=== block 1 ===
`config.mk`:
```
export PLATFORM = sky130hd
export DESIGN_NAME = seg_scan_driver_flat
export DESIGN_NICKNAME = d
export VERILOG_FILES = /design/src/rtl/seg_scan_driver_if.sv /design/src/rtl/seg_scan_driver.sv /design/src/flat_wrapper.sv
export SDC_FILE = /design/constraint.sdc
export NUM_CORES = 1
export LEC_CHECK = 0
export ABC_CLOCK_PERIOD_IN_PS = 3600
export CAP_MARGIN = 20
export CORE_MARGIN = 2
export CORE_UTILIZATION = 55
export CTS_CLUSTER_SIZE = 40
export DETAILED_ROUTE_END_ITERATION = 8
export HOLD_SLACK_MARGIN = 0.08
export PLACE_DENSITY_LB_ADDON = 0.15
export SLEW_MARGIN = 20
export SYNTH_ARGS = -nofsm -noshare
export SYNTH_HDL_FRONTEND = slang
export SYNTH_SLANG_ARGS = --single-unit
```
`constraint.sdc`:
```
create_clock -name clk -period 3.6 [get_ports clk]
set_clock_uncertainty 0.1 [all_clocks]
set_input_delay 0.54 -clock clk [delete_from_list [all_inputs] [get_ports clk]]
set_output_delay 0.54 -clock clk [all_outputs]
set_load 0.1 [all_outputs]
```
`src/rtl/seg_scan_driver_if.sv`:
```
// -----------------------------------------------------------------------------
// seg_scan_driver_if
// Groups the display-data input bus and the LED-driver outputs of
// seg_scan_driver.
//   data       32  word to display, nibble i -> digit i (digit 0 rightmost)
//   load        1  sample strobe for data
//   blank_lz    1  leading-zero blanking enable
//   dp_mask     8  per-digit decimal point enable (1 = lit)
//   AN          8  anode enables, active-low
//   SEG         8  segments, active-low {dp,g,f,e,d,c,b,a}
//   frame_done  1  one-cycle pulse after each 8-digit frame
// master = data source / observer, slave = the scan driver.
// -----------------------------------------------------------------------------
interface seg_scan_driver_if;
  logic [31:0] data;
  logic        load;
  logic        blank_lz;
  logic [7:0]  dp_mask;
  logic [7:0]  AN;
  logic [7:0]  SEG;
  logic        frame_done;

  modport master (
    output data, load, blank_lz, dp_mask,
    input  AN, SEG, frame_done
  );

  modport slave (
    input  data, load, blank_lz, dp_mask,
    output AN, SEG, frame_done
  );
endinterface

```
`src/rtl/seg_scan_driver.sv`:
```
// -----------------------------------------------------------------------------
// seg_scan_driver
// Time-multiplexed 8-digit seven-segment scan driver.
//   clk   board clock
//   rst   asynchronous active-low reset
//   bus   seg_scan_driver_if.slave (data/load/blank_lz/dp_mask in,
//         AN/SEG/frame_done out)
// Each digit owns SCAN_DIV clocks; the first GAP clocks of a slot keep all
// anodes off to avoid ghosting. A loaded word is held pending and only moved
// into the displayed (shadow) word at the frame boundary, so one frame never
// mixes two words. All outputs are registered and reflect the state of the
// previous cycle.
// -----------------------------------------------------------------------------
module seg_scan_driver #(
  parameter int SCAN_DIV = 100000,
  parameter int GAP      = 2000
) (
  input  logic                clk,
  input  logic                rst,
  seg_scan_driver_if.slave    bus
);

  localparam int CW = $clog2(SCAN_DIV);
  localparam logic [CW-1:0] CNT_MAX = CW'(SCAN_DIV - 1);
  localparam logic [CW-1:0] GAP_C   = CW'(GAP);

  typedef enum logic {DEAD, LIT} phase_t;

  // With GAP == 0 there is no dead time, so cnt == 0 is already lit.
  localparam phase_t RST_PHASE = (GAP == 0) ? LIT : DEAD;

  logic [CW-1:0] cnt_q, cnt_d;
  logic [2:0]    idx_q, idx_d;
  logic [31:0]   shadow_q, shadow_d;
  logic [31:0]   pend_data_q, pend_data_d;
  logic          pend_q, pend_d;
  phase_t        phase_q, phase_d;
  logic [7:0]    an_q, an_d;
  logic [7:0]    seg_q, seg_d;
  logic          fd_q, fd_d;

  logic          wrap;
  logic          boundary;
  logic [3:0]    nib;
  logic [6:0]    dec;
  logic [7:0]    lz;
  logic          blank;

  // lz[i] = nibbles i..7 of the shadow word are all zero.
  genvar gi;
  generate
    for (gi = 0; gi < 8; gi++) begin : g_lz
      assign lz[gi] = (shadow_q[31:4*gi] == '0);
    end
  endgenerate

  always_ff @(posedge clk or negedge rst) begin
    if (!rst) begin
      cnt_q       <= '0;
      idx_q       <= '0;
      shadow_q    <= '0;
      pend_data_q <= '0;
      pend_q      <= 1'b0;
      phase_q     <= RST_PHASE;
      an_q        <= 8'hFF;
      seg_q       <= 8'hFF;
      fd_q        <= 1'b0;
    end else begin
      cnt_q       <= cnt_d;
      idx_q       <= idx_d;
      shadow_q    <= shadow_d;
      pend_data_q <= pend_data_d;
      pend_q      <= pend_d;
      phase_q     <= phase_d;
      an_q        <= an_d;
      seg_q       <= seg_d;
      fd_q        <= fd_d;
    end
  end

  always_comb begin
    wrap        = (cnt_q == CNT_MAX);
    boundary    = wrap && (idx_q == 3'd7);
    cnt_d       = wrap ? '0 : cnt_q + CW'(1);
    idx_d       = wrap ? idx_q + 3'd1 : idx_q;
    // phase_q always describes the current cnt_q, so it is derived from cnt_d.
    phase_d     = (cnt_d < GAP_C) ? DEAD : LIT;

    shadow_d    = shadow_q;
    pend_data_d = pend_data_q;
    pend_d      = pend_q;
    if (bus.load) begin
      pend_data_d = bus.data;
      pend_d      = 1'b1;
    end
    if (boundary) begin
      // A load on the boundary cycle itself bypasses the pending register.
      if (bus.load)   shadow_d = bus.data;
      else if (pend_q) shadow_d = pend_data_q;
      pend_d = 1'b0;
    end

    nib = shadow_q[4*idx_q +: 4];
    case (nib)
      4'h0:    dec = 7'h40;
      4'h1:    dec = 7'h79;
      4'h2:    dec = 7'h24;
      4'h3:    dec = 7'h30;
      4'h4:    dec = 7'h19;
      4'h5:    dec = 7'h12;
      4'h6:    dec = 7'h02;
      4'h7:    dec = 7'h78;
      4'h8:    dec = 7'h00;
      4'h9:    dec = 7'h10;
      4'hA:    dec = 7'h08;
      4'hB:    dec = 7'h03;
      4'hC:    dec = 7'h46;
      4'hD:    dec = 7'h21;
      4'hE:    dec = 7'h06;
      default: dec = 7'h0E;
    endcase
    blank = bus.blank_lz && (idx_q != 3'd0) && lz[idx_q];

    an_d  = 8'hFF;
    seg_d = 8'hFF;
    unique case (phase_q)
      DEAD: ;
      LIT: begin
        an_d  = ~(8'h01 << idx_q);
        seg_d = {~bus.dp_mask[idx_q], blank ? 7'h7F : dec};
      end
    endcase
    fd_d = boundary;
  end

  assign bus.AN         = an_q;
  assign bus.SEG        = seg_q;
  assign bus.frame_done = fd_q;

endmodule
```
`src/flat_wrapper.sv`:
```
// flat-port wrapper written by rule: the top's interface ports become plain ports
module seg_scan_driver_flat 
#(
  parameter int SCAN_DIV = 100000,
  parameter int GAP      = 2000
)
  (clk, rst, bus_data, bus_load, bus_blank_lz, bus_dp_mask, bus_AN, bus_SEG, bus_frame_done);
  seg_scan_driver_if bus_i ();
  input  logic clk;
  input  logic rst;
  input wire logic [$bits(bus_i.data)-1:0] bus_data;
  input wire logic [$bits(bus_i.load)-1:0] bus_load;
  input wire logic [$bits(bus_i.blank_lz)-1:0] bus_blank_lz;
  input wire logic [$bits(bus_i.dp_mask)-1:0] bus_dp_mask;
  output wire logic [$bits(bus_i.AN)-1:0] bus_AN;
  output wire logic [$bits(bus_i.SEG)-1:0] bus_SEG;
  output wire logic [$bits(bus_i.frame_done)-1:0] bus_frame_done;
  assign bus_i.data = bus_data;
  assign bus_i.load = bus_load;
  assign bus_i.blank_lz = bus_blank_lz;
  assign bus_i.dp_mask = bus_dp_mask;
  assign bus_AN = bus_i.AN;
  assign bus_SEG = bus_i.SEG;
  assign bus_frame_done = bus_i.frame_done;
  seg_scan_driver #(.SCAN_DIV(SCAN_DIV), .GAP(GAP)) u_core (.clk(clk), .rst(rst), .bus(bus_i));
endmodule
```
=== block 2 ===
<file path="src/rtl/obi_data_if.sv">
// OBI data-channel bundle: address phase (req/addr/we/be/wdata/gnt) plus response phase (rvalid/rdata).
// The master modport is the side that issues requests; the slave modport is the side that grants them.
interface obi_data_if;
  logic        req;
  logic [31:0] addr;
  logic        we;
  logic [3:0]  be;
  logic [31:0] wdata;
  logic        gnt;
  logic        rvalid;
  logic [31:0] rdata;

  // Handshake: an address phase transfers in the cycle where req && gnt are both high.
  // Once req is raised it is held, with stable addr/we/be/wdata, until gnt.
  // Each transfer later gets exactly one rvalid, and responses come back in request order.
  modport master (output req, addr, we, be, wdata, input gnt, rvalid, rdata);
  modport slave  (input req, addr, we, be, wdata, output gnt, rvalid, rdata);
endinterface

</file>
<file path="src/rtl/obi_data_arbiter.sv">
// 2:1 round-robin arbiter in front of one OBI data port, with address-phase locking and an owner FIFO
// so that every response is routed back to the master that issued the request.
module obi_data_arbiter #(
  parameter int unsigned MAX_OUTSTANDING = 2
) (
  input  logic                                   clk,
  input  logic                                   rst_n,
  obi_data_if.slave                              m0,
  obi_data_if.slave                              m1,
  obi_data_if.master                             data,
  output logic                                   busy_o,
  output logic                                   rsp_err_o,
  output logic [$clog2(MAX_OUTSTANDING+1)-1:0]   dbg_cnt_o
);
  localparam int unsigned CW = $clog2(MAX_OUTSTANDING + 1);
  localparam int unsigned PW = (MAX_OUTSTANDING > 1) ? $clog2(MAX_OUTSTANDING) : 1;
  localparam logic [CW-1:0] CNT_FULL = CW'(MAX_OUTSTANDING);
  localparam logic [PW-1:0] PTR_LAST = PW'(MAX_OUTSTANDING - 1);

  logic                       sel_q, lock_q, last_q;
  logic [MAX_OUTSTANDING-1:0] owner_q;
  logic [PW-1:0]              wr_ptr_q, rd_ptr_q;
  logic [CW-1:0]              cnt_q;

  logic sel, sel_req, full, grant, rsp_ok, head;

  // A locked address phase keeps its owner; otherwise a lone requester wins and a tie alternates.
  always_comb begin
    sel = ~last_q;
    if (lock_q)                 sel = sel_q;
    else if (m0.req && !m1.req) sel = 1'b0;
    else if (m1.req && !m0.req) sel = 1'b1;
  end

  assign full    = (cnt_q == CNT_FULL);
  assign sel_req = sel ? m1.req : m0.req;
  assign grant   = data.req && data.gnt;
  assign head    = owner_q[rd_ptr_q];
  assign rsp_ok  = rst_n && data.rvalid && (cnt_q != '0);

  assign data.req   = rst_n && sel_req && !full;
  assign data.addr  = rst_n ? (sel ? m1.addr  : m0.addr)  : '0;
  assign data.we    = rst_n && (sel ? m1.we : m0.we);
  assign data.be    = rst_n ? (sel ? m1.be    : m0.be)    : '0;
  assign data.wdata = rst_n ? (sel ? m1.wdata : m0.wdata) : '0;

  assign m0.gnt    = grant && !sel;
  assign m1.gnt    = grant && sel;
  assign m0.rvalid = rsp_ok && !head;
  assign m1.rvalid = rsp_ok && head;
  assign m0.rdata  = rst_n ? data.rdata : '0;
  assign m1.rdata  = rst_n ? data.rdata : '0;

  assign busy_o    = rst_n && (cnt_q != '0);
  assign rsp_err_o = rst_n && data.rvalid && (cnt_q == '0);
  assign dbg_cnt_o = rst_n ? cnt_q : '0;

  always_ff @(posedge clk) begin
    if (!rst_n) begin
      sel_q    <= 1'b0;
      lock_q   <= 1'b0;
      last_q   <= 1'b1;
      owner_q  <= '0;
      wr_ptr_q <= '0;
      rd_ptr_q <= '0;
      cnt_q    <= '0;
    end else begin
      if (data.req && !data.gnt) begin
        lock_q <= 1'b1;
        sel_q  <= sel;
      end
      if (grant) begin
        lock_q            <= 1'b0;
        last_q            <= sel;
        owner_q[wr_ptr_q] <= sel;
        wr_ptr_q          <= (wr_ptr_q == PTR_LAST) ? '0 : wr_ptr_q + PW'(1);
      end
      if (rsp_ok) begin
        rd_ptr_q <= (rd_ptr_q == PTR_LAST) ? '0 : rd_ptr_q + PW'(1);
      end
      // A simultaneous push and pop leaves the occupancy unchanged.
      case ({grant, rsp_ok})
        2'b10:   cnt_q <= cnt_q + CW'(1);
        2'b01:   cnt_q <= cnt_q - CW'(1);
        default: cnt_q <= cnt_q;
      endcase
    end
  end
endmodule

</file>
<file path="src/flat_wrapper.sv">
// flat-port wrapper written by rule: the top's interface ports become plain ports
module obi_data_arbiter_flat 
#(
  parameter int unsigned MAX_OUTSTANDING = 2
)
  (clk, rst_n, busy_o, rsp_err_o, dbg_cnt_o, m0_req, m0_addr, m0_we, m0_be, m0_wdata, m0_gnt, m0_rvalid, m0_rdata, m1_req, m1_addr, m1_we, m1_be, m1_wdata, m1_gnt, m1_rvalid, m1_rdata, data_req, data_addr, data_we, data_be, data_wdata, data_gnt, data_rvalid, data_rdata);
  obi_data_if m0_i ();
  obi_data_if m1_i ();
  obi_data_if data_i ();
  input  logic clk;
  input  logic rst_n;
  output logic busy_o;
  output logic rsp_err_o;
  output logic [$clog2(MAX_OUTSTANDING+1)-1:0] dbg_cnt_o;
  input wire logic [$bits(m0_i.req)-1:0] m0_req;
  input wire logic [$bits(m0_i.addr)-1:0] m0_addr;
  input wire logic [$bits(m0_i.we)-1:0] m0_we;
  input wire logic [$bits(m0_i.be)-1:0] m0_be;
  input wire logic [$bits(m0_i.wdata)-1:0] m0_wdata;
  output wire logic [$bits(m0_i.gnt)-1:0] m0_gnt;
  output wire logic [$bits(m0_i.rvalid)-1:0] m0_rvalid;
  output wire logic [$bits(m0_i.rdata)-1:0] m0_rdata;
  input wire logic [$bits(m1_i.req)-1:0] m1_req;
  input wire logic [$bits(m1_i.addr)-1:0] m1_addr;
  input wire logic [$bits(m1_i.we)-1:0] m1_we;
  input wire logic [$bits(m1_i.be)-1:0] m1_be;
  input wire logic [$bits(m1_i.wdata)-1:0] m1_wdata;
  output wire logic [$bits(m1_i.gnt)-1:0] m1_gnt;
  output wire logic [$bits(m1_i.rvalid)-1:0] m1_rvalid;
  output wire logic [$bits(m1_i.rdata)-1:0] m1_rdata;
  output wire logic [$bits(data_i.req)-1:0] data_req;
  output wire logic [$bits(data_i.addr)-1:0] data_addr;
  output wire logic [$bits(data_i.we)-1:0] data_we;
  output wire logic [$bits(data_i.be)-1:0] data_be;
  output wire logic [$bits(data_i.wdata)-1:0] data_wdata;
  input wire logic [$bits(data_i.gnt)-1:0] data_gnt;
  input wire logic [$bits(data_i.rvalid)-1:0] data_rvalid;
  input wire logic [$bits(data_i.rdata)-1:0] data_rdata;
  assign m0_i.req = m0_req;
  assign m0_i.addr = m0_addr;
  assign m0_i.we = m0_we;
  assign m0_i.be = m0_be;
  assign m0_i.wdata = m0_wdata;
  assign m0_gnt = m0_i.gnt;
  assign m0_rvalid = m0_i.rvalid;
  assign m0_rdata = m0_i.rdata;
  assign m1_i.req = m1_req;
  assign m1_i.addr = m1_addr;
  assign m1_i.we = m1_we;
  assign m1_i.be = m1_be;
  assign m1_i.wdata = m1_wdata;
  assign m1_gnt = m1_i.gnt;
  assign m1_rvalid = m1_i.rvalid;
  assign m1_rdata = m1_i.rdata;
  assign data_req = data_i.req;
  assign data_addr = data_i.addr;
  assign data_we = data_i.we;
  assign data_be = data_i.be;
  assign data_wdata = data_i.wdata;
  assign data_i.gnt = data_gnt;
  assign data_i.rvalid = data_rvalid;
  assign data_i.rdata = data_rdata;
  obi_data_arbiter #(.MAX_OUTSTANDING(MAX_OUTSTANDING)) u_core (.clk(clk), .rst_n(rst_n), .m0(m0_i), .m1(m1_i), .data(data_i), .busy_o(busy_o), .rsp_err_o(rsp_err_o), .dbg_cnt_o(dbg_cnt_o));
endmodule
</file>
<file path="config.mk">
export PLATFORM = sky130hd
export DESIGN_NAME = obi_data_arbiter_flat
export DESIGN_NICKNAME = d
export VERILOG_FILES = /design/src/rtl/obi_data_if.sv /design/src/rtl/obi_data_arbiter.sv /design/src/flat_wrapper.sv
export SDC_FILE = /design/constraint.sdc
export NUM_CORES = 1
export LEC_CHECK = 0
export CORE_AREA = 4 4 121 123
export DETAILED_ROUTE_END_ITERATION = 6
export DIE_AREA = 0 0 125 127
export HOLD_SLACK_MARGIN = 0.15
export SYNTH_ARGS = -nofsm -noshare
export SYNTH_HDL_FRONTEND = slang
export SYNTH_SLANG_ARGS = --single-unit
</file>
<file path="constraint.sdc">
create_clock -name clk -period 2.45 [get_ports clk]
set_clock_uncertainty 0.05 [all_clocks]
set_input_delay 0.49 -clock clk [delete_from_list [all_inputs] [get_ports clk]]
set_output_delay 0.49 -clock clk [all_outputs]
set_load 0.01 [all_outputs]
</file>
### Cells by drive strength, block 2

(3 px per um)
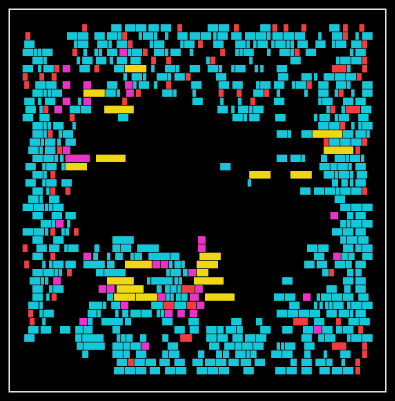
_6 and larger: in yellow, cells 19, most used buf_12. _3 and _4 cells: in magenta, cells 35, most used buf_4. _2 cells: in red, cells 78, most used buf_2. _0 and _1 cells: in cyan, cells 541, most used clkdlybuf4s50_1.
Non-clk bufs: 365
Area growth, synth to finish: 144%
final instance area: 5700 sq um

### Routed metal, one colour a layer, block 2

(3 px per um) Only two layers are drawn.
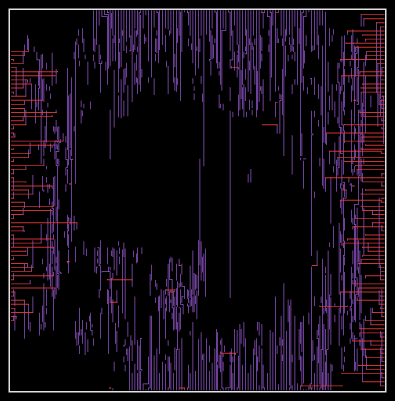
metal 2: in purple, wire length 6510 um. metal 3: in red, wire length 1090 um.
via count: 3534
Routed WL per cell: 15.0 um
All-Layer GR Usage: 14.7%

==> GITHUB_STEP_SUMMARY, block 2 <==
### Flow metrics

| Metric | Value |
|---|---|
| Met3 Use GR | 4.22% |
| Fmax | 414 MHz |
| Outcome | finished, final reports clean |
| CTS tree | yes |
| Pwr dens | 313 nW/um^2 |
| Final Hold Vio Count | 0 |
| Post-layout min period | 2410 ps |
| P_sw | 0.607 mW |
| Sequential share of power | 9.9% |
| DRC errors left | 0 |
| Total die size | 15900 sq um |
| CTS root buf | clkbuf_16 |
| Met3 Routed Length | 1090 um |
| Violation count after the first detailed-routing iteration | 104 |
| Gr busiest metal | met2 |
| Final #Nets | 851 |
| Top-level port count | 318 |
| Main area contributors | mux2i_1, nand2_1, buf_4 |
| Seq/Total Area, Yosys | 7.71% |
| P_leak | 2.58 nW |
| Clk latency of the worst-skew pair | 230 ps |
| Async SR Flop Fraction | 0% |
| Max_cap viols | 0 |
| Avg Inst Size Synth | 6.40 sq um |
| Top Registers | u_core.cnt_q: 2 flops, u_core.owner_q: 2 flops |
| P_clk | 0.283 mW |
| XORs/XNORs by Area | 1.12% |
==> block 2: metrics by stage <==
| stage | TNS (ps) | instances | utilization [%] | worst slack [ps] |
|---|---|---|---|---|
| 3_5_place_dp | -41780 | 828 | 41.3 | -663 |
| 2_1_floorplan | 0 | 365 | - | 399 |
| 6_report | 0 | 853 | 41.7 | 36.2 |
| 3_3_place_gp | -40300 | 828 | 41.3 | -664 |
| 5_1_grt | -81.6 | 853 | 41.7 | -16.5 |
| 4_1_cts | -4.44 | 842 | 41.9 | -2.01 |
==> block 2: worst register-to-register path: cells and delay by family (launching register included) <==
family	cells	cell delay [ps]
compound gates	2	540
fa+ha+maj	1	220
xor+xnor	1	130
flops	1	430
simple gates	2	460
==> block 2: layout make-up <==
type,count,area share [%]
Inverter,3,0.198
Sequential cell,9,3.16
Tap cell,180,3.95
Timing Repair Buffer,365,60.0
Multi-Input combinational cell,292,31.3
Clock buffer,4,1.38
==> block 2: worst paths after layout <==
check / from / end / cells after the start
worst min-delay path: u_core.owner_q[1] / u_core.owner_q[1] / 2
worst min register to register: u_core.owner_q[1] / u_core.owner_q[1] / 2
worst max-delay path: m1_req / data_wdata[25] / 9
worst max register to register: u_core.cnt_q[0] / u_core.cnt_q[1] / 6
### Routed metal, one colour a layer, block 1

(4 px per um) Only two layers are drawn.
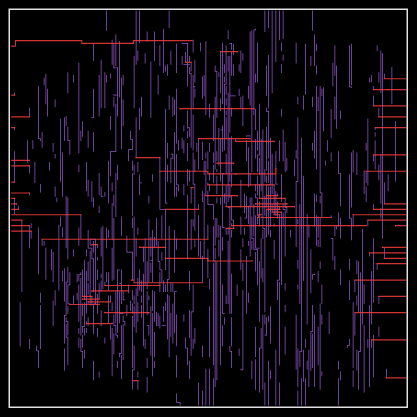
metal 2: in purple, wire length 4510 um. metal 3: in red, wire length 630 um.
via count: 3134
total detailed-routing wirelength: 9700 um
Routed WL per cell: 17.5 um
All-Layer GR Usage: 21.0%

### Cell outlines without signal wires, block 1

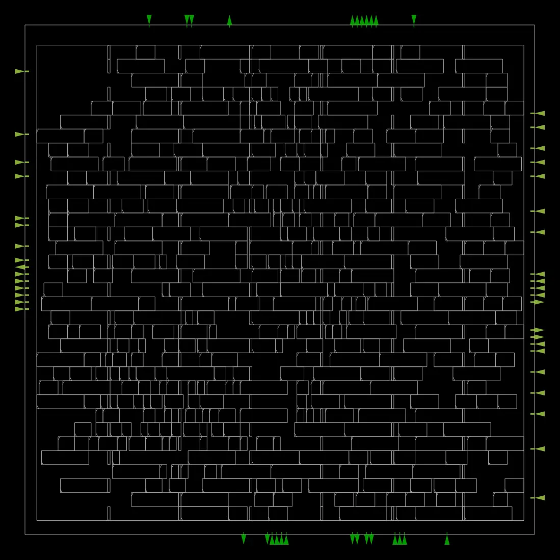
filler cell count: 651
final non-filler cell total: 554

==> GITHUB_STEP_SUMMARY, block 1 <==
### Flow metrics

| Metric | Value |
|---|---|
| FF+latch count, synth | 103 |
| Combinational power | 0.194 mW |
| Post-Syn Area | 4980 sq um |
| Mux frac, synth | 22.2% |
| Outcome | finished, final reports clean |
| Main flop type | dfrtp_1 |
| Top Registers | u_core.pend_data_q: 32 flops, u_core.shadow_q: 32 flops, u_core.cnt_q: 17 flops |
| CTS root buf | clkbuf_8 |
| Grt ovf | 0 |
| CTS Sinks | 103 |
| VDD IR-drop max | 0.000240 V |
| H-Tree Depth | 3 |
| Final Hold Vio Count | 0 |
| Vias/cell | 5.66 |
| Clock-pin slew on the worst setup and hold paths | 100 ps |
| Tcrit/Tclk final | 74.1% |
| CP max stage delay | 1130 ps |
| CTS Buffer Depth | 2 |
| CP Launch Type | register |
| Vias in the first global route | 3180 |
| Slew headroom | 34.6% |
[block 1: layer usage]
layer / GRT usage, % / vias to the layer above / part of all wire, %
li1: - / 1477 / -
met1: 31.5 / 1541 / 46
met2: 31.8 / 112 / 47
met3: 3.87 / 4 / 6.5
met4: 5.48 / 0 / 0.63
met5: 0 / - / 0
[block 1: kinds of logic after synthesis]
logic type	Yosys count
xor+xnor	17
fa+ha+maj	13
flops	103
compound gates	34
simple gates	103
mux	82
buf+inv	32
[block 1: layout make-up]
type | instances | area, sq um | area share, %
multi-input combinational | 249 | 2190 | 37.4
inverter | 11 | 41.3 | 0.705
tap | 108 | 135 | 2.31
sequential | 103 | 2600 | 44.4
clock inverter | 7 | 86.3 | 1.47
clock buffer | 9 | 124 | 2.12
timing repair buffer | 67 | 678 | 11.6
[block 1: path summary, 6_finish.rpt]
path,start,to
setup / recovery,u_core.bus.AN[4],bus_AN[4]
hold / removal,u_core.cnt_q[0],u_core.cnt_q[0]
setup reg to reg,u_core.idx_q[1],u_core.bus.SEG[3]
hold reg to reg,u_core.cnt_q[0],u_core.cnt_q[0]
max in group asynchronous,rst,u_core.bus.SEG[1]
min in group asynchronous,rst,u_core.pend_data_q[10]

=== block 3 ===
### A small window of the routed layout, block 3

Region (26, 26) to (56, 56) um. Cells in grey, sequential cells in the stronger grey; small squares are vias.
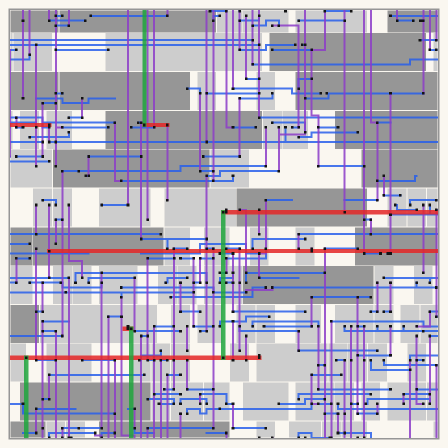

### src/rtl/conv_pkg.sv
// Shared types and constants for the convolution MAC sequencer.
package conv_pkg;

    localparam int unsigned DATA_W = 4;
    localparam int unsigned PROD_W = 8;

    typedef enum logic [1:0] {
        IDLE  = 2'd0,
        ISSUE = 2'd1,
        DRAIN = 2'd2,
        DONE  = 2'd3
    } state_t;

    // Ceiling log2, returns 0 for v <= 1.
    function automatic int unsigned clog2(input int unsigned v);
        int unsigned r;
        r = 0;
        while ((64'd1 << r) < 64'(v)) r = r + 1;
        return r;
    endfunction

endpackage

### src/rtl/lat_pipe.sv
// Valid shift register that mirrors the multiplier pipeline latency.
module lat_pipe #(
    parameter int unsigned DEPTH = 1
) (
    input  logic ck,
    input  logic rst_n,
    input  logic din,
    output logic tail,
    output logic any_set_c
);

    logic [DEPTH-1:0] stages;

    // any_set_c covers only the stages behind the tail: zero means the tail holds the last product
    generate
        if (DEPTH == 1) begin : g_one
            always_ff @(posedge ck or negedge rst_n) begin
                if (!rst_n) stages <= '0;
                else        stages <= din;
            end
            assign any_set_c = 1'b0;
        end else begin : g_many
            always_ff @(posedge ck or negedge rst_n) begin
                if (!rst_n) stages <= '0;
                else        stages <= {stages[DEPTH-2:0], din};
            end
            assign any_set_c = |stages[DEPTH-2:0];
        end
    endgenerate

    assign tail = stages[DEPTH-1];

endmodule

### src/rtl/conv_mac_seq.sv
// Sequences one TAPS-wide window through the shared 4x4 multiplier and accumulates the result.
module conv_mac_seq
    import conv_pkg::*;
#(
    parameter int unsigned TAPS    = 3,
    parameter int unsigned MUL_LAT = 1,
    parameter int unsigned ACC_W   = 10
) (
    input  logic                     ck,
    input  logic                     rst_n,
    input  logic                     start,
    input  logic [DATA_W*TAPS-1:0]   win_data,
    input  logic [DATA_W*TAPS-1:0]   coef,
    output logic [DATA_W-1:0]        mul_a,
    output logic [DATA_W-1:0]        mul_b,
    input  logic [PROD_W-1:0]        mul_p,
    output logic                     busy,
    output logic [ACC_W-1:0]         out_data,
    output logic                     out_valid,
    input  logic                     out_ready
);

    localparam int unsigned IDX_W = clog2(TAPS);

    generate
        if (ACC_W < PROD_W + clog2(TAPS)) begin : g_bad_acc_w
            $error("conv_mac_seq: ACC_W too narrow for TAPS");
        end
        if (MUL_LAT < 1) begin : g_bad_mul_lat
            $error("conv_mac_seq: MUL_LAT must be at least 1");
        end
    endgenerate

    logic [DATA_W-1:0] w_in   [TAPS];
    logic [DATA_W-1:0] c_in   [TAPS];
    logic [DATA_W-1:0] w_snap [TAPS];
    logic [DATA_W-1:0] c_snap [TAPS];

    genvar gi;
    generate
        for (gi = 0; gi < TAPS; gi++) begin : g_unpack
            assign w_in[gi] = win_data[DATA_W*gi +: DATA_W];
            assign c_in[gi] = coef[DATA_W*gi +: DATA_W];
        end
    endgenerate

    state_t            state, state_nx;
    logic [IDX_W-1:0]  idx, idx_nx, idx_inc;
    logic [ACC_W-1:0]  acc, acc_nx, acc_sum;
    logic [DATA_W-1:0] mul_a_nx, mul_b_nx;
    logic [ACC_W-1:0]  out_data_nx;
    logic              busy_nx, out_valid_nx, snap_en;
    logic              last_tap_c, pipe_tail, pipe_more_c;

    assign last_tap_c = (idx == IDX_W'(TAPS - 1));
    assign idx_inc    = idx + IDX_W'(1);
    assign acc_sum    = acc + ACC_W'(mul_p);

    lat_pipe #(.DEPTH(MUL_LAT)) u_lat_pipe (
        .ck        (ck),
        .rst_n     (rst_n),
        .din       (state == ISSUE),
        .tail      (pipe_tail),
        .any_set_c (pipe_more_c)
    );

    // State register
    always_ff @(posedge ck or negedge rst_n) begin
        if (!rst_n) state <= IDLE;
        else        state <= state_nx;
    end

    // Next-state logic
    always_comb begin
        state_nx = state;
        unique case (state)
            IDLE:  if (start)                      state_nx = ISSUE;
            ISSUE: if (last_tap_c)                 state_nx = DRAIN;
            DRAIN: if (pipe_tail && !pipe_more_c)  state_nx = DONE;
            DONE:  if (out_ready)                  state_nx = IDLE;
            default:                               state_nx = IDLE;
        endcase
    end

    // Next values of the registered datapath and outputs
    always_comb begin
        idx_nx       = idx;
        acc_nx       = acc;
        mul_a_nx     = '0;
        mul_b_nx     = '0;
        out_data_nx  = out_data;
        snap_en      = 1'b0;
        busy_nx      = (state_nx != IDLE);
        out_valid_nx = (state_nx == DONE);
        if (pipe_tail) acc_nx = acc_sum;
        unique case (state)
            IDLE: begin
                if (start) begin
                    snap_en  = 1'b1;
                    acc_nx   = '0;
                    idx_nx   = '0;
                    mul_a_nx = w_in[0];
                    mul_b_nx = c_in[0];
                end
            end
            ISSUE: begin
                if (!last_tap_c) begin
                    idx_nx   = idx_inc;
                    mul_a_nx = w_snap[idx_inc];
                    mul_b_nx = c_snap[idx_inc];
                end
            end
            DRAIN: begin
                if (state_nx == DONE) out_data_nx = acc_sum;
            end
            DONE: begin
            end
            default: begin
            end
        endcase
    end

    always_ff @(posedge ck or negedge rst_n) begin
        if (!rst_n) begin
            idx       <= '0;
            acc       <= '0;
            mul_a     <= '0;
            mul_b     <= '0;
            busy      <= 1'b0;
            out_valid <= 1'b0;
            out_data  <= '0;
        end else begin
            idx       <= idx_nx;
            acc       <= acc_nx;
            mul_a     <= mul_a_nx;
            mul_b     <= mul_b_nx;
            busy      <= busy_nx;
            out_valid <= out_valid_nx;
            out_data  <= out_data_nx;
        end
    end

    // Operand snapshot; only read while busy, so it needs no reset
    always_ff @(posedge ck) begin
        if (snap_en) begin
            w_snap <= w_in;
            c_snap <= c_in;
        end
    end

endmodule

### config.mk
export PLATFORM = sky130hd
export DESIGN_NAME = conv_mac_seq
export DESIGN_NICKNAME = d
export VERILOG_FILES = /design/src/rtl/conv_pkg.sv /design/src/rtl/lat_pipe.sv /design/src/rtl/conv_mac_seq.sv
export SDC_FILE = /design/constraint.sdc
export NUM_CORES = 1
export LEC_CHECK = 0
export ABC_AREA = 1
export CAP_MARGIN = 20
export CORE_MARGIN = 4
export CORE_UTILIZATION = 50
export CTS_CLUSTER_SIZE = 24
export DETAILED_ROUTE_END_ITERATION = 6
export PLACE_DENSITY_LB_ADDON = 0.12
export SLEW_MARGIN = 20
export SYNTH_ARGS = -nofsm -noshare
export SYNTH_HDL_FRONTEND = slang
export SYNTH_SLANG_ARGS = --single-unit
export TNS_END_PERCENT = 5
### constraint.sdc
create_clock -name ck -period 1.93 [get_ports ck]
set_input_delay 0.4825 -clock ck [delete_from_list [all_inputs] [get_ports ck]]
set_output_delay 0.4825 -clock ck [all_outputs]
set_load 0.005 [all_outputs]
=== block 4 ===
File: src/rtl/div_pkg.sv
// Shared types, constants and helpers for the shared divider scheduler.
package div_pkg;

    localparam int unsigned DIV_WIDTH = 16;

    // Quotient reported for a zero divisor (all ones at the default width).
    localparam logic [DIV_WIDTH-1:0] DIV0_QUOTIENT = '1;

    typedef enum logic [1:0] {
        IDLE = 2'd0,
        CALC = 2'd1,
        RESP = 2'd2
    } state_e;

    // Bit offset of requester idx inside a packed operand bus.
    function automatic int unsigned op_lsb(input int unsigned idx, input int unsigned width);
        return idx * width;
    endfunction

endpackage

File: src/rtl/div_iter_core.sv
// Restoring shift-subtract divider datapath, one quotient bit per step, MSB first.
module div_iter_core
    import div_pkg::*;
#(
    parameter int unsigned WIDTH = DIV_WIDTH
) (
    input  logic             clk,
    input  logic             rst,
    input  logic             start_i,
    input  logic             step_i,
    input  logic [WIDTH-1:0] dividend_i,
    input  logic [WIDTH-1:0] divisor_i,
    output logic [WIDTH-1:0] quo_nxt_c_o,
    output logic [WIDTH-1:0] rem_nxt_c_o,
    output logic             done_c_o
);

    localparam int unsigned CW = (WIDTH > 1) ? $clog2(WIDTH) : 1;

    logic [WIDTH-1:0] rem_q, rem_d;
    logic [WIDTH-1:0] quo_q, quo_d;
    logic [WIDTH-1:0] dsr_q, dsr_d;
    logic [CW-1:0]    cnt_q, cnt_d;

    logic [WIDTH:0]   rem_shift;
    logic [WIDTH:0]   diff;
    logic             fits;
    logic [WIDTH-1:0] rem_step;
    logic [WIDTH-1:0] quo_step;

    // One restoring step; the quotient register doubles as the dividend shifter.
    // The stored remainder is always below the divisor, so a clear borrow bit
    // of the WIDTH+1 subtraction means the shifted remainder fits.
    always_comb begin
        rem_shift = {rem_q, quo_q[WIDTH-1]};
        diff      = rem_shift - {1'b0, dsr_q};
        fits      = ~diff[WIDTH];
        rem_step  = fits ? diff[WIDTH-1:0] : rem_shift[WIDTH-1:0];
        quo_step  = {quo_q[WIDTH-2:0], fits};

        rem_d = rem_q;
        quo_d = quo_q;
        dsr_d = dsr_q;
        cnt_d = cnt_q;
        if (start_i) begin
            rem_d = '0;
            quo_d = dividend_i;
            dsr_d = divisor_i;
            cnt_d = CW'(WIDTH - 1);
        end else if (step_i) begin
            rem_d = rem_step;
            quo_d = quo_step;
            if (cnt_q != '0) begin
                cnt_d = cnt_q - CW'(1);
            end
        end
    end

    // Datapath registers.
    always_ff @(posedge clk) begin
        if (rst) begin
            rem_q <= '0;
            quo_q <= '0;
            dsr_q <= '0;
            cnt_q <= '0;
        end else begin
            rem_q <= rem_d;
            quo_q <= quo_d;
            dsr_q <= dsr_d;
            cnt_q <= cnt_d;
        end
    end

    assign quo_nxt_c_o = quo_step;
    assign rem_nxt_c_o = rem_step;
    assign done_c_o    = step_i && (cnt_q == '0);

endmodule

File: src/rtl/div_sched.sv
// Round-robin arbiter and sequencer sharing one iterative divider among requesters.
module div_sched
    import div_pkg::*;
#(
    parameter int unsigned NREQ  = 4,
    parameter int unsigned WIDTH = DIV_WIDTH,
    parameter int unsigned IDW   = 2
) (
    input  logic                  clk,
    input  logic                  rst,
    input  logic [NREQ-1:0]       req_valid,
    output logic [NREQ-1:0]       req_ready,
    input  logic [NREQ*WIDTH-1:0] req_dividend,
    input  logic [NREQ*WIDTH-1:0] req_divisor,
    output logic                  rsp_valid,
    input  logic                  rsp_ready,
    output logic [IDW-1:0]        rsp_id,
    output logic [WIDTH-1:0]      rsp_quotient,
    output logic [WIDTH-1:0]      rsp_remainder,
    output logic                  rsp_div0,
    output logic                  busy
);

    state_e           state_q, state_d;
    logic [IDW-1:0]   ptr_q, ptr_d;
    logic [IDW-1:0]   id_q, id_d;
    logic             rsp_valid_q, rsp_valid_d;
    logic [IDW-1:0]   rsp_id_q, rsp_id_d;
    logic [WIDTH-1:0] rsp_quo_q, rsp_quo_d;
    logic [WIDTH-1:0] rsp_rem_q, rsp_rem_d;
    logic             rsp_div0_q, rsp_div0_d;
    logic             busy_q, busy_d;

    logic [NREQ-1:0]  gnt_c;
    logic [IDW-1:0]   gnt_idx_c;
    logic             gnt_any_c;
    logic             accept_c;
    logic [WIDTH-1:0] sel_dvd_c;
    logic [WIDTH-1:0] sel_dsr_c;

    logic             core_start_c;
    logic             core_step_c;
    logic             core_done_c;
    logic [WIDTH-1:0] core_quo_c;
    logic [WIDTH-1:0] core_rem_c;

    // Round-robin pick: first valid at or above the pointer, then wrap to below it.
    always_comb begin
        gnt_c     = '0;
        gnt_idx_c = '0;
        gnt_any_c = 1'b0;
        for (int i = 0; i < NREQ; i++) begin
            if (!gnt_any_c && req_valid[i] && (IDW'(i) >= ptr_q)) begin
                gnt_c[i]  = 1'b1;
                gnt_idx_c = IDW'(i);
                gnt_any_c = 1'b1;
            end
        end
        for (int i = 0; i < NREQ; i++) begin
            if (!gnt_any_c && req_valid[i] && (IDW'(i) < ptr_q)) begin
                gnt_c[i]  = 1'b1;
                gnt_idx_c = IDW'(i);
                gnt_any_c = 1'b1;
            end
        end
    end

    // Operand mux driven by the one-hot grant.
    always_comb begin
        sel_dvd_c = '0;
        sel_dsr_c = '0;
        for (int i = 0; i < NREQ; i++) begin
            if (gnt_c[i]) begin
                sel_dvd_c = req_dividend[op_lsb(i, WIDTH) +: WIDTH];
                sel_dsr_c = req_divisor[op_lsb(i, WIDTH) +: WIDTH];
            end
        end
    end

    assign accept_c  = (state_q == IDLE) && gnt_any_c && !rst;
    assign req_ready = accept_c ? gnt_c : '0;

    div_iter_core #(
        .WIDTH (WIDTH)
    ) u_core (
        .clk         (clk),
        .rst         (rst),
        .start_i     (core_start_c),
        .step_i      (core_step_c),
        .dividend_i  (sel_dvd_c),
        .divisor_i   (sel_dsr_c),
        .quo_nxt_c_o (core_quo_c),
        .rem_nxt_c_o (core_rem_c),
        .done_c_o    (core_done_c)
    );

    // Sequencer next state and response capture.
    always_comb begin
        state_d      = state_q;
        ptr_d        = ptr_q;
        id_d         = id_q;
        rsp_id_d     = rsp_id_q;
        rsp_quo_d    = rsp_quo_q;
        rsp_rem_d    = rsp_rem_q;
        rsp_div0_d   = rsp_div0_q;
        core_start_c = 1'b0;
        core_step_c  = 1'b0;

        case (state_q)
            IDLE: begin
                if (accept_c) begin
                    ptr_d = (gnt_idx_c == IDW'(NREQ - 1)) ? '0 : gnt_idx_c + IDW'(1);
                    id_d  = gnt_idx_c;
                    if (sel_dsr_c == '0) begin
                        // Zero divisor skips the datapath entirely.
                        state_d    = RESP;
                        rsp_id_d   = gnt_idx_c;
                        rsp_quo_d  = {WIDTH{1'b1}};
                        rsp_rem_d  = sel_dvd_c;
                        rsp_div0_d = 1'b1;
                    end else begin
                        state_d      = CALC;
                        core_start_c = 1'b1;
                    end
                end
            end
            CALC: begin
                core_step_c = 1'b1;
                if (core_done_c) begin
                    state_d    = RESP;
                    rsp_id_d   = id_q;
                    rsp_quo_d  = core_quo_c;
                    rsp_rem_d  = core_rem_c;
                    rsp_div0_d = 1'b0;
                end
            end
            RESP: begin
                if (rsp_ready) begin
                    state_d = IDLE;
                end
            end
            default: state_d = IDLE;
        endcase

        rsp_valid_d = (state_d == RESP);
        busy_d      = (state_d != IDLE);
    end

    // State and response registers.
    always_ff @(posedge clk) begin
        if (rst) begin
            state_q     <= IDLE;
            ptr_q       <= '0;
            id_q        <= '0;
            rsp_valid_q <= 1'b0;
            rsp_id_q    <= '0;
            rsp_quo_q   <= '0;
            rsp_rem_q   <= '0;
            rsp_div0_q  <= 1'b0;
            busy_q      <= 1'b0;
        end else begin
            state_q     <= state_d;
            ptr_q       <= ptr_d;
            id_q        <= id_d;
            rsp_valid_q <= rsp_valid_d;
            rsp_id_q    <= rsp_id_d;
            rsp_quo_q   <= rsp_quo_d;
            rsp_rem_q   <= rsp_rem_d;
            rsp_div0_q  <= rsp_div0_d;
            busy_q      <= busy_d;
        end
    end

    assign rsp_valid     = rsp_valid_q;
    assign rsp_id        = rsp_id_q;
    assign rsp_quotient  = rsp_quo_q;
    assign rsp_remainder = rsp_rem_q;
    assign rsp_div0      = rsp_div0_q;
    assign busy          = busy_q;

endmodule
File: config.mk
export PLATFORM = sky130hd
export DESIGN_NAME = div_sched
export DESIGN_NICKNAME = d
export VERILOG_FILES = /design/src/rtl/div_pkg.sv /design/src/rtl/div_iter_core.sv /design/src/rtl/div_sched.sv
export SDC_FILE = /design/constraint.sdc
export NUM_CORES = 1
export LEC_CHECK = 0
export ABC_AREA = 1
export ABC_CLOCK_PERIOD_IN_PS = 3840
export CORE_MARGIN = 1
export CORE_UTILIZATION = 53
export CTS_BUF_LIST = sky130_fd_sc_hd__clkbuf_4 sky130_fd_sc_hd__clkbuf_8
export DETAILED_ROUTE_END_ITERATION = 7
export PLACE_DENSITY = 0.89
export SKIP_LAST_GASP = 1
export SYNTH_ARGS = -nofsm -noshare
export SYNTH_HDL_FRONTEND = slang
export SYNTH_SLANG_ARGS = --single-unit
File: constraint.sdc
create_clock -name clk -period 3.84 [get_ports clk]
set_input_delay 0.768 -clock clk [delete_from_list [all_inputs] [get_ports clk]]
set_output_delay 0.768 -clock clk [all_outputs]
set_load 0.02 [all_outputs]
=== block 5 ===
## config.mk

```make
export PLATFORM = sky130hd
export DESIGN_NAME = cnu_minsum_serial
export DESIGN_NICKNAME = d
export VERILOG_FILES = /design/src/rtl/ldpc_pkg.sv /design/src/rtl/cnu_min_tracker.sv /design/src/rtl/cnu_minsum_serial.sv
export SDC_FILE = /design/constraint.sdc
export NUM_CORES = 1
export LEC_CHECK = 0
export CAP_MARGIN = 20
export CORE_ASPECT_RATIO = 0.9
export CORE_UTILIZATION = 46
export DETAILED_ROUTE_END_ITERATION = 6
export PLACE_DENSITY = 0.7
export SYNTH_ARGS = -nofsm -noshare
export SYNTH_HDL_FRONTEND = slang
export SYNTH_SLANG_ARGS = --single-unit
```

## constraint.sdc

```tcl
create_clock -name clk -period 6.7 [get_ports clk]
set_input_delay 1.34 -clock clk [delete_from_list [all_inputs] [get_ports clk]]
set_output_delay 1.34 -clock clk [all_outputs]
set_load 0.01 [all_outputs]
```

## src/rtl/ldpc_pkg.sv

```systemverilog
// Shared LDPC decoder definitions: message width, default check degree,
// the saturating magnitude helper and the check node unit state encoding.
package ldpc_pkg;

    localparam int MSG_W  = 32;
    localparam int CNU_DC = 6;

    typedef enum logic {
        ACCUM = 1'b0,
        EMIT  = 1'b1
    } cnu_state_e;

    // |v| in MSG_W-1 bits; the most negative value saturates to all ones.
    function automatic logic [MSG_W-2:0] sat_mag(input logic [MSG_W-1:0] v);
        logic [MSG_W-1:0] neg;
        if (!v[MSG_W-1]) return v[MSG_W-2:0];
        neg = -v;
        if (neg[MSG_W-1]) return {(MSG_W-1){1'b1}};
        return neg[MSG_W-2:0];
    endfunction

endpackage

```

## src/rtl/cnu_min_tracker.sv

```systemverilog
// Two-minimum tracker for the serial check node: keeps min1, min2 and the
// edge index of min1, with an init strobe and a per-edge update strobe.
module cnu_min_tracker
    import ldpc_pkg::*;
#(
    parameter int MW = MSG_W - 1,
    parameter int IW = 3
) (
    input  logic          clk,
    input  logic          rst,
    input  logic          init,
    input  logic          upd,
    input  logic          first,
    input  logic [MW-1:0] mag,
    input  logic [IW-1:0] cnt,
    output logic [MW-1:0] min1,
    output logic [MW-1:0] min2,
    output logic [IW-1:0] idx
);

    localparam logic [MW-1:0] MAG_MAX = '1;

    logic [MW-1:0] min1_q, min1_d, min2_q, min2_d;
    logic [IW-1:0] idx_q, idx_d;
    logic [MW-1:0] base1, base2;
    logic [IW-1:0] base_idx;

    // The first edge of a check compares against a fresh tracker, so a check
    // started straight out of reset (registers at 0) is still correct.
    always_comb begin
        base1    = first ? MAG_MAX : min1_q;
        base2    = first ? MAG_MAX : min2_q;
        base_idx = first ? '0 : idx_q;
        min1_d   = min1_q;
        min2_d   = min2_q;
        idx_d    = idx_q;
        if (init) begin
            min1_d = MAG_MAX;
            min2_d = MAG_MAX;
            idx_d  = '0;
        end else if (upd) begin
            min1_d = base1;
            min2_d = base2;
            idx_d  = base_idx;
            if (mag < base1) begin
                min2_d = base1;
                min1_d = mag;
                idx_d  = cnt;
            end else if (mag < base2) begin
                min2_d = mag;
            end
        end
    end

    // NOTE: async reset in the sensitivity list, and <= for every register so
    // all flops sample the same pre-edge values.
    always_ff @(posedge clk or negedge rst) begin
        if (!rst) begin
            min1_q <= '0;
            min2_q <= '0;
            idx_q  <= '0;
        end else begin
            min1_q <= min1_d;
            min2_q <= min2_d;
            idx_q  <= idx_d;
        end
    end

    assign min1 = min1_q;
    assign min2 = min2_q;
    assign idx  = idx_q;

endmodule

```

## src/rtl/cnu_minsum_serial.sv

```systemverilog
// Serial min-sum check node unit: accepts DC Q messages, then emits DC R messages.
// Define CNU_OFFSET_EN for offset min-sum (OFFSET subtracted from both minima). W <= MSG_W.
module cnu_minsum_serial
    import ldpc_pkg::*;
#(
    parameter int W      = MSG_W,
    parameter int DC     = CNU_DC,
    parameter int OFFSET = 1
) (
    input  logic                  clk,
    input  logic                  rst,
    input  logic                  q_valid,
    output logic                  q_ready,
    input  logic [W-1:0]          q_in,
    output logic                  r_valid,
    input  logic                  r_ready,
    output logic [W-1:0]          r_out,
    output logic [$clog2(DC)-1:0] r_idx,
    output logic                  r_last,
    output logic                  parity
);

    localparam int IW = $clog2(DC);
    localparam logic [W-2:0] MAG_MAX = '1;
`ifdef CNU_OFFSET_EN
    localparam logic OFFSET_ON = 1'b1;
`else
    localparam logic OFFSET_ON = 1'b0;
`endif
    localparam logic [W-2:0] OFF_AMT = (W-1)'(OFFSET) & {(W-1){OFFSET_ON}};

    cnu_state_e    state_q, state_d;
    logic [IW-1:0] cnt_q, cnt_d;
    logic [DC-1:0] sign_q, sign_d;
    logic          parity_q, parity_d;

    logic          cnt_last, q_acc, r_acc;
    logic [MSG_W-1:0] q_ext;
    logic [MSG_W-2:0] mag_full;
    logic [W-2:0]  q_mag;
    logic [W-2:0]  min1, min2, sel_mag, adj_mag;
    logic [IW-1:0] min_idx;
    logic [W-1:0]  r_mag;
    logic          r_sign;

    assign cnt_last = (cnt_q == IW'(DC - 1));
    assign q_acc    = (state_q == ACCUM) && q_valid;
    assign r_acc    = (state_q == EMIT) && r_ready;

    assign q_ext    = MSG_W'($signed(q_in));
    assign mag_full = sat_mag(q_ext);
    assign q_mag    = (mag_full > (MSG_W-1)'(MAG_MAX)) ? MAG_MAX : mag_full[W-2:0];

    always_comb begin
        state_d  = state_q;
        cnt_d    = cnt_q;
        sign_d   = sign_q;
        parity_d = parity_q;
        case (state_q)
            ACCUM: begin
                if (q_valid) begin
                    sign_d[cnt_q] = q_in[W-1];
                    parity_d      = ((cnt_q == '0) ? 1'b0 : parity_q) ^ q_in[W-1];
                    if (cnt_last) begin
                        cnt_d   = '0;
                        state_d = EMIT;
                    end else begin
                        cnt_d = cnt_q + 1'b1;
                    end
                end
            end
            EMIT: begin
                if (r_ready) begin
                    if (cnt_last) begin
                        cnt_d   = '0;
                        state_d = ACCUM;
                    end else begin
                        cnt_d = cnt_q + 1'b1;
                    end
                end
            end
            default: state_d = ACCUM;
        endcase
    end

    always_ff @(posedge clk or negedge rst) begin
        if (!rst) begin
            state_q  <= ACCUM;
            cnt_q    <= '0;
            sign_q   <= '0;
            parity_q <= 1'b0;
        end else begin
            state_q  <= state_d;
            cnt_q    <= cnt_d;
            sign_q   <= sign_d;
            parity_q <= parity_d;
        end
    end

    cnu_min_tracker #(
        .MW (W - 1),
        .IW (IW)
    ) u_tracker (
        .clk   (clk),
        .rst   (rst),
        .init  (r_acc && cnt_last),
        .upd   (q_acc),
        .first (cnt_q == '0),
        .mag   (q_mag),
        .cnt   (cnt_q),
        .min1  (min1),
        .min2  (min2),
        .idx   (min_idx)
    );

    // Output mux; a zero magnitude is never negated, so no negative zero.
    always_comb begin
        sel_mag = (cnt_q == min_idx) ? min2 : min1;
        adj_mag = (sel_mag > OFF_AMT) ? (sel_mag - OFF_AMT) : '0;
        r_sign  = parity_q ^ sign_q[cnt_q];
        r_mag   = {1'b0, adj_mag};
        r_out   = '0;
        if (state_q == EMIT) r_out = (r_sign && (adj_mag != '0)) ? -r_mag : r_mag;
    end

    assign q_ready = (state_q == ACCUM);
    assign r_valid = (state_q == EMIT);
    assign r_idx   = r_valid ? cnt_q : '0;
    assign r_last  = r_valid && cnt_last;
    assign parity  = r_valid && parity_q;

endmodule
```

=== block 6 ===
[config.mk]
export PLATFORM = sky130hd
export DESIGN_NAME = uart_tx_dev
export DESIGN_NICKNAME = d
export VERILOG_FILES = /design/src/rtl/uart_tx_dev.sv
export SDC_FILE = /design/constraint.sdc
export NUM_CORES = 1
export LEC_CHECK = 0
export CAP_MARGIN = 20
export CORE_MARGIN = 1
export CORE_UTILIZATION = 52
export CTS_CLUSTER_SIZE = 24
export DETAILED_ROUTE_END_ITERATION = 10
export GPL_TIMING_DRIVEN = 1
export PLACE_DENSITY_LB_ADDON = 0.3
export SKIP_CTS_REPAIR_TIMING = 1
export SKIP_LAST_GASP = 1
export SYNTH_ARGS = -nofsm -noshare
export SYNTH_HDL_FRONTEND = slang
export SYNTH_SLANG_ARGS = --single-unit
[constraint.sdc]
create_clock -name clk -period 5.3 [get_ports clk]
set_input_delay 1.06 -clock clk [delete_from_list [all_inputs] [get_ports clk]]
set_output_delay 1.06 -clock clk [all_outputs]
set_load 0.005 [all_outputs]
[src/rtl/uart_tx_dev.sv]
// Memory-mapped 8N1 UART transmitter with a small TX FIFO, programmable baud divider
// and a level interrupt raised when the transmitter has fully drained.
module uart_tx_dev #(
   parameter int          FIFO_DEPTH = 4,
   parameter logic [15:0] DIV_RESET  = 16'd434
) (
   input  logic        clk,
   input  logic        reset,
   input  logic [29:0] Addr,
   input  logic        WE,
   input  logic [31:0] Din,
   output logic [31:0] Dout,
   output logic        IRQ,
   output logic        txd,
   output logic [1:0]  state_dbg
);

   typedef enum logic [1:0] {S_IDLE, S_START, S_DATA, S_STOP} state_e;

   localparam int         PW      = $clog2(FIFO_DEPTH);
   localparam logic [PW:0] DEPTH_C = (PW+1)'(FIFO_DEPTH);

   state_e          state_q, state_d;
   logic [1:0]      ctrl_q, ctrl_d;
   logic [15:0]     div_q, div_d;
   logic            ovf_q, ovf_d;
   logic [PW-1:0]   wr_ptr_q, wr_ptr_d, rd_ptr_q, rd_ptr_d;
   logic [PW:0]     count_q, count_d;
   logic [7:0]      mem_q [FIFO_DEPTH];
   logic [7:0]      shift_q, shift_d;
   logic [15:0]     baud_q, baud_d;
   logic [2:0]      bit_idx_q, bit_idx_d;
   logic            txd_q, txd_d;
   logic            irq_q, irq_d;

   logic        wr_data, wr_ctrl, wr_div, wr_status;
   logic [15:0] div_eff;
   logic        bit_done, fifo_empty, fifo_full, busy, can_load, pop, push_ok;
   logic [31:0] count_ext;
   logic        unused_ok;

   assign unused_ok = ^{Addr[29:2], Din[31:16]};

   always_comb begin
      wr_data    = WE && (Addr[1:0] == 2'd0);
      wr_ctrl    = WE && (Addr[1:0] == 2'd1);
      wr_div     = WE && (Addr[1:0] == 2'd2);
      wr_status  = WE && (Addr[1:0] == 2'd3);
      div_eff    = (div_q == 16'd0) ? 16'd1 : div_q;
      // Live compare: a DIV lowered below the count ends the bit only after wrap.
      bit_done   = (baud_q == div_eff - 16'd1);
      fifo_empty = (count_q == '0);
      fifo_full  = (count_q == DEPTH_C);
      busy       = (state_q != S_IDLE);
      can_load   = ctrl_q[0] && !fifo_empty;
      pop        = can_load && ((state_q == S_IDLE) || ((state_q == S_STOP) && bit_done));
      push_ok    = wr_data && (!fifo_full || pop);
   end

   // Register file and FIFO bookkeeping
   always_comb begin
      ctrl_d   = wr_ctrl ? Din[1:0] : ctrl_q;
      div_d    = wr_div ? Din[15:0] : div_q;
      ovf_d    = wr_status ? 1'b0 : (ovf_q || (wr_data && !push_ok));
      wr_ptr_d = push_ok ? wr_ptr_q + PW'(1) : wr_ptr_q;
      rd_ptr_d = pop ? rd_ptr_q + PW'(1) : rd_ptr_q;
      count_d  = count_q;
      if (push_ok && !pop)      count_d = count_q + (PW+1)'(1);
      else if (!push_ok && pop) count_d = count_q - (PW+1)'(1);
      irq_d    = ctrl_q[1] && fifo_empty && !busy;
   end

   // FSM: state register
   always_ff @(posedge clk or negedge reset) begin
      if (!reset) state_q <= S_IDLE;
      else        state_q <= state_d;
   end

   // FSM: next state
   always_comb begin
      state_d = state_q;
      case (state_q)
         S_IDLE:  if (can_load) state_d = S_START;
         S_START: if (bit_done) state_d = S_DATA;
         S_DATA:  if (bit_done && (bit_idx_q == 3'd7)) state_d = S_STOP;
         S_STOP:  if (bit_done) state_d = can_load ? S_START : S_IDLE;
         default: state_d = S_IDLE;
      endcase
   end

   // FSM: shifter, baud counter and serial output
   always_comb begin
      shift_d   = shift_q;
      baud_d    = baud_q;
      bit_idx_d = bit_idx_q;
      txd_d     = txd_q;
      if (pop) begin
         shift_d   = mem_q[rd_ptr_q];
         baud_d    = 16'd0;
         bit_idx_d = 3'd0;
         txd_d     = 1'b0;
      end else begin
         case (state_q)
            S_START: begin
               baud_d = bit_done ? 16'd0 : baud_q + 16'd1;
               if (bit_done) txd_d = shift_q[0];
            end
            S_DATA: begin
               baud_d = bit_done ? 16'd0 : baud_q + 16'd1;
               if (bit_done) begin
                  if (bit_idx_q == 3'd7) begin
                     txd_d = 1'b1;
                  end else begin
                     shift_d   = {1'b0, shift_q[7:1]};
                     txd_d     = shift_q[1];
                     bit_idx_d = bit_idx_q + 3'd1;
                  end
               end
            end
            S_STOP: begin
               baud_d = bit_done ? 16'd0 : baud_q + 16'd1;
               txd_d  = 1'b1;
            end
            default: txd_d = 1'b1;
         endcase
      end
   end

   always_ff @(posedge clk or negedge reset) begin
      if (!reset) begin
         ctrl_q    <= 2'b00;
         div_q     <= DIV_RESET;
         ovf_q     <= 1'b0;
         wr_ptr_q  <= '0;
         rd_ptr_q  <= '0;
         count_q   <= '0;
         shift_q   <= 8'h00;
         baud_q    <= 16'd0;
         bit_idx_q <= 3'd0;
         txd_q     <= 1'b1;
         irq_q     <= 1'b0;
      end else begin
         ctrl_q    <= ctrl_d;
         div_q     <= div_d;
         ovf_q     <= ovf_d;
         wr_ptr_q  <= wr_ptr_d;
         rd_ptr_q  <= rd_ptr_d;
         count_q   <= count_d;
         shift_q   <= shift_d;
         baud_q    <= baud_d;
         bit_idx_q <= bit_idx_d;
         txd_q     <= txd_d;
         irq_q     <= irq_d;
      end
   end

   // Storage needs no reset: pointers and count define what is valid.
   always_ff @(posedge clk) begin
      if (push_ok) mem_q[wr_ptr_q] <= Din[7:0];
   end

   always_comb begin
      count_ext = 32'(count_q);
      case (Addr[1:0])
         2'd1:    Dout = {30'd0, ctrl_q};
         2'd2:    Dout = {16'd0, div_q};
         2'd3:    Dout = {25'd0, count_ext[2:0], ovf_q, busy, fifo_full, fifo_empty};
         default: Dout = 32'd0;
      endcase
   end

   assign IRQ       = irq_q;
   assign txd       = txd_q;
   assign state_dbg = state_q;

endmodule

### Signal metal coverage by tile, block 4

(2 px per um) The die is cut into 21 by 21 equal tiles; dark purple is low, yellow is high, scaled to the fullest tile. Values are wire area over tile area, all layers added.
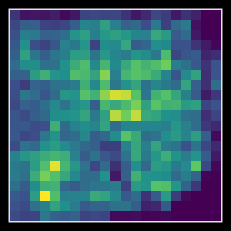
28% of the tiles are over half the peak. The mean over all tiles is 0.27. The densest ninth of the die: centre. 5.9% of the tiles are nearly empty.
Routed WL per cell: 15.4 um
All-Layer GR Usage: 33.6%

==> GITHUB_STEP_SUMMARY, block 4 <==
### Flow metrics

| Metric | Value |
|---|---|
| Core area | 10400 sq um |
| Fin Hold WS | 467 ps |
| Stage-log warning count | 26 |
| DRC errors left | 0 |
| Signal buf overhead | 24.6% |
| Final instance area | 7740 sq um |
| Combinational gate area | 3310 sq um |
| XORs/XNORs by Area | 2.16% |
| Worst-path maximum fanout | 5 |
| AO/OA Area Share | 15.4% |
| Worst EP required | 3070 ps |
| Setup bufs post-CTS | 0 |
| Clock buffer count | 11 |
| Synth warn | 0 |
| Setup violators final | 0 |
| CTS Buffer Depth | 2 |
| Top post-synthesis cells by count | nand2_1, dfxtp_1, a21oi_1 |
| Post-Synth Simple-Gate Area | 36.5% |
| Worst Hold Endpoint | u_core.dsr_q[6] |
| Total die size | 11100 sq um |
| RR Startpoint | u_core.quo_q[15] |
| Vias/cell | 5.49 |
| Pre-CTS setup slack | 110 ps |
| Filler cell count | 813 |
| Outcome | finished, final reports clean |
| Fin Setup TNS | 0 ps |
| Clk latency of the worst-skew pair | 380 ps |
[block 4: state kept, by name, summed over array words and instances (netlist names)]
register / flops
u_core.cnt_q: 4
rsp_valid: 1
busy: 1
state_q: 2
rsp_div0: 1
u_core.dsr_q: 16
id_q: 2
ptr_q: 2
u_core.quo_q: 16
rsp_remainder: 16
rsp_id: 2
u_core.rem_q: 16
rsp_quotient: 16
[block 4: repair_timing]
| action | in CTS | in global routing |
|---|---|---|
| setup endpoints to repair | 0 | 4 |
| resized | 0 | 1 |
| hold buffers | 0 | 0 |
[block 4: power by group]
group | internal, mW | leakage [nW] | total, mW | switching [mW]
Combinational | 0.418 | 2.41 | 1.03 | 0.608
Sequential | 1.06 | 0.778 | 1.10 | 0.0401
Clock | 0.335 | 0.110 | 0.712 | 0.377
[block 4: through the flow]
stage | power [mW] | util (%)
floorplan | 1.75 | -
global placement | 2.11 | 72.6
detailed placement | 2.13 | 72.6
CTS | 2.82 | 74.6
global route | 3.00 | 74.6
finish | 2.84 | 74.6
[block 4: critical path: stages]
cell,delay (ps)
clkdlybuf4s50_1,490
nand2_1,120
nand2_1,60
nor2_2,170
nand3_1,100
o21ai_1,290
nor2_2,60
inv_1,160
nor2_1,110
clkdlybuf4s50_1,550
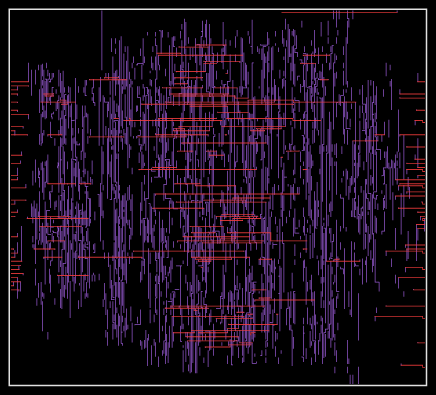
*Routed metal, one colour a layer, block 5*
(3 px per um) Only two layers are drawn.
metal 3: in red, wire length 1730 um. metal 2: in purple, wire length 9290 um.
All-Layer GR Usage: 27.0%
via count: 7593
Routed WL per cell: 18.2 um

==> GITHUB_STEP_SUMMARY, block 5 <==
### Flow metrics

| Metric | Value |
|---|---|
| Outcome | finished with violations |
| Failing checks | DRC |
| CTS root buf | clkbuf_16 |
| Seq pwr | 0.957 mW |
| Core area | 16300 sq um |
| Share of cells above drive strength 1 | 11.9% |
| Drt first pass iters | 7 |
| Worst-Margin Slew | 981 ps |
| Worst EP required | 6900 ps |
| Signal buf overhead | 11.6% |
| Synth warn | 0 |
| CTS Buf Count | 9 |
| Hold path startpoint | sign_q[1] |
| Fmax | 159 MHz |
| Crit path max-delay family | simple AND/OR/NAND/NOR gates |
| Net Count, Synth | 1061 |
| DRC errors left | 19 |
| Slew headroom | 34.4% |
| Most used logic cell in the final layout | nor2_1 |
| Sequential share of power | 19.7% |
| Post-synth top area cell | dfrtp_1 |
| Initial antenna violation count | 0 |
| Hold buffers post-CTS | 0 |
| CTS Buffer Depth | 2 |
| Max_cap viols | 0 |
[block 5: path summary, 6_finish.rpt]
path / to / slack, ps / cells after the start
worst max-delay path: u_tracker.min1[12] / 420 / 17
worst min-delay path: sign_q[1] / 500 / 1
worst max register to register: u_tracker.idx[2] / 2070 / 13
worst min register to register: sign_q[1] / 500 / 1
max in group asynchronous: cnt_q[1] / 4920 / 1
min in group asynchronous: u_tracker.min2[28] / 1140 / 1
[block 5: worst reg2reg max path, cell delays in order, from the launching register on]
cell and delay, ps:
dfrtp_1 550, nor3_2 240, buf_4 600, nor2_1 220, ha_1 370, nand4_1 120, nor4_1 360, o31ai_1 130
or4_1 440, and3_4 210, o41ai_4 500, nor2_1 350, buf_4 270, a22o_1 180
[block 5: cells by family (layout without fill, tap and decap cells)]
group	Yosys count	after routing	share of synthesized area (%)
simple gates	364	364	23.1
compound gates	235	235	21.9
fa+ha+maj	61	61	9.85
buf+inv	122	195	6.52
mux	74	74	10.2
flops	76	76	24.6
xor+xnor	33	33	3.74
[block 5: what timing repair did]
action,CTS,global route
hold endpoints to repair,0,0
setup endpoints to repair,0,6
resized,0,1
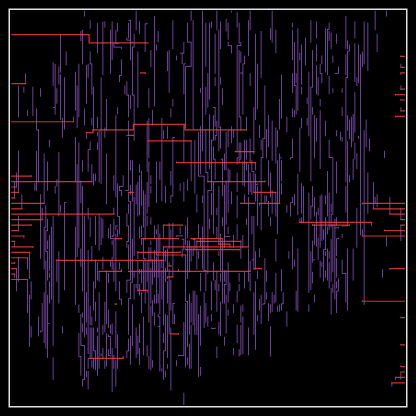
*Routed metal, one colour a layer, block 6*
(4 px per um) Only two layers are drawn.
metal 2: in purple, wire length 4670 um. metal 3: in red, wire length 534 um.
total detailed-routing wirelength: 9670 um
Routed WL per cell: 17.0 um

==> GITHUB_STEP_SUMMARY, block 6 <==
### Flow metrics

| Metric | Value |
|---|---|
| Outcome | finished, final reports clean |
| Port-buffer cells | 40 |
| Number of cell rows | 35 |
| Top-level port count | 101 |
| Worst-Margin Slew | 743 ps |
| Violation count after the first detailed-routing iteration | 115 |
| Comb_multi_in | 291 |
| Max reg flops | 32 |
| Clock-pin slew on the worst setup and hold paths | 90 ps |
| Avg Inst Size Synth | 12.0 sq um |
| Ant diodes | 0 |
| Gr busiest metal | met2 |
| CTS root buf | clkbuf_8 |
| RR Startpoint | div_q[13] |
| Met3 Routed Length | 534 um |
| Final non-filler cell total | 568 |
| Async SR Flop Fraction | 64.0% |
| Vias/cell | 5.74 |
| GRT met1 Usage | 29.5% |
| Top Registers | mem_q: 32 flops, baud_q: 16 flops, div_q: 16 flops |
| Final Hold Vio Count | 0 |
| Total die size | 9800 sq um |
| P_sw | 0.781 mW |
| AO/OA Area Share | 7.14% |
| Placer Congestion | 0.806 |
| Via count | 3263 |
==> block 6: synthesized netlist by cell type (2+ instances only) <==
cell	count	area share [%]
or4_1	2	0.31
and2_1	16	2.0
a21oi_1	9	0.92
o31a_1	2	0.36
dfstp_2	6	3.2
nand2_1	20	1.5
or2_2	3	0.38
nor4_2	2	0.51
mux2_2	28	6.4
and3b_1	2	0.36
nor2_1	32	2.5
buf_4	16	2.5
xor2_1	16	2.9
buf_6	3	0.69
clkbuf_1	11	0.84
mux4_2	8	3.7
nand2b_1	3	0.38
o311a_1	2	0.41
a31oi_1	6	0.77
nand4_1	5	0.64
ha_1	13	3.3
or4_4	2	0.46
mux2_1	4	0.92
nor2b_1	7	0.90
nor4_1	4	0.51
mux2_4	3	0.92
mux2i_1	12	2.5
nor3_1	5	0.51
and3_1	4	0.51
o211ai_1	2	0.31
xnor2_1	19	3.4
nand3_1	4	0.41
o31ai_1	2	0.31
inv_1	12	0.92
o21ai_0	11	1.1
nor3b_1	4	0.61
edfxtp_1	32	20
dfrtp_1	51	26
a2111oi_4	2	1.1
### Signal metal coverage by tile, block 3

(3 px per um) The die is cut into 16 by 16 equal tiles; dark purple is low, yellow is high, scaled to the fullest tile. Values are wire area over tile area, all layers added.
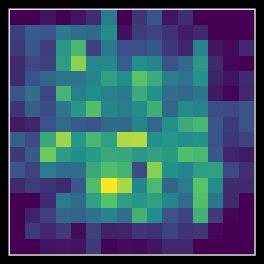
The mean over all tiles is 0.13. The emptiest ninth of the die: upper right. The densest ninth of the die: centre.
All-Layer GR Usage: 18.6%
via count: 2067
total detailed-routing wirelength: 5600 um

## Picture notes: 'A small window of the routed layout' of block 3
metal 4: in green. metal 1: in blue. metal 2: in purple. metal 3: in red.
Netlist names of flops here include c_snap (5), acc (3), out_data (2). Most frequent: nand2_1 (24), inv_1 (7), dfrtp_1 (7). Sequential cells in the window: 13. 73 logic cells have their middle in the window.

==> GITHUB_STEP_SUMMARY, block 3 <==
### Flow metrics

| Metric | Value |
|---|---|
| Outcome | finished, final reports clean |
| Post-synth top area cell | dfrtp_1 |
| Final instance area | 3680 sq um |
| Avg Inst Size Synth | 9.91 sq um |
| AO/OA Area Share | 11.0% |
| Critical path capture point type | register |
| R2R cell count | 5 |
| Core area | 5170 sq um |
| CTS Sinks | 59 |
| Adder Share, Synth | 4.92% |
| Sequential share of cell area | 43.4% |
| Most frequent cells in the layout | nand2_1, clkdlybuf4s50_1, dfrtp_1, inv_1, edfxtp_1 |
| Mux frac, synth | 0% |
| Ant diodes | 0 |
| DIE HEIGHT | 81.4 um |
| Placer Congestion | 0.820 |
| Internal power | 2.27 mW |
| Routed WL per cell | 13.3 um |
| Pre-CTS setup slack | -381 ps |
| Worst-path maximum fanout | 3 |
| Most used logic cell in the final layout | nand2_1 |
| Non-clk bufs | 68 |
| Async SR Flop Fraction | 59.3% |
| Core Util at FP | 52.1% |
| Yosys Instances | 272 |
| Net Count, Synth | 318 |
| Util after Layout | 71.1% |
| Grt ovf | 0 |
| Top post-synthesis cells by count | nand2_1, dfrtp_1, inv_1 |
[block 3: per-stage QoR]
stage | hold slack (ps) | cells | setup TNS [ps]
finish | 93.4 | 421 | 0
global route | 87.1 | 421 | 0
CTS | 88.4 | 421 | 0
detailed placement | 459 | 405 | -3240
global placement | 457 | 405 | -2450
floorplan | 187 | 272 | 0
[block 3: power by group through the flow]
stage	combinational, mW	clock [mW]	sequential (mW)
global placement	0.166	0	1.33
finish	0.173	1.37	1.31
floorplan	0.0556	0	1.33
CTS	0.172	1.39	1.31
global route	0.191	1.46	1.30
detailed placement	0.171	0	1.33
[block 3: path summary, 6_finish.rpt]
check / slack [ps] / endpoint
setup / recovery: 100 / acc[8]
hold / removal: 90 / out_data[0]
setup reg to reg: 210 / mul_b[0]
hold reg to reg: 490 / out_data[3]
max in group asynchronous: 1650 / out_data[6]
min in group ck: 490 / out_data[3]
[block 3: metal layers]
metal	global-route usage [%]	routed length, um	vias to the layer above
met5	0	0	-
met4	6.93	76	0
met3	6.25	312	10
met2	31.5	2820	52
met1	21.9	2390	952
li1	-	-	1053
[block 3: cells by family after synthesis]
group	count (synthesis)
simple gates	115
compound gates	49
xor+xnor	3
flops	59
buf+inv	36
fa+ha+maj	10

==> notes/layouts.md <==
Pictures saved along the way, in no particular order.

A small window of the routed layout.
Plate I
Region (34, 34) to (64, 64) um. Cells in grey, sequential cells in the stronger grey; small squares are vias.
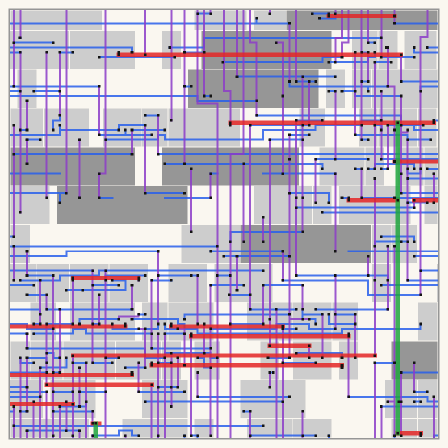
Plate II
Region (54, 47) to (84, 77) um. Cells in grey, sequential cells in the stronger grey; small squares are vias.
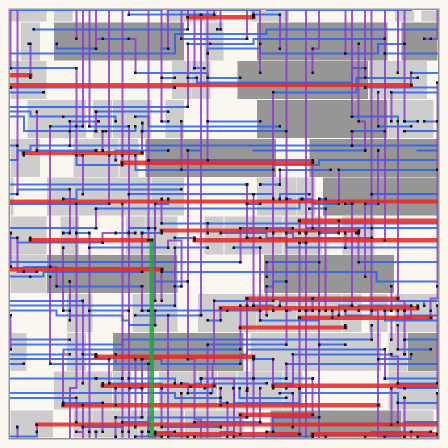
Plate III
Region (38, 38) to (68, 68) um. Cells in grey, sequential cells in the stronger grey; small squares are vias.
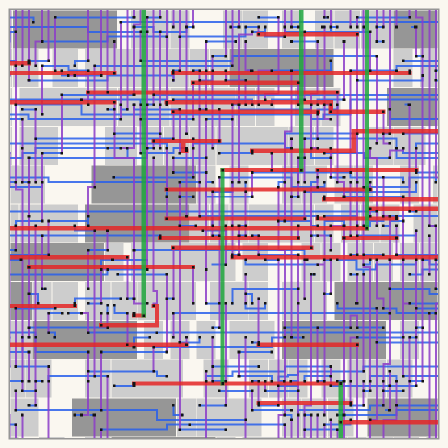
- block 4 = Plate III
- block 6 = Plate I
- block 5 = Plate II

Key to Plate I:
metal 2: in purple. metal 1: in blue. metal 4: in green. metal 3: in red.
Netlist names of flops here include div_q (3), count_q (2). Sequential cells in the window: 7. Most frequent: nand2_1 (7), o21ai_0 (5), dfrtp_1 (5). 75 logic cells have their middle in the window.



==> layout pictures side by side <==
Cell outlines without signal wires.
image #1
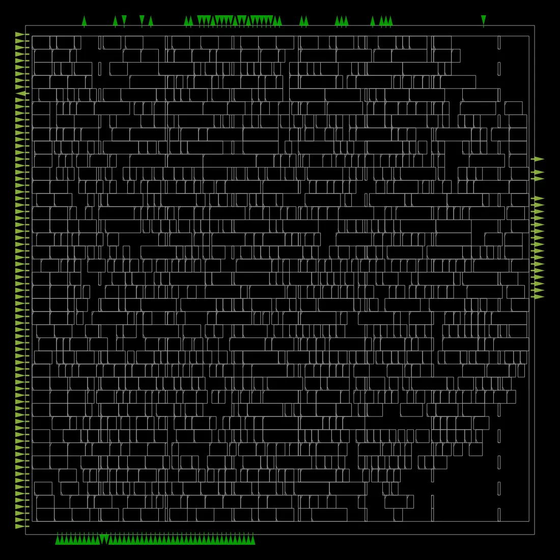
image #2
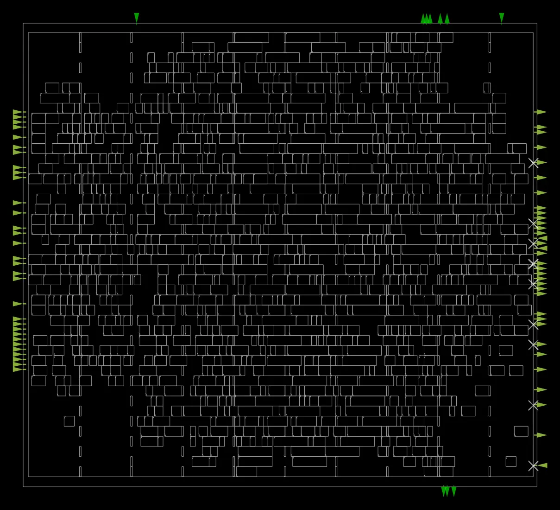
image #3
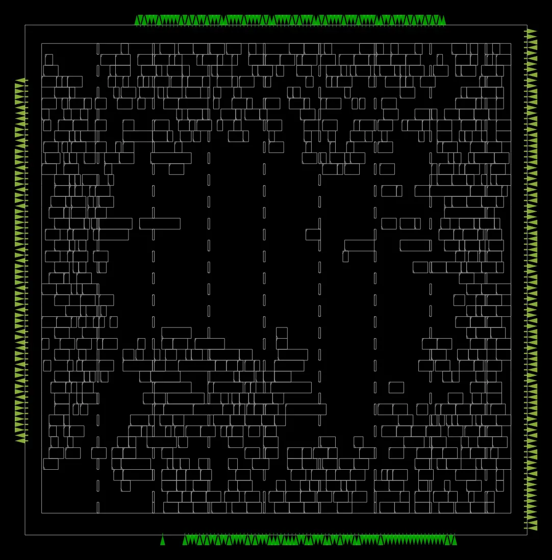
image #4
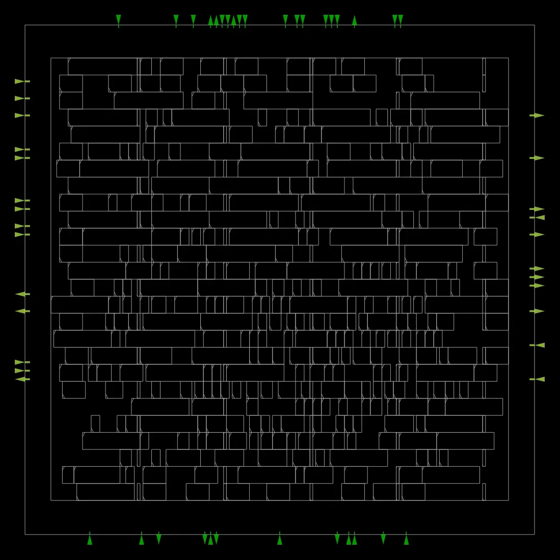
image #5
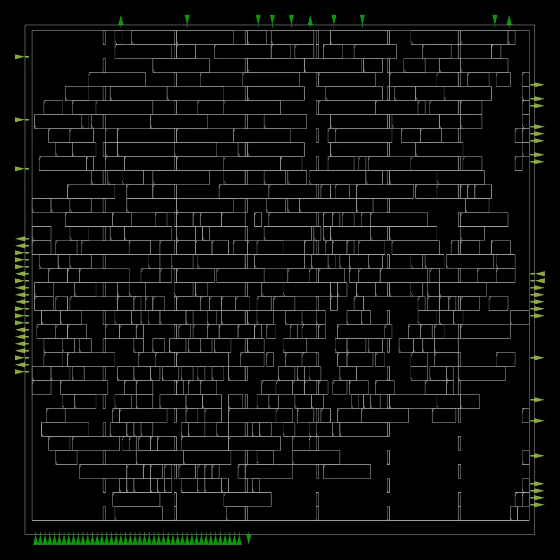
- fewest cells: image #4
| from | picture |
|---|---|
| block 2 | image #3 |
| block 4 | image #1 |
| block 5 | image #2 |
| block 3 | image #4 |
| block 6 | image #5 |


## Gallery

Logic cells by family.
(a)
(3 px per um)
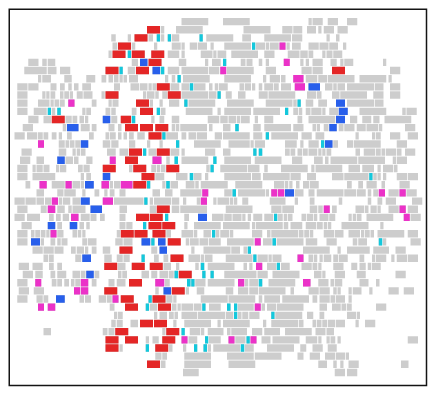
(b)
(4 px per um)
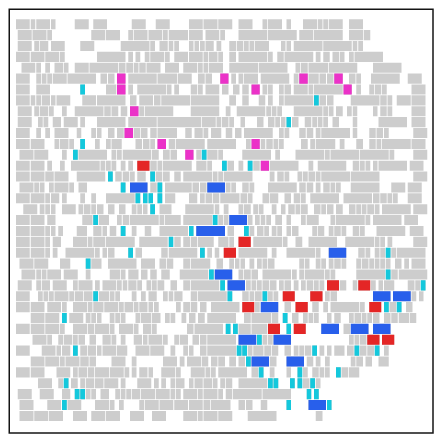
(c)
(4 px per um)
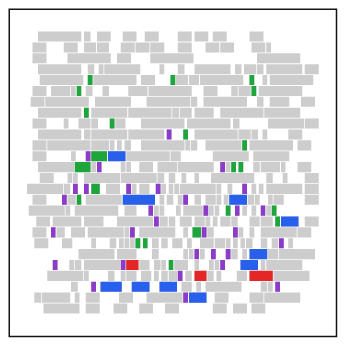
(d)
(4 px per um)
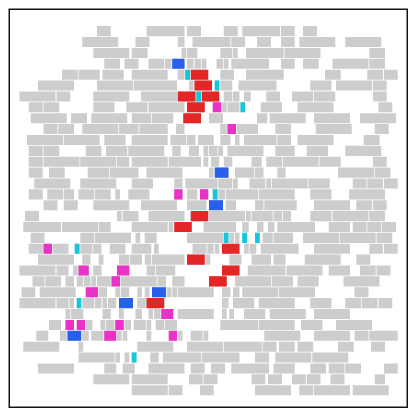
(e)
(4 px per um)
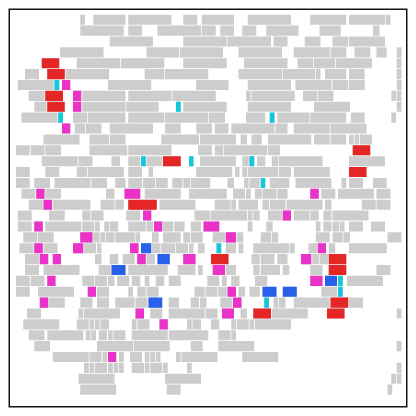
(f)
(3 px per um)
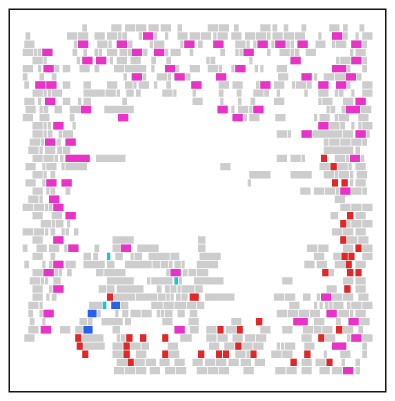
- block 1 = (d)
- block 6 = (e)
- block 2 = (f)
- block 3 = (c)
- block 5 = (a)
- block 4 = (b)
The one with the fewest cells is (c).

Power figures rest on the tool's default switching activity, not on a simulated workload.
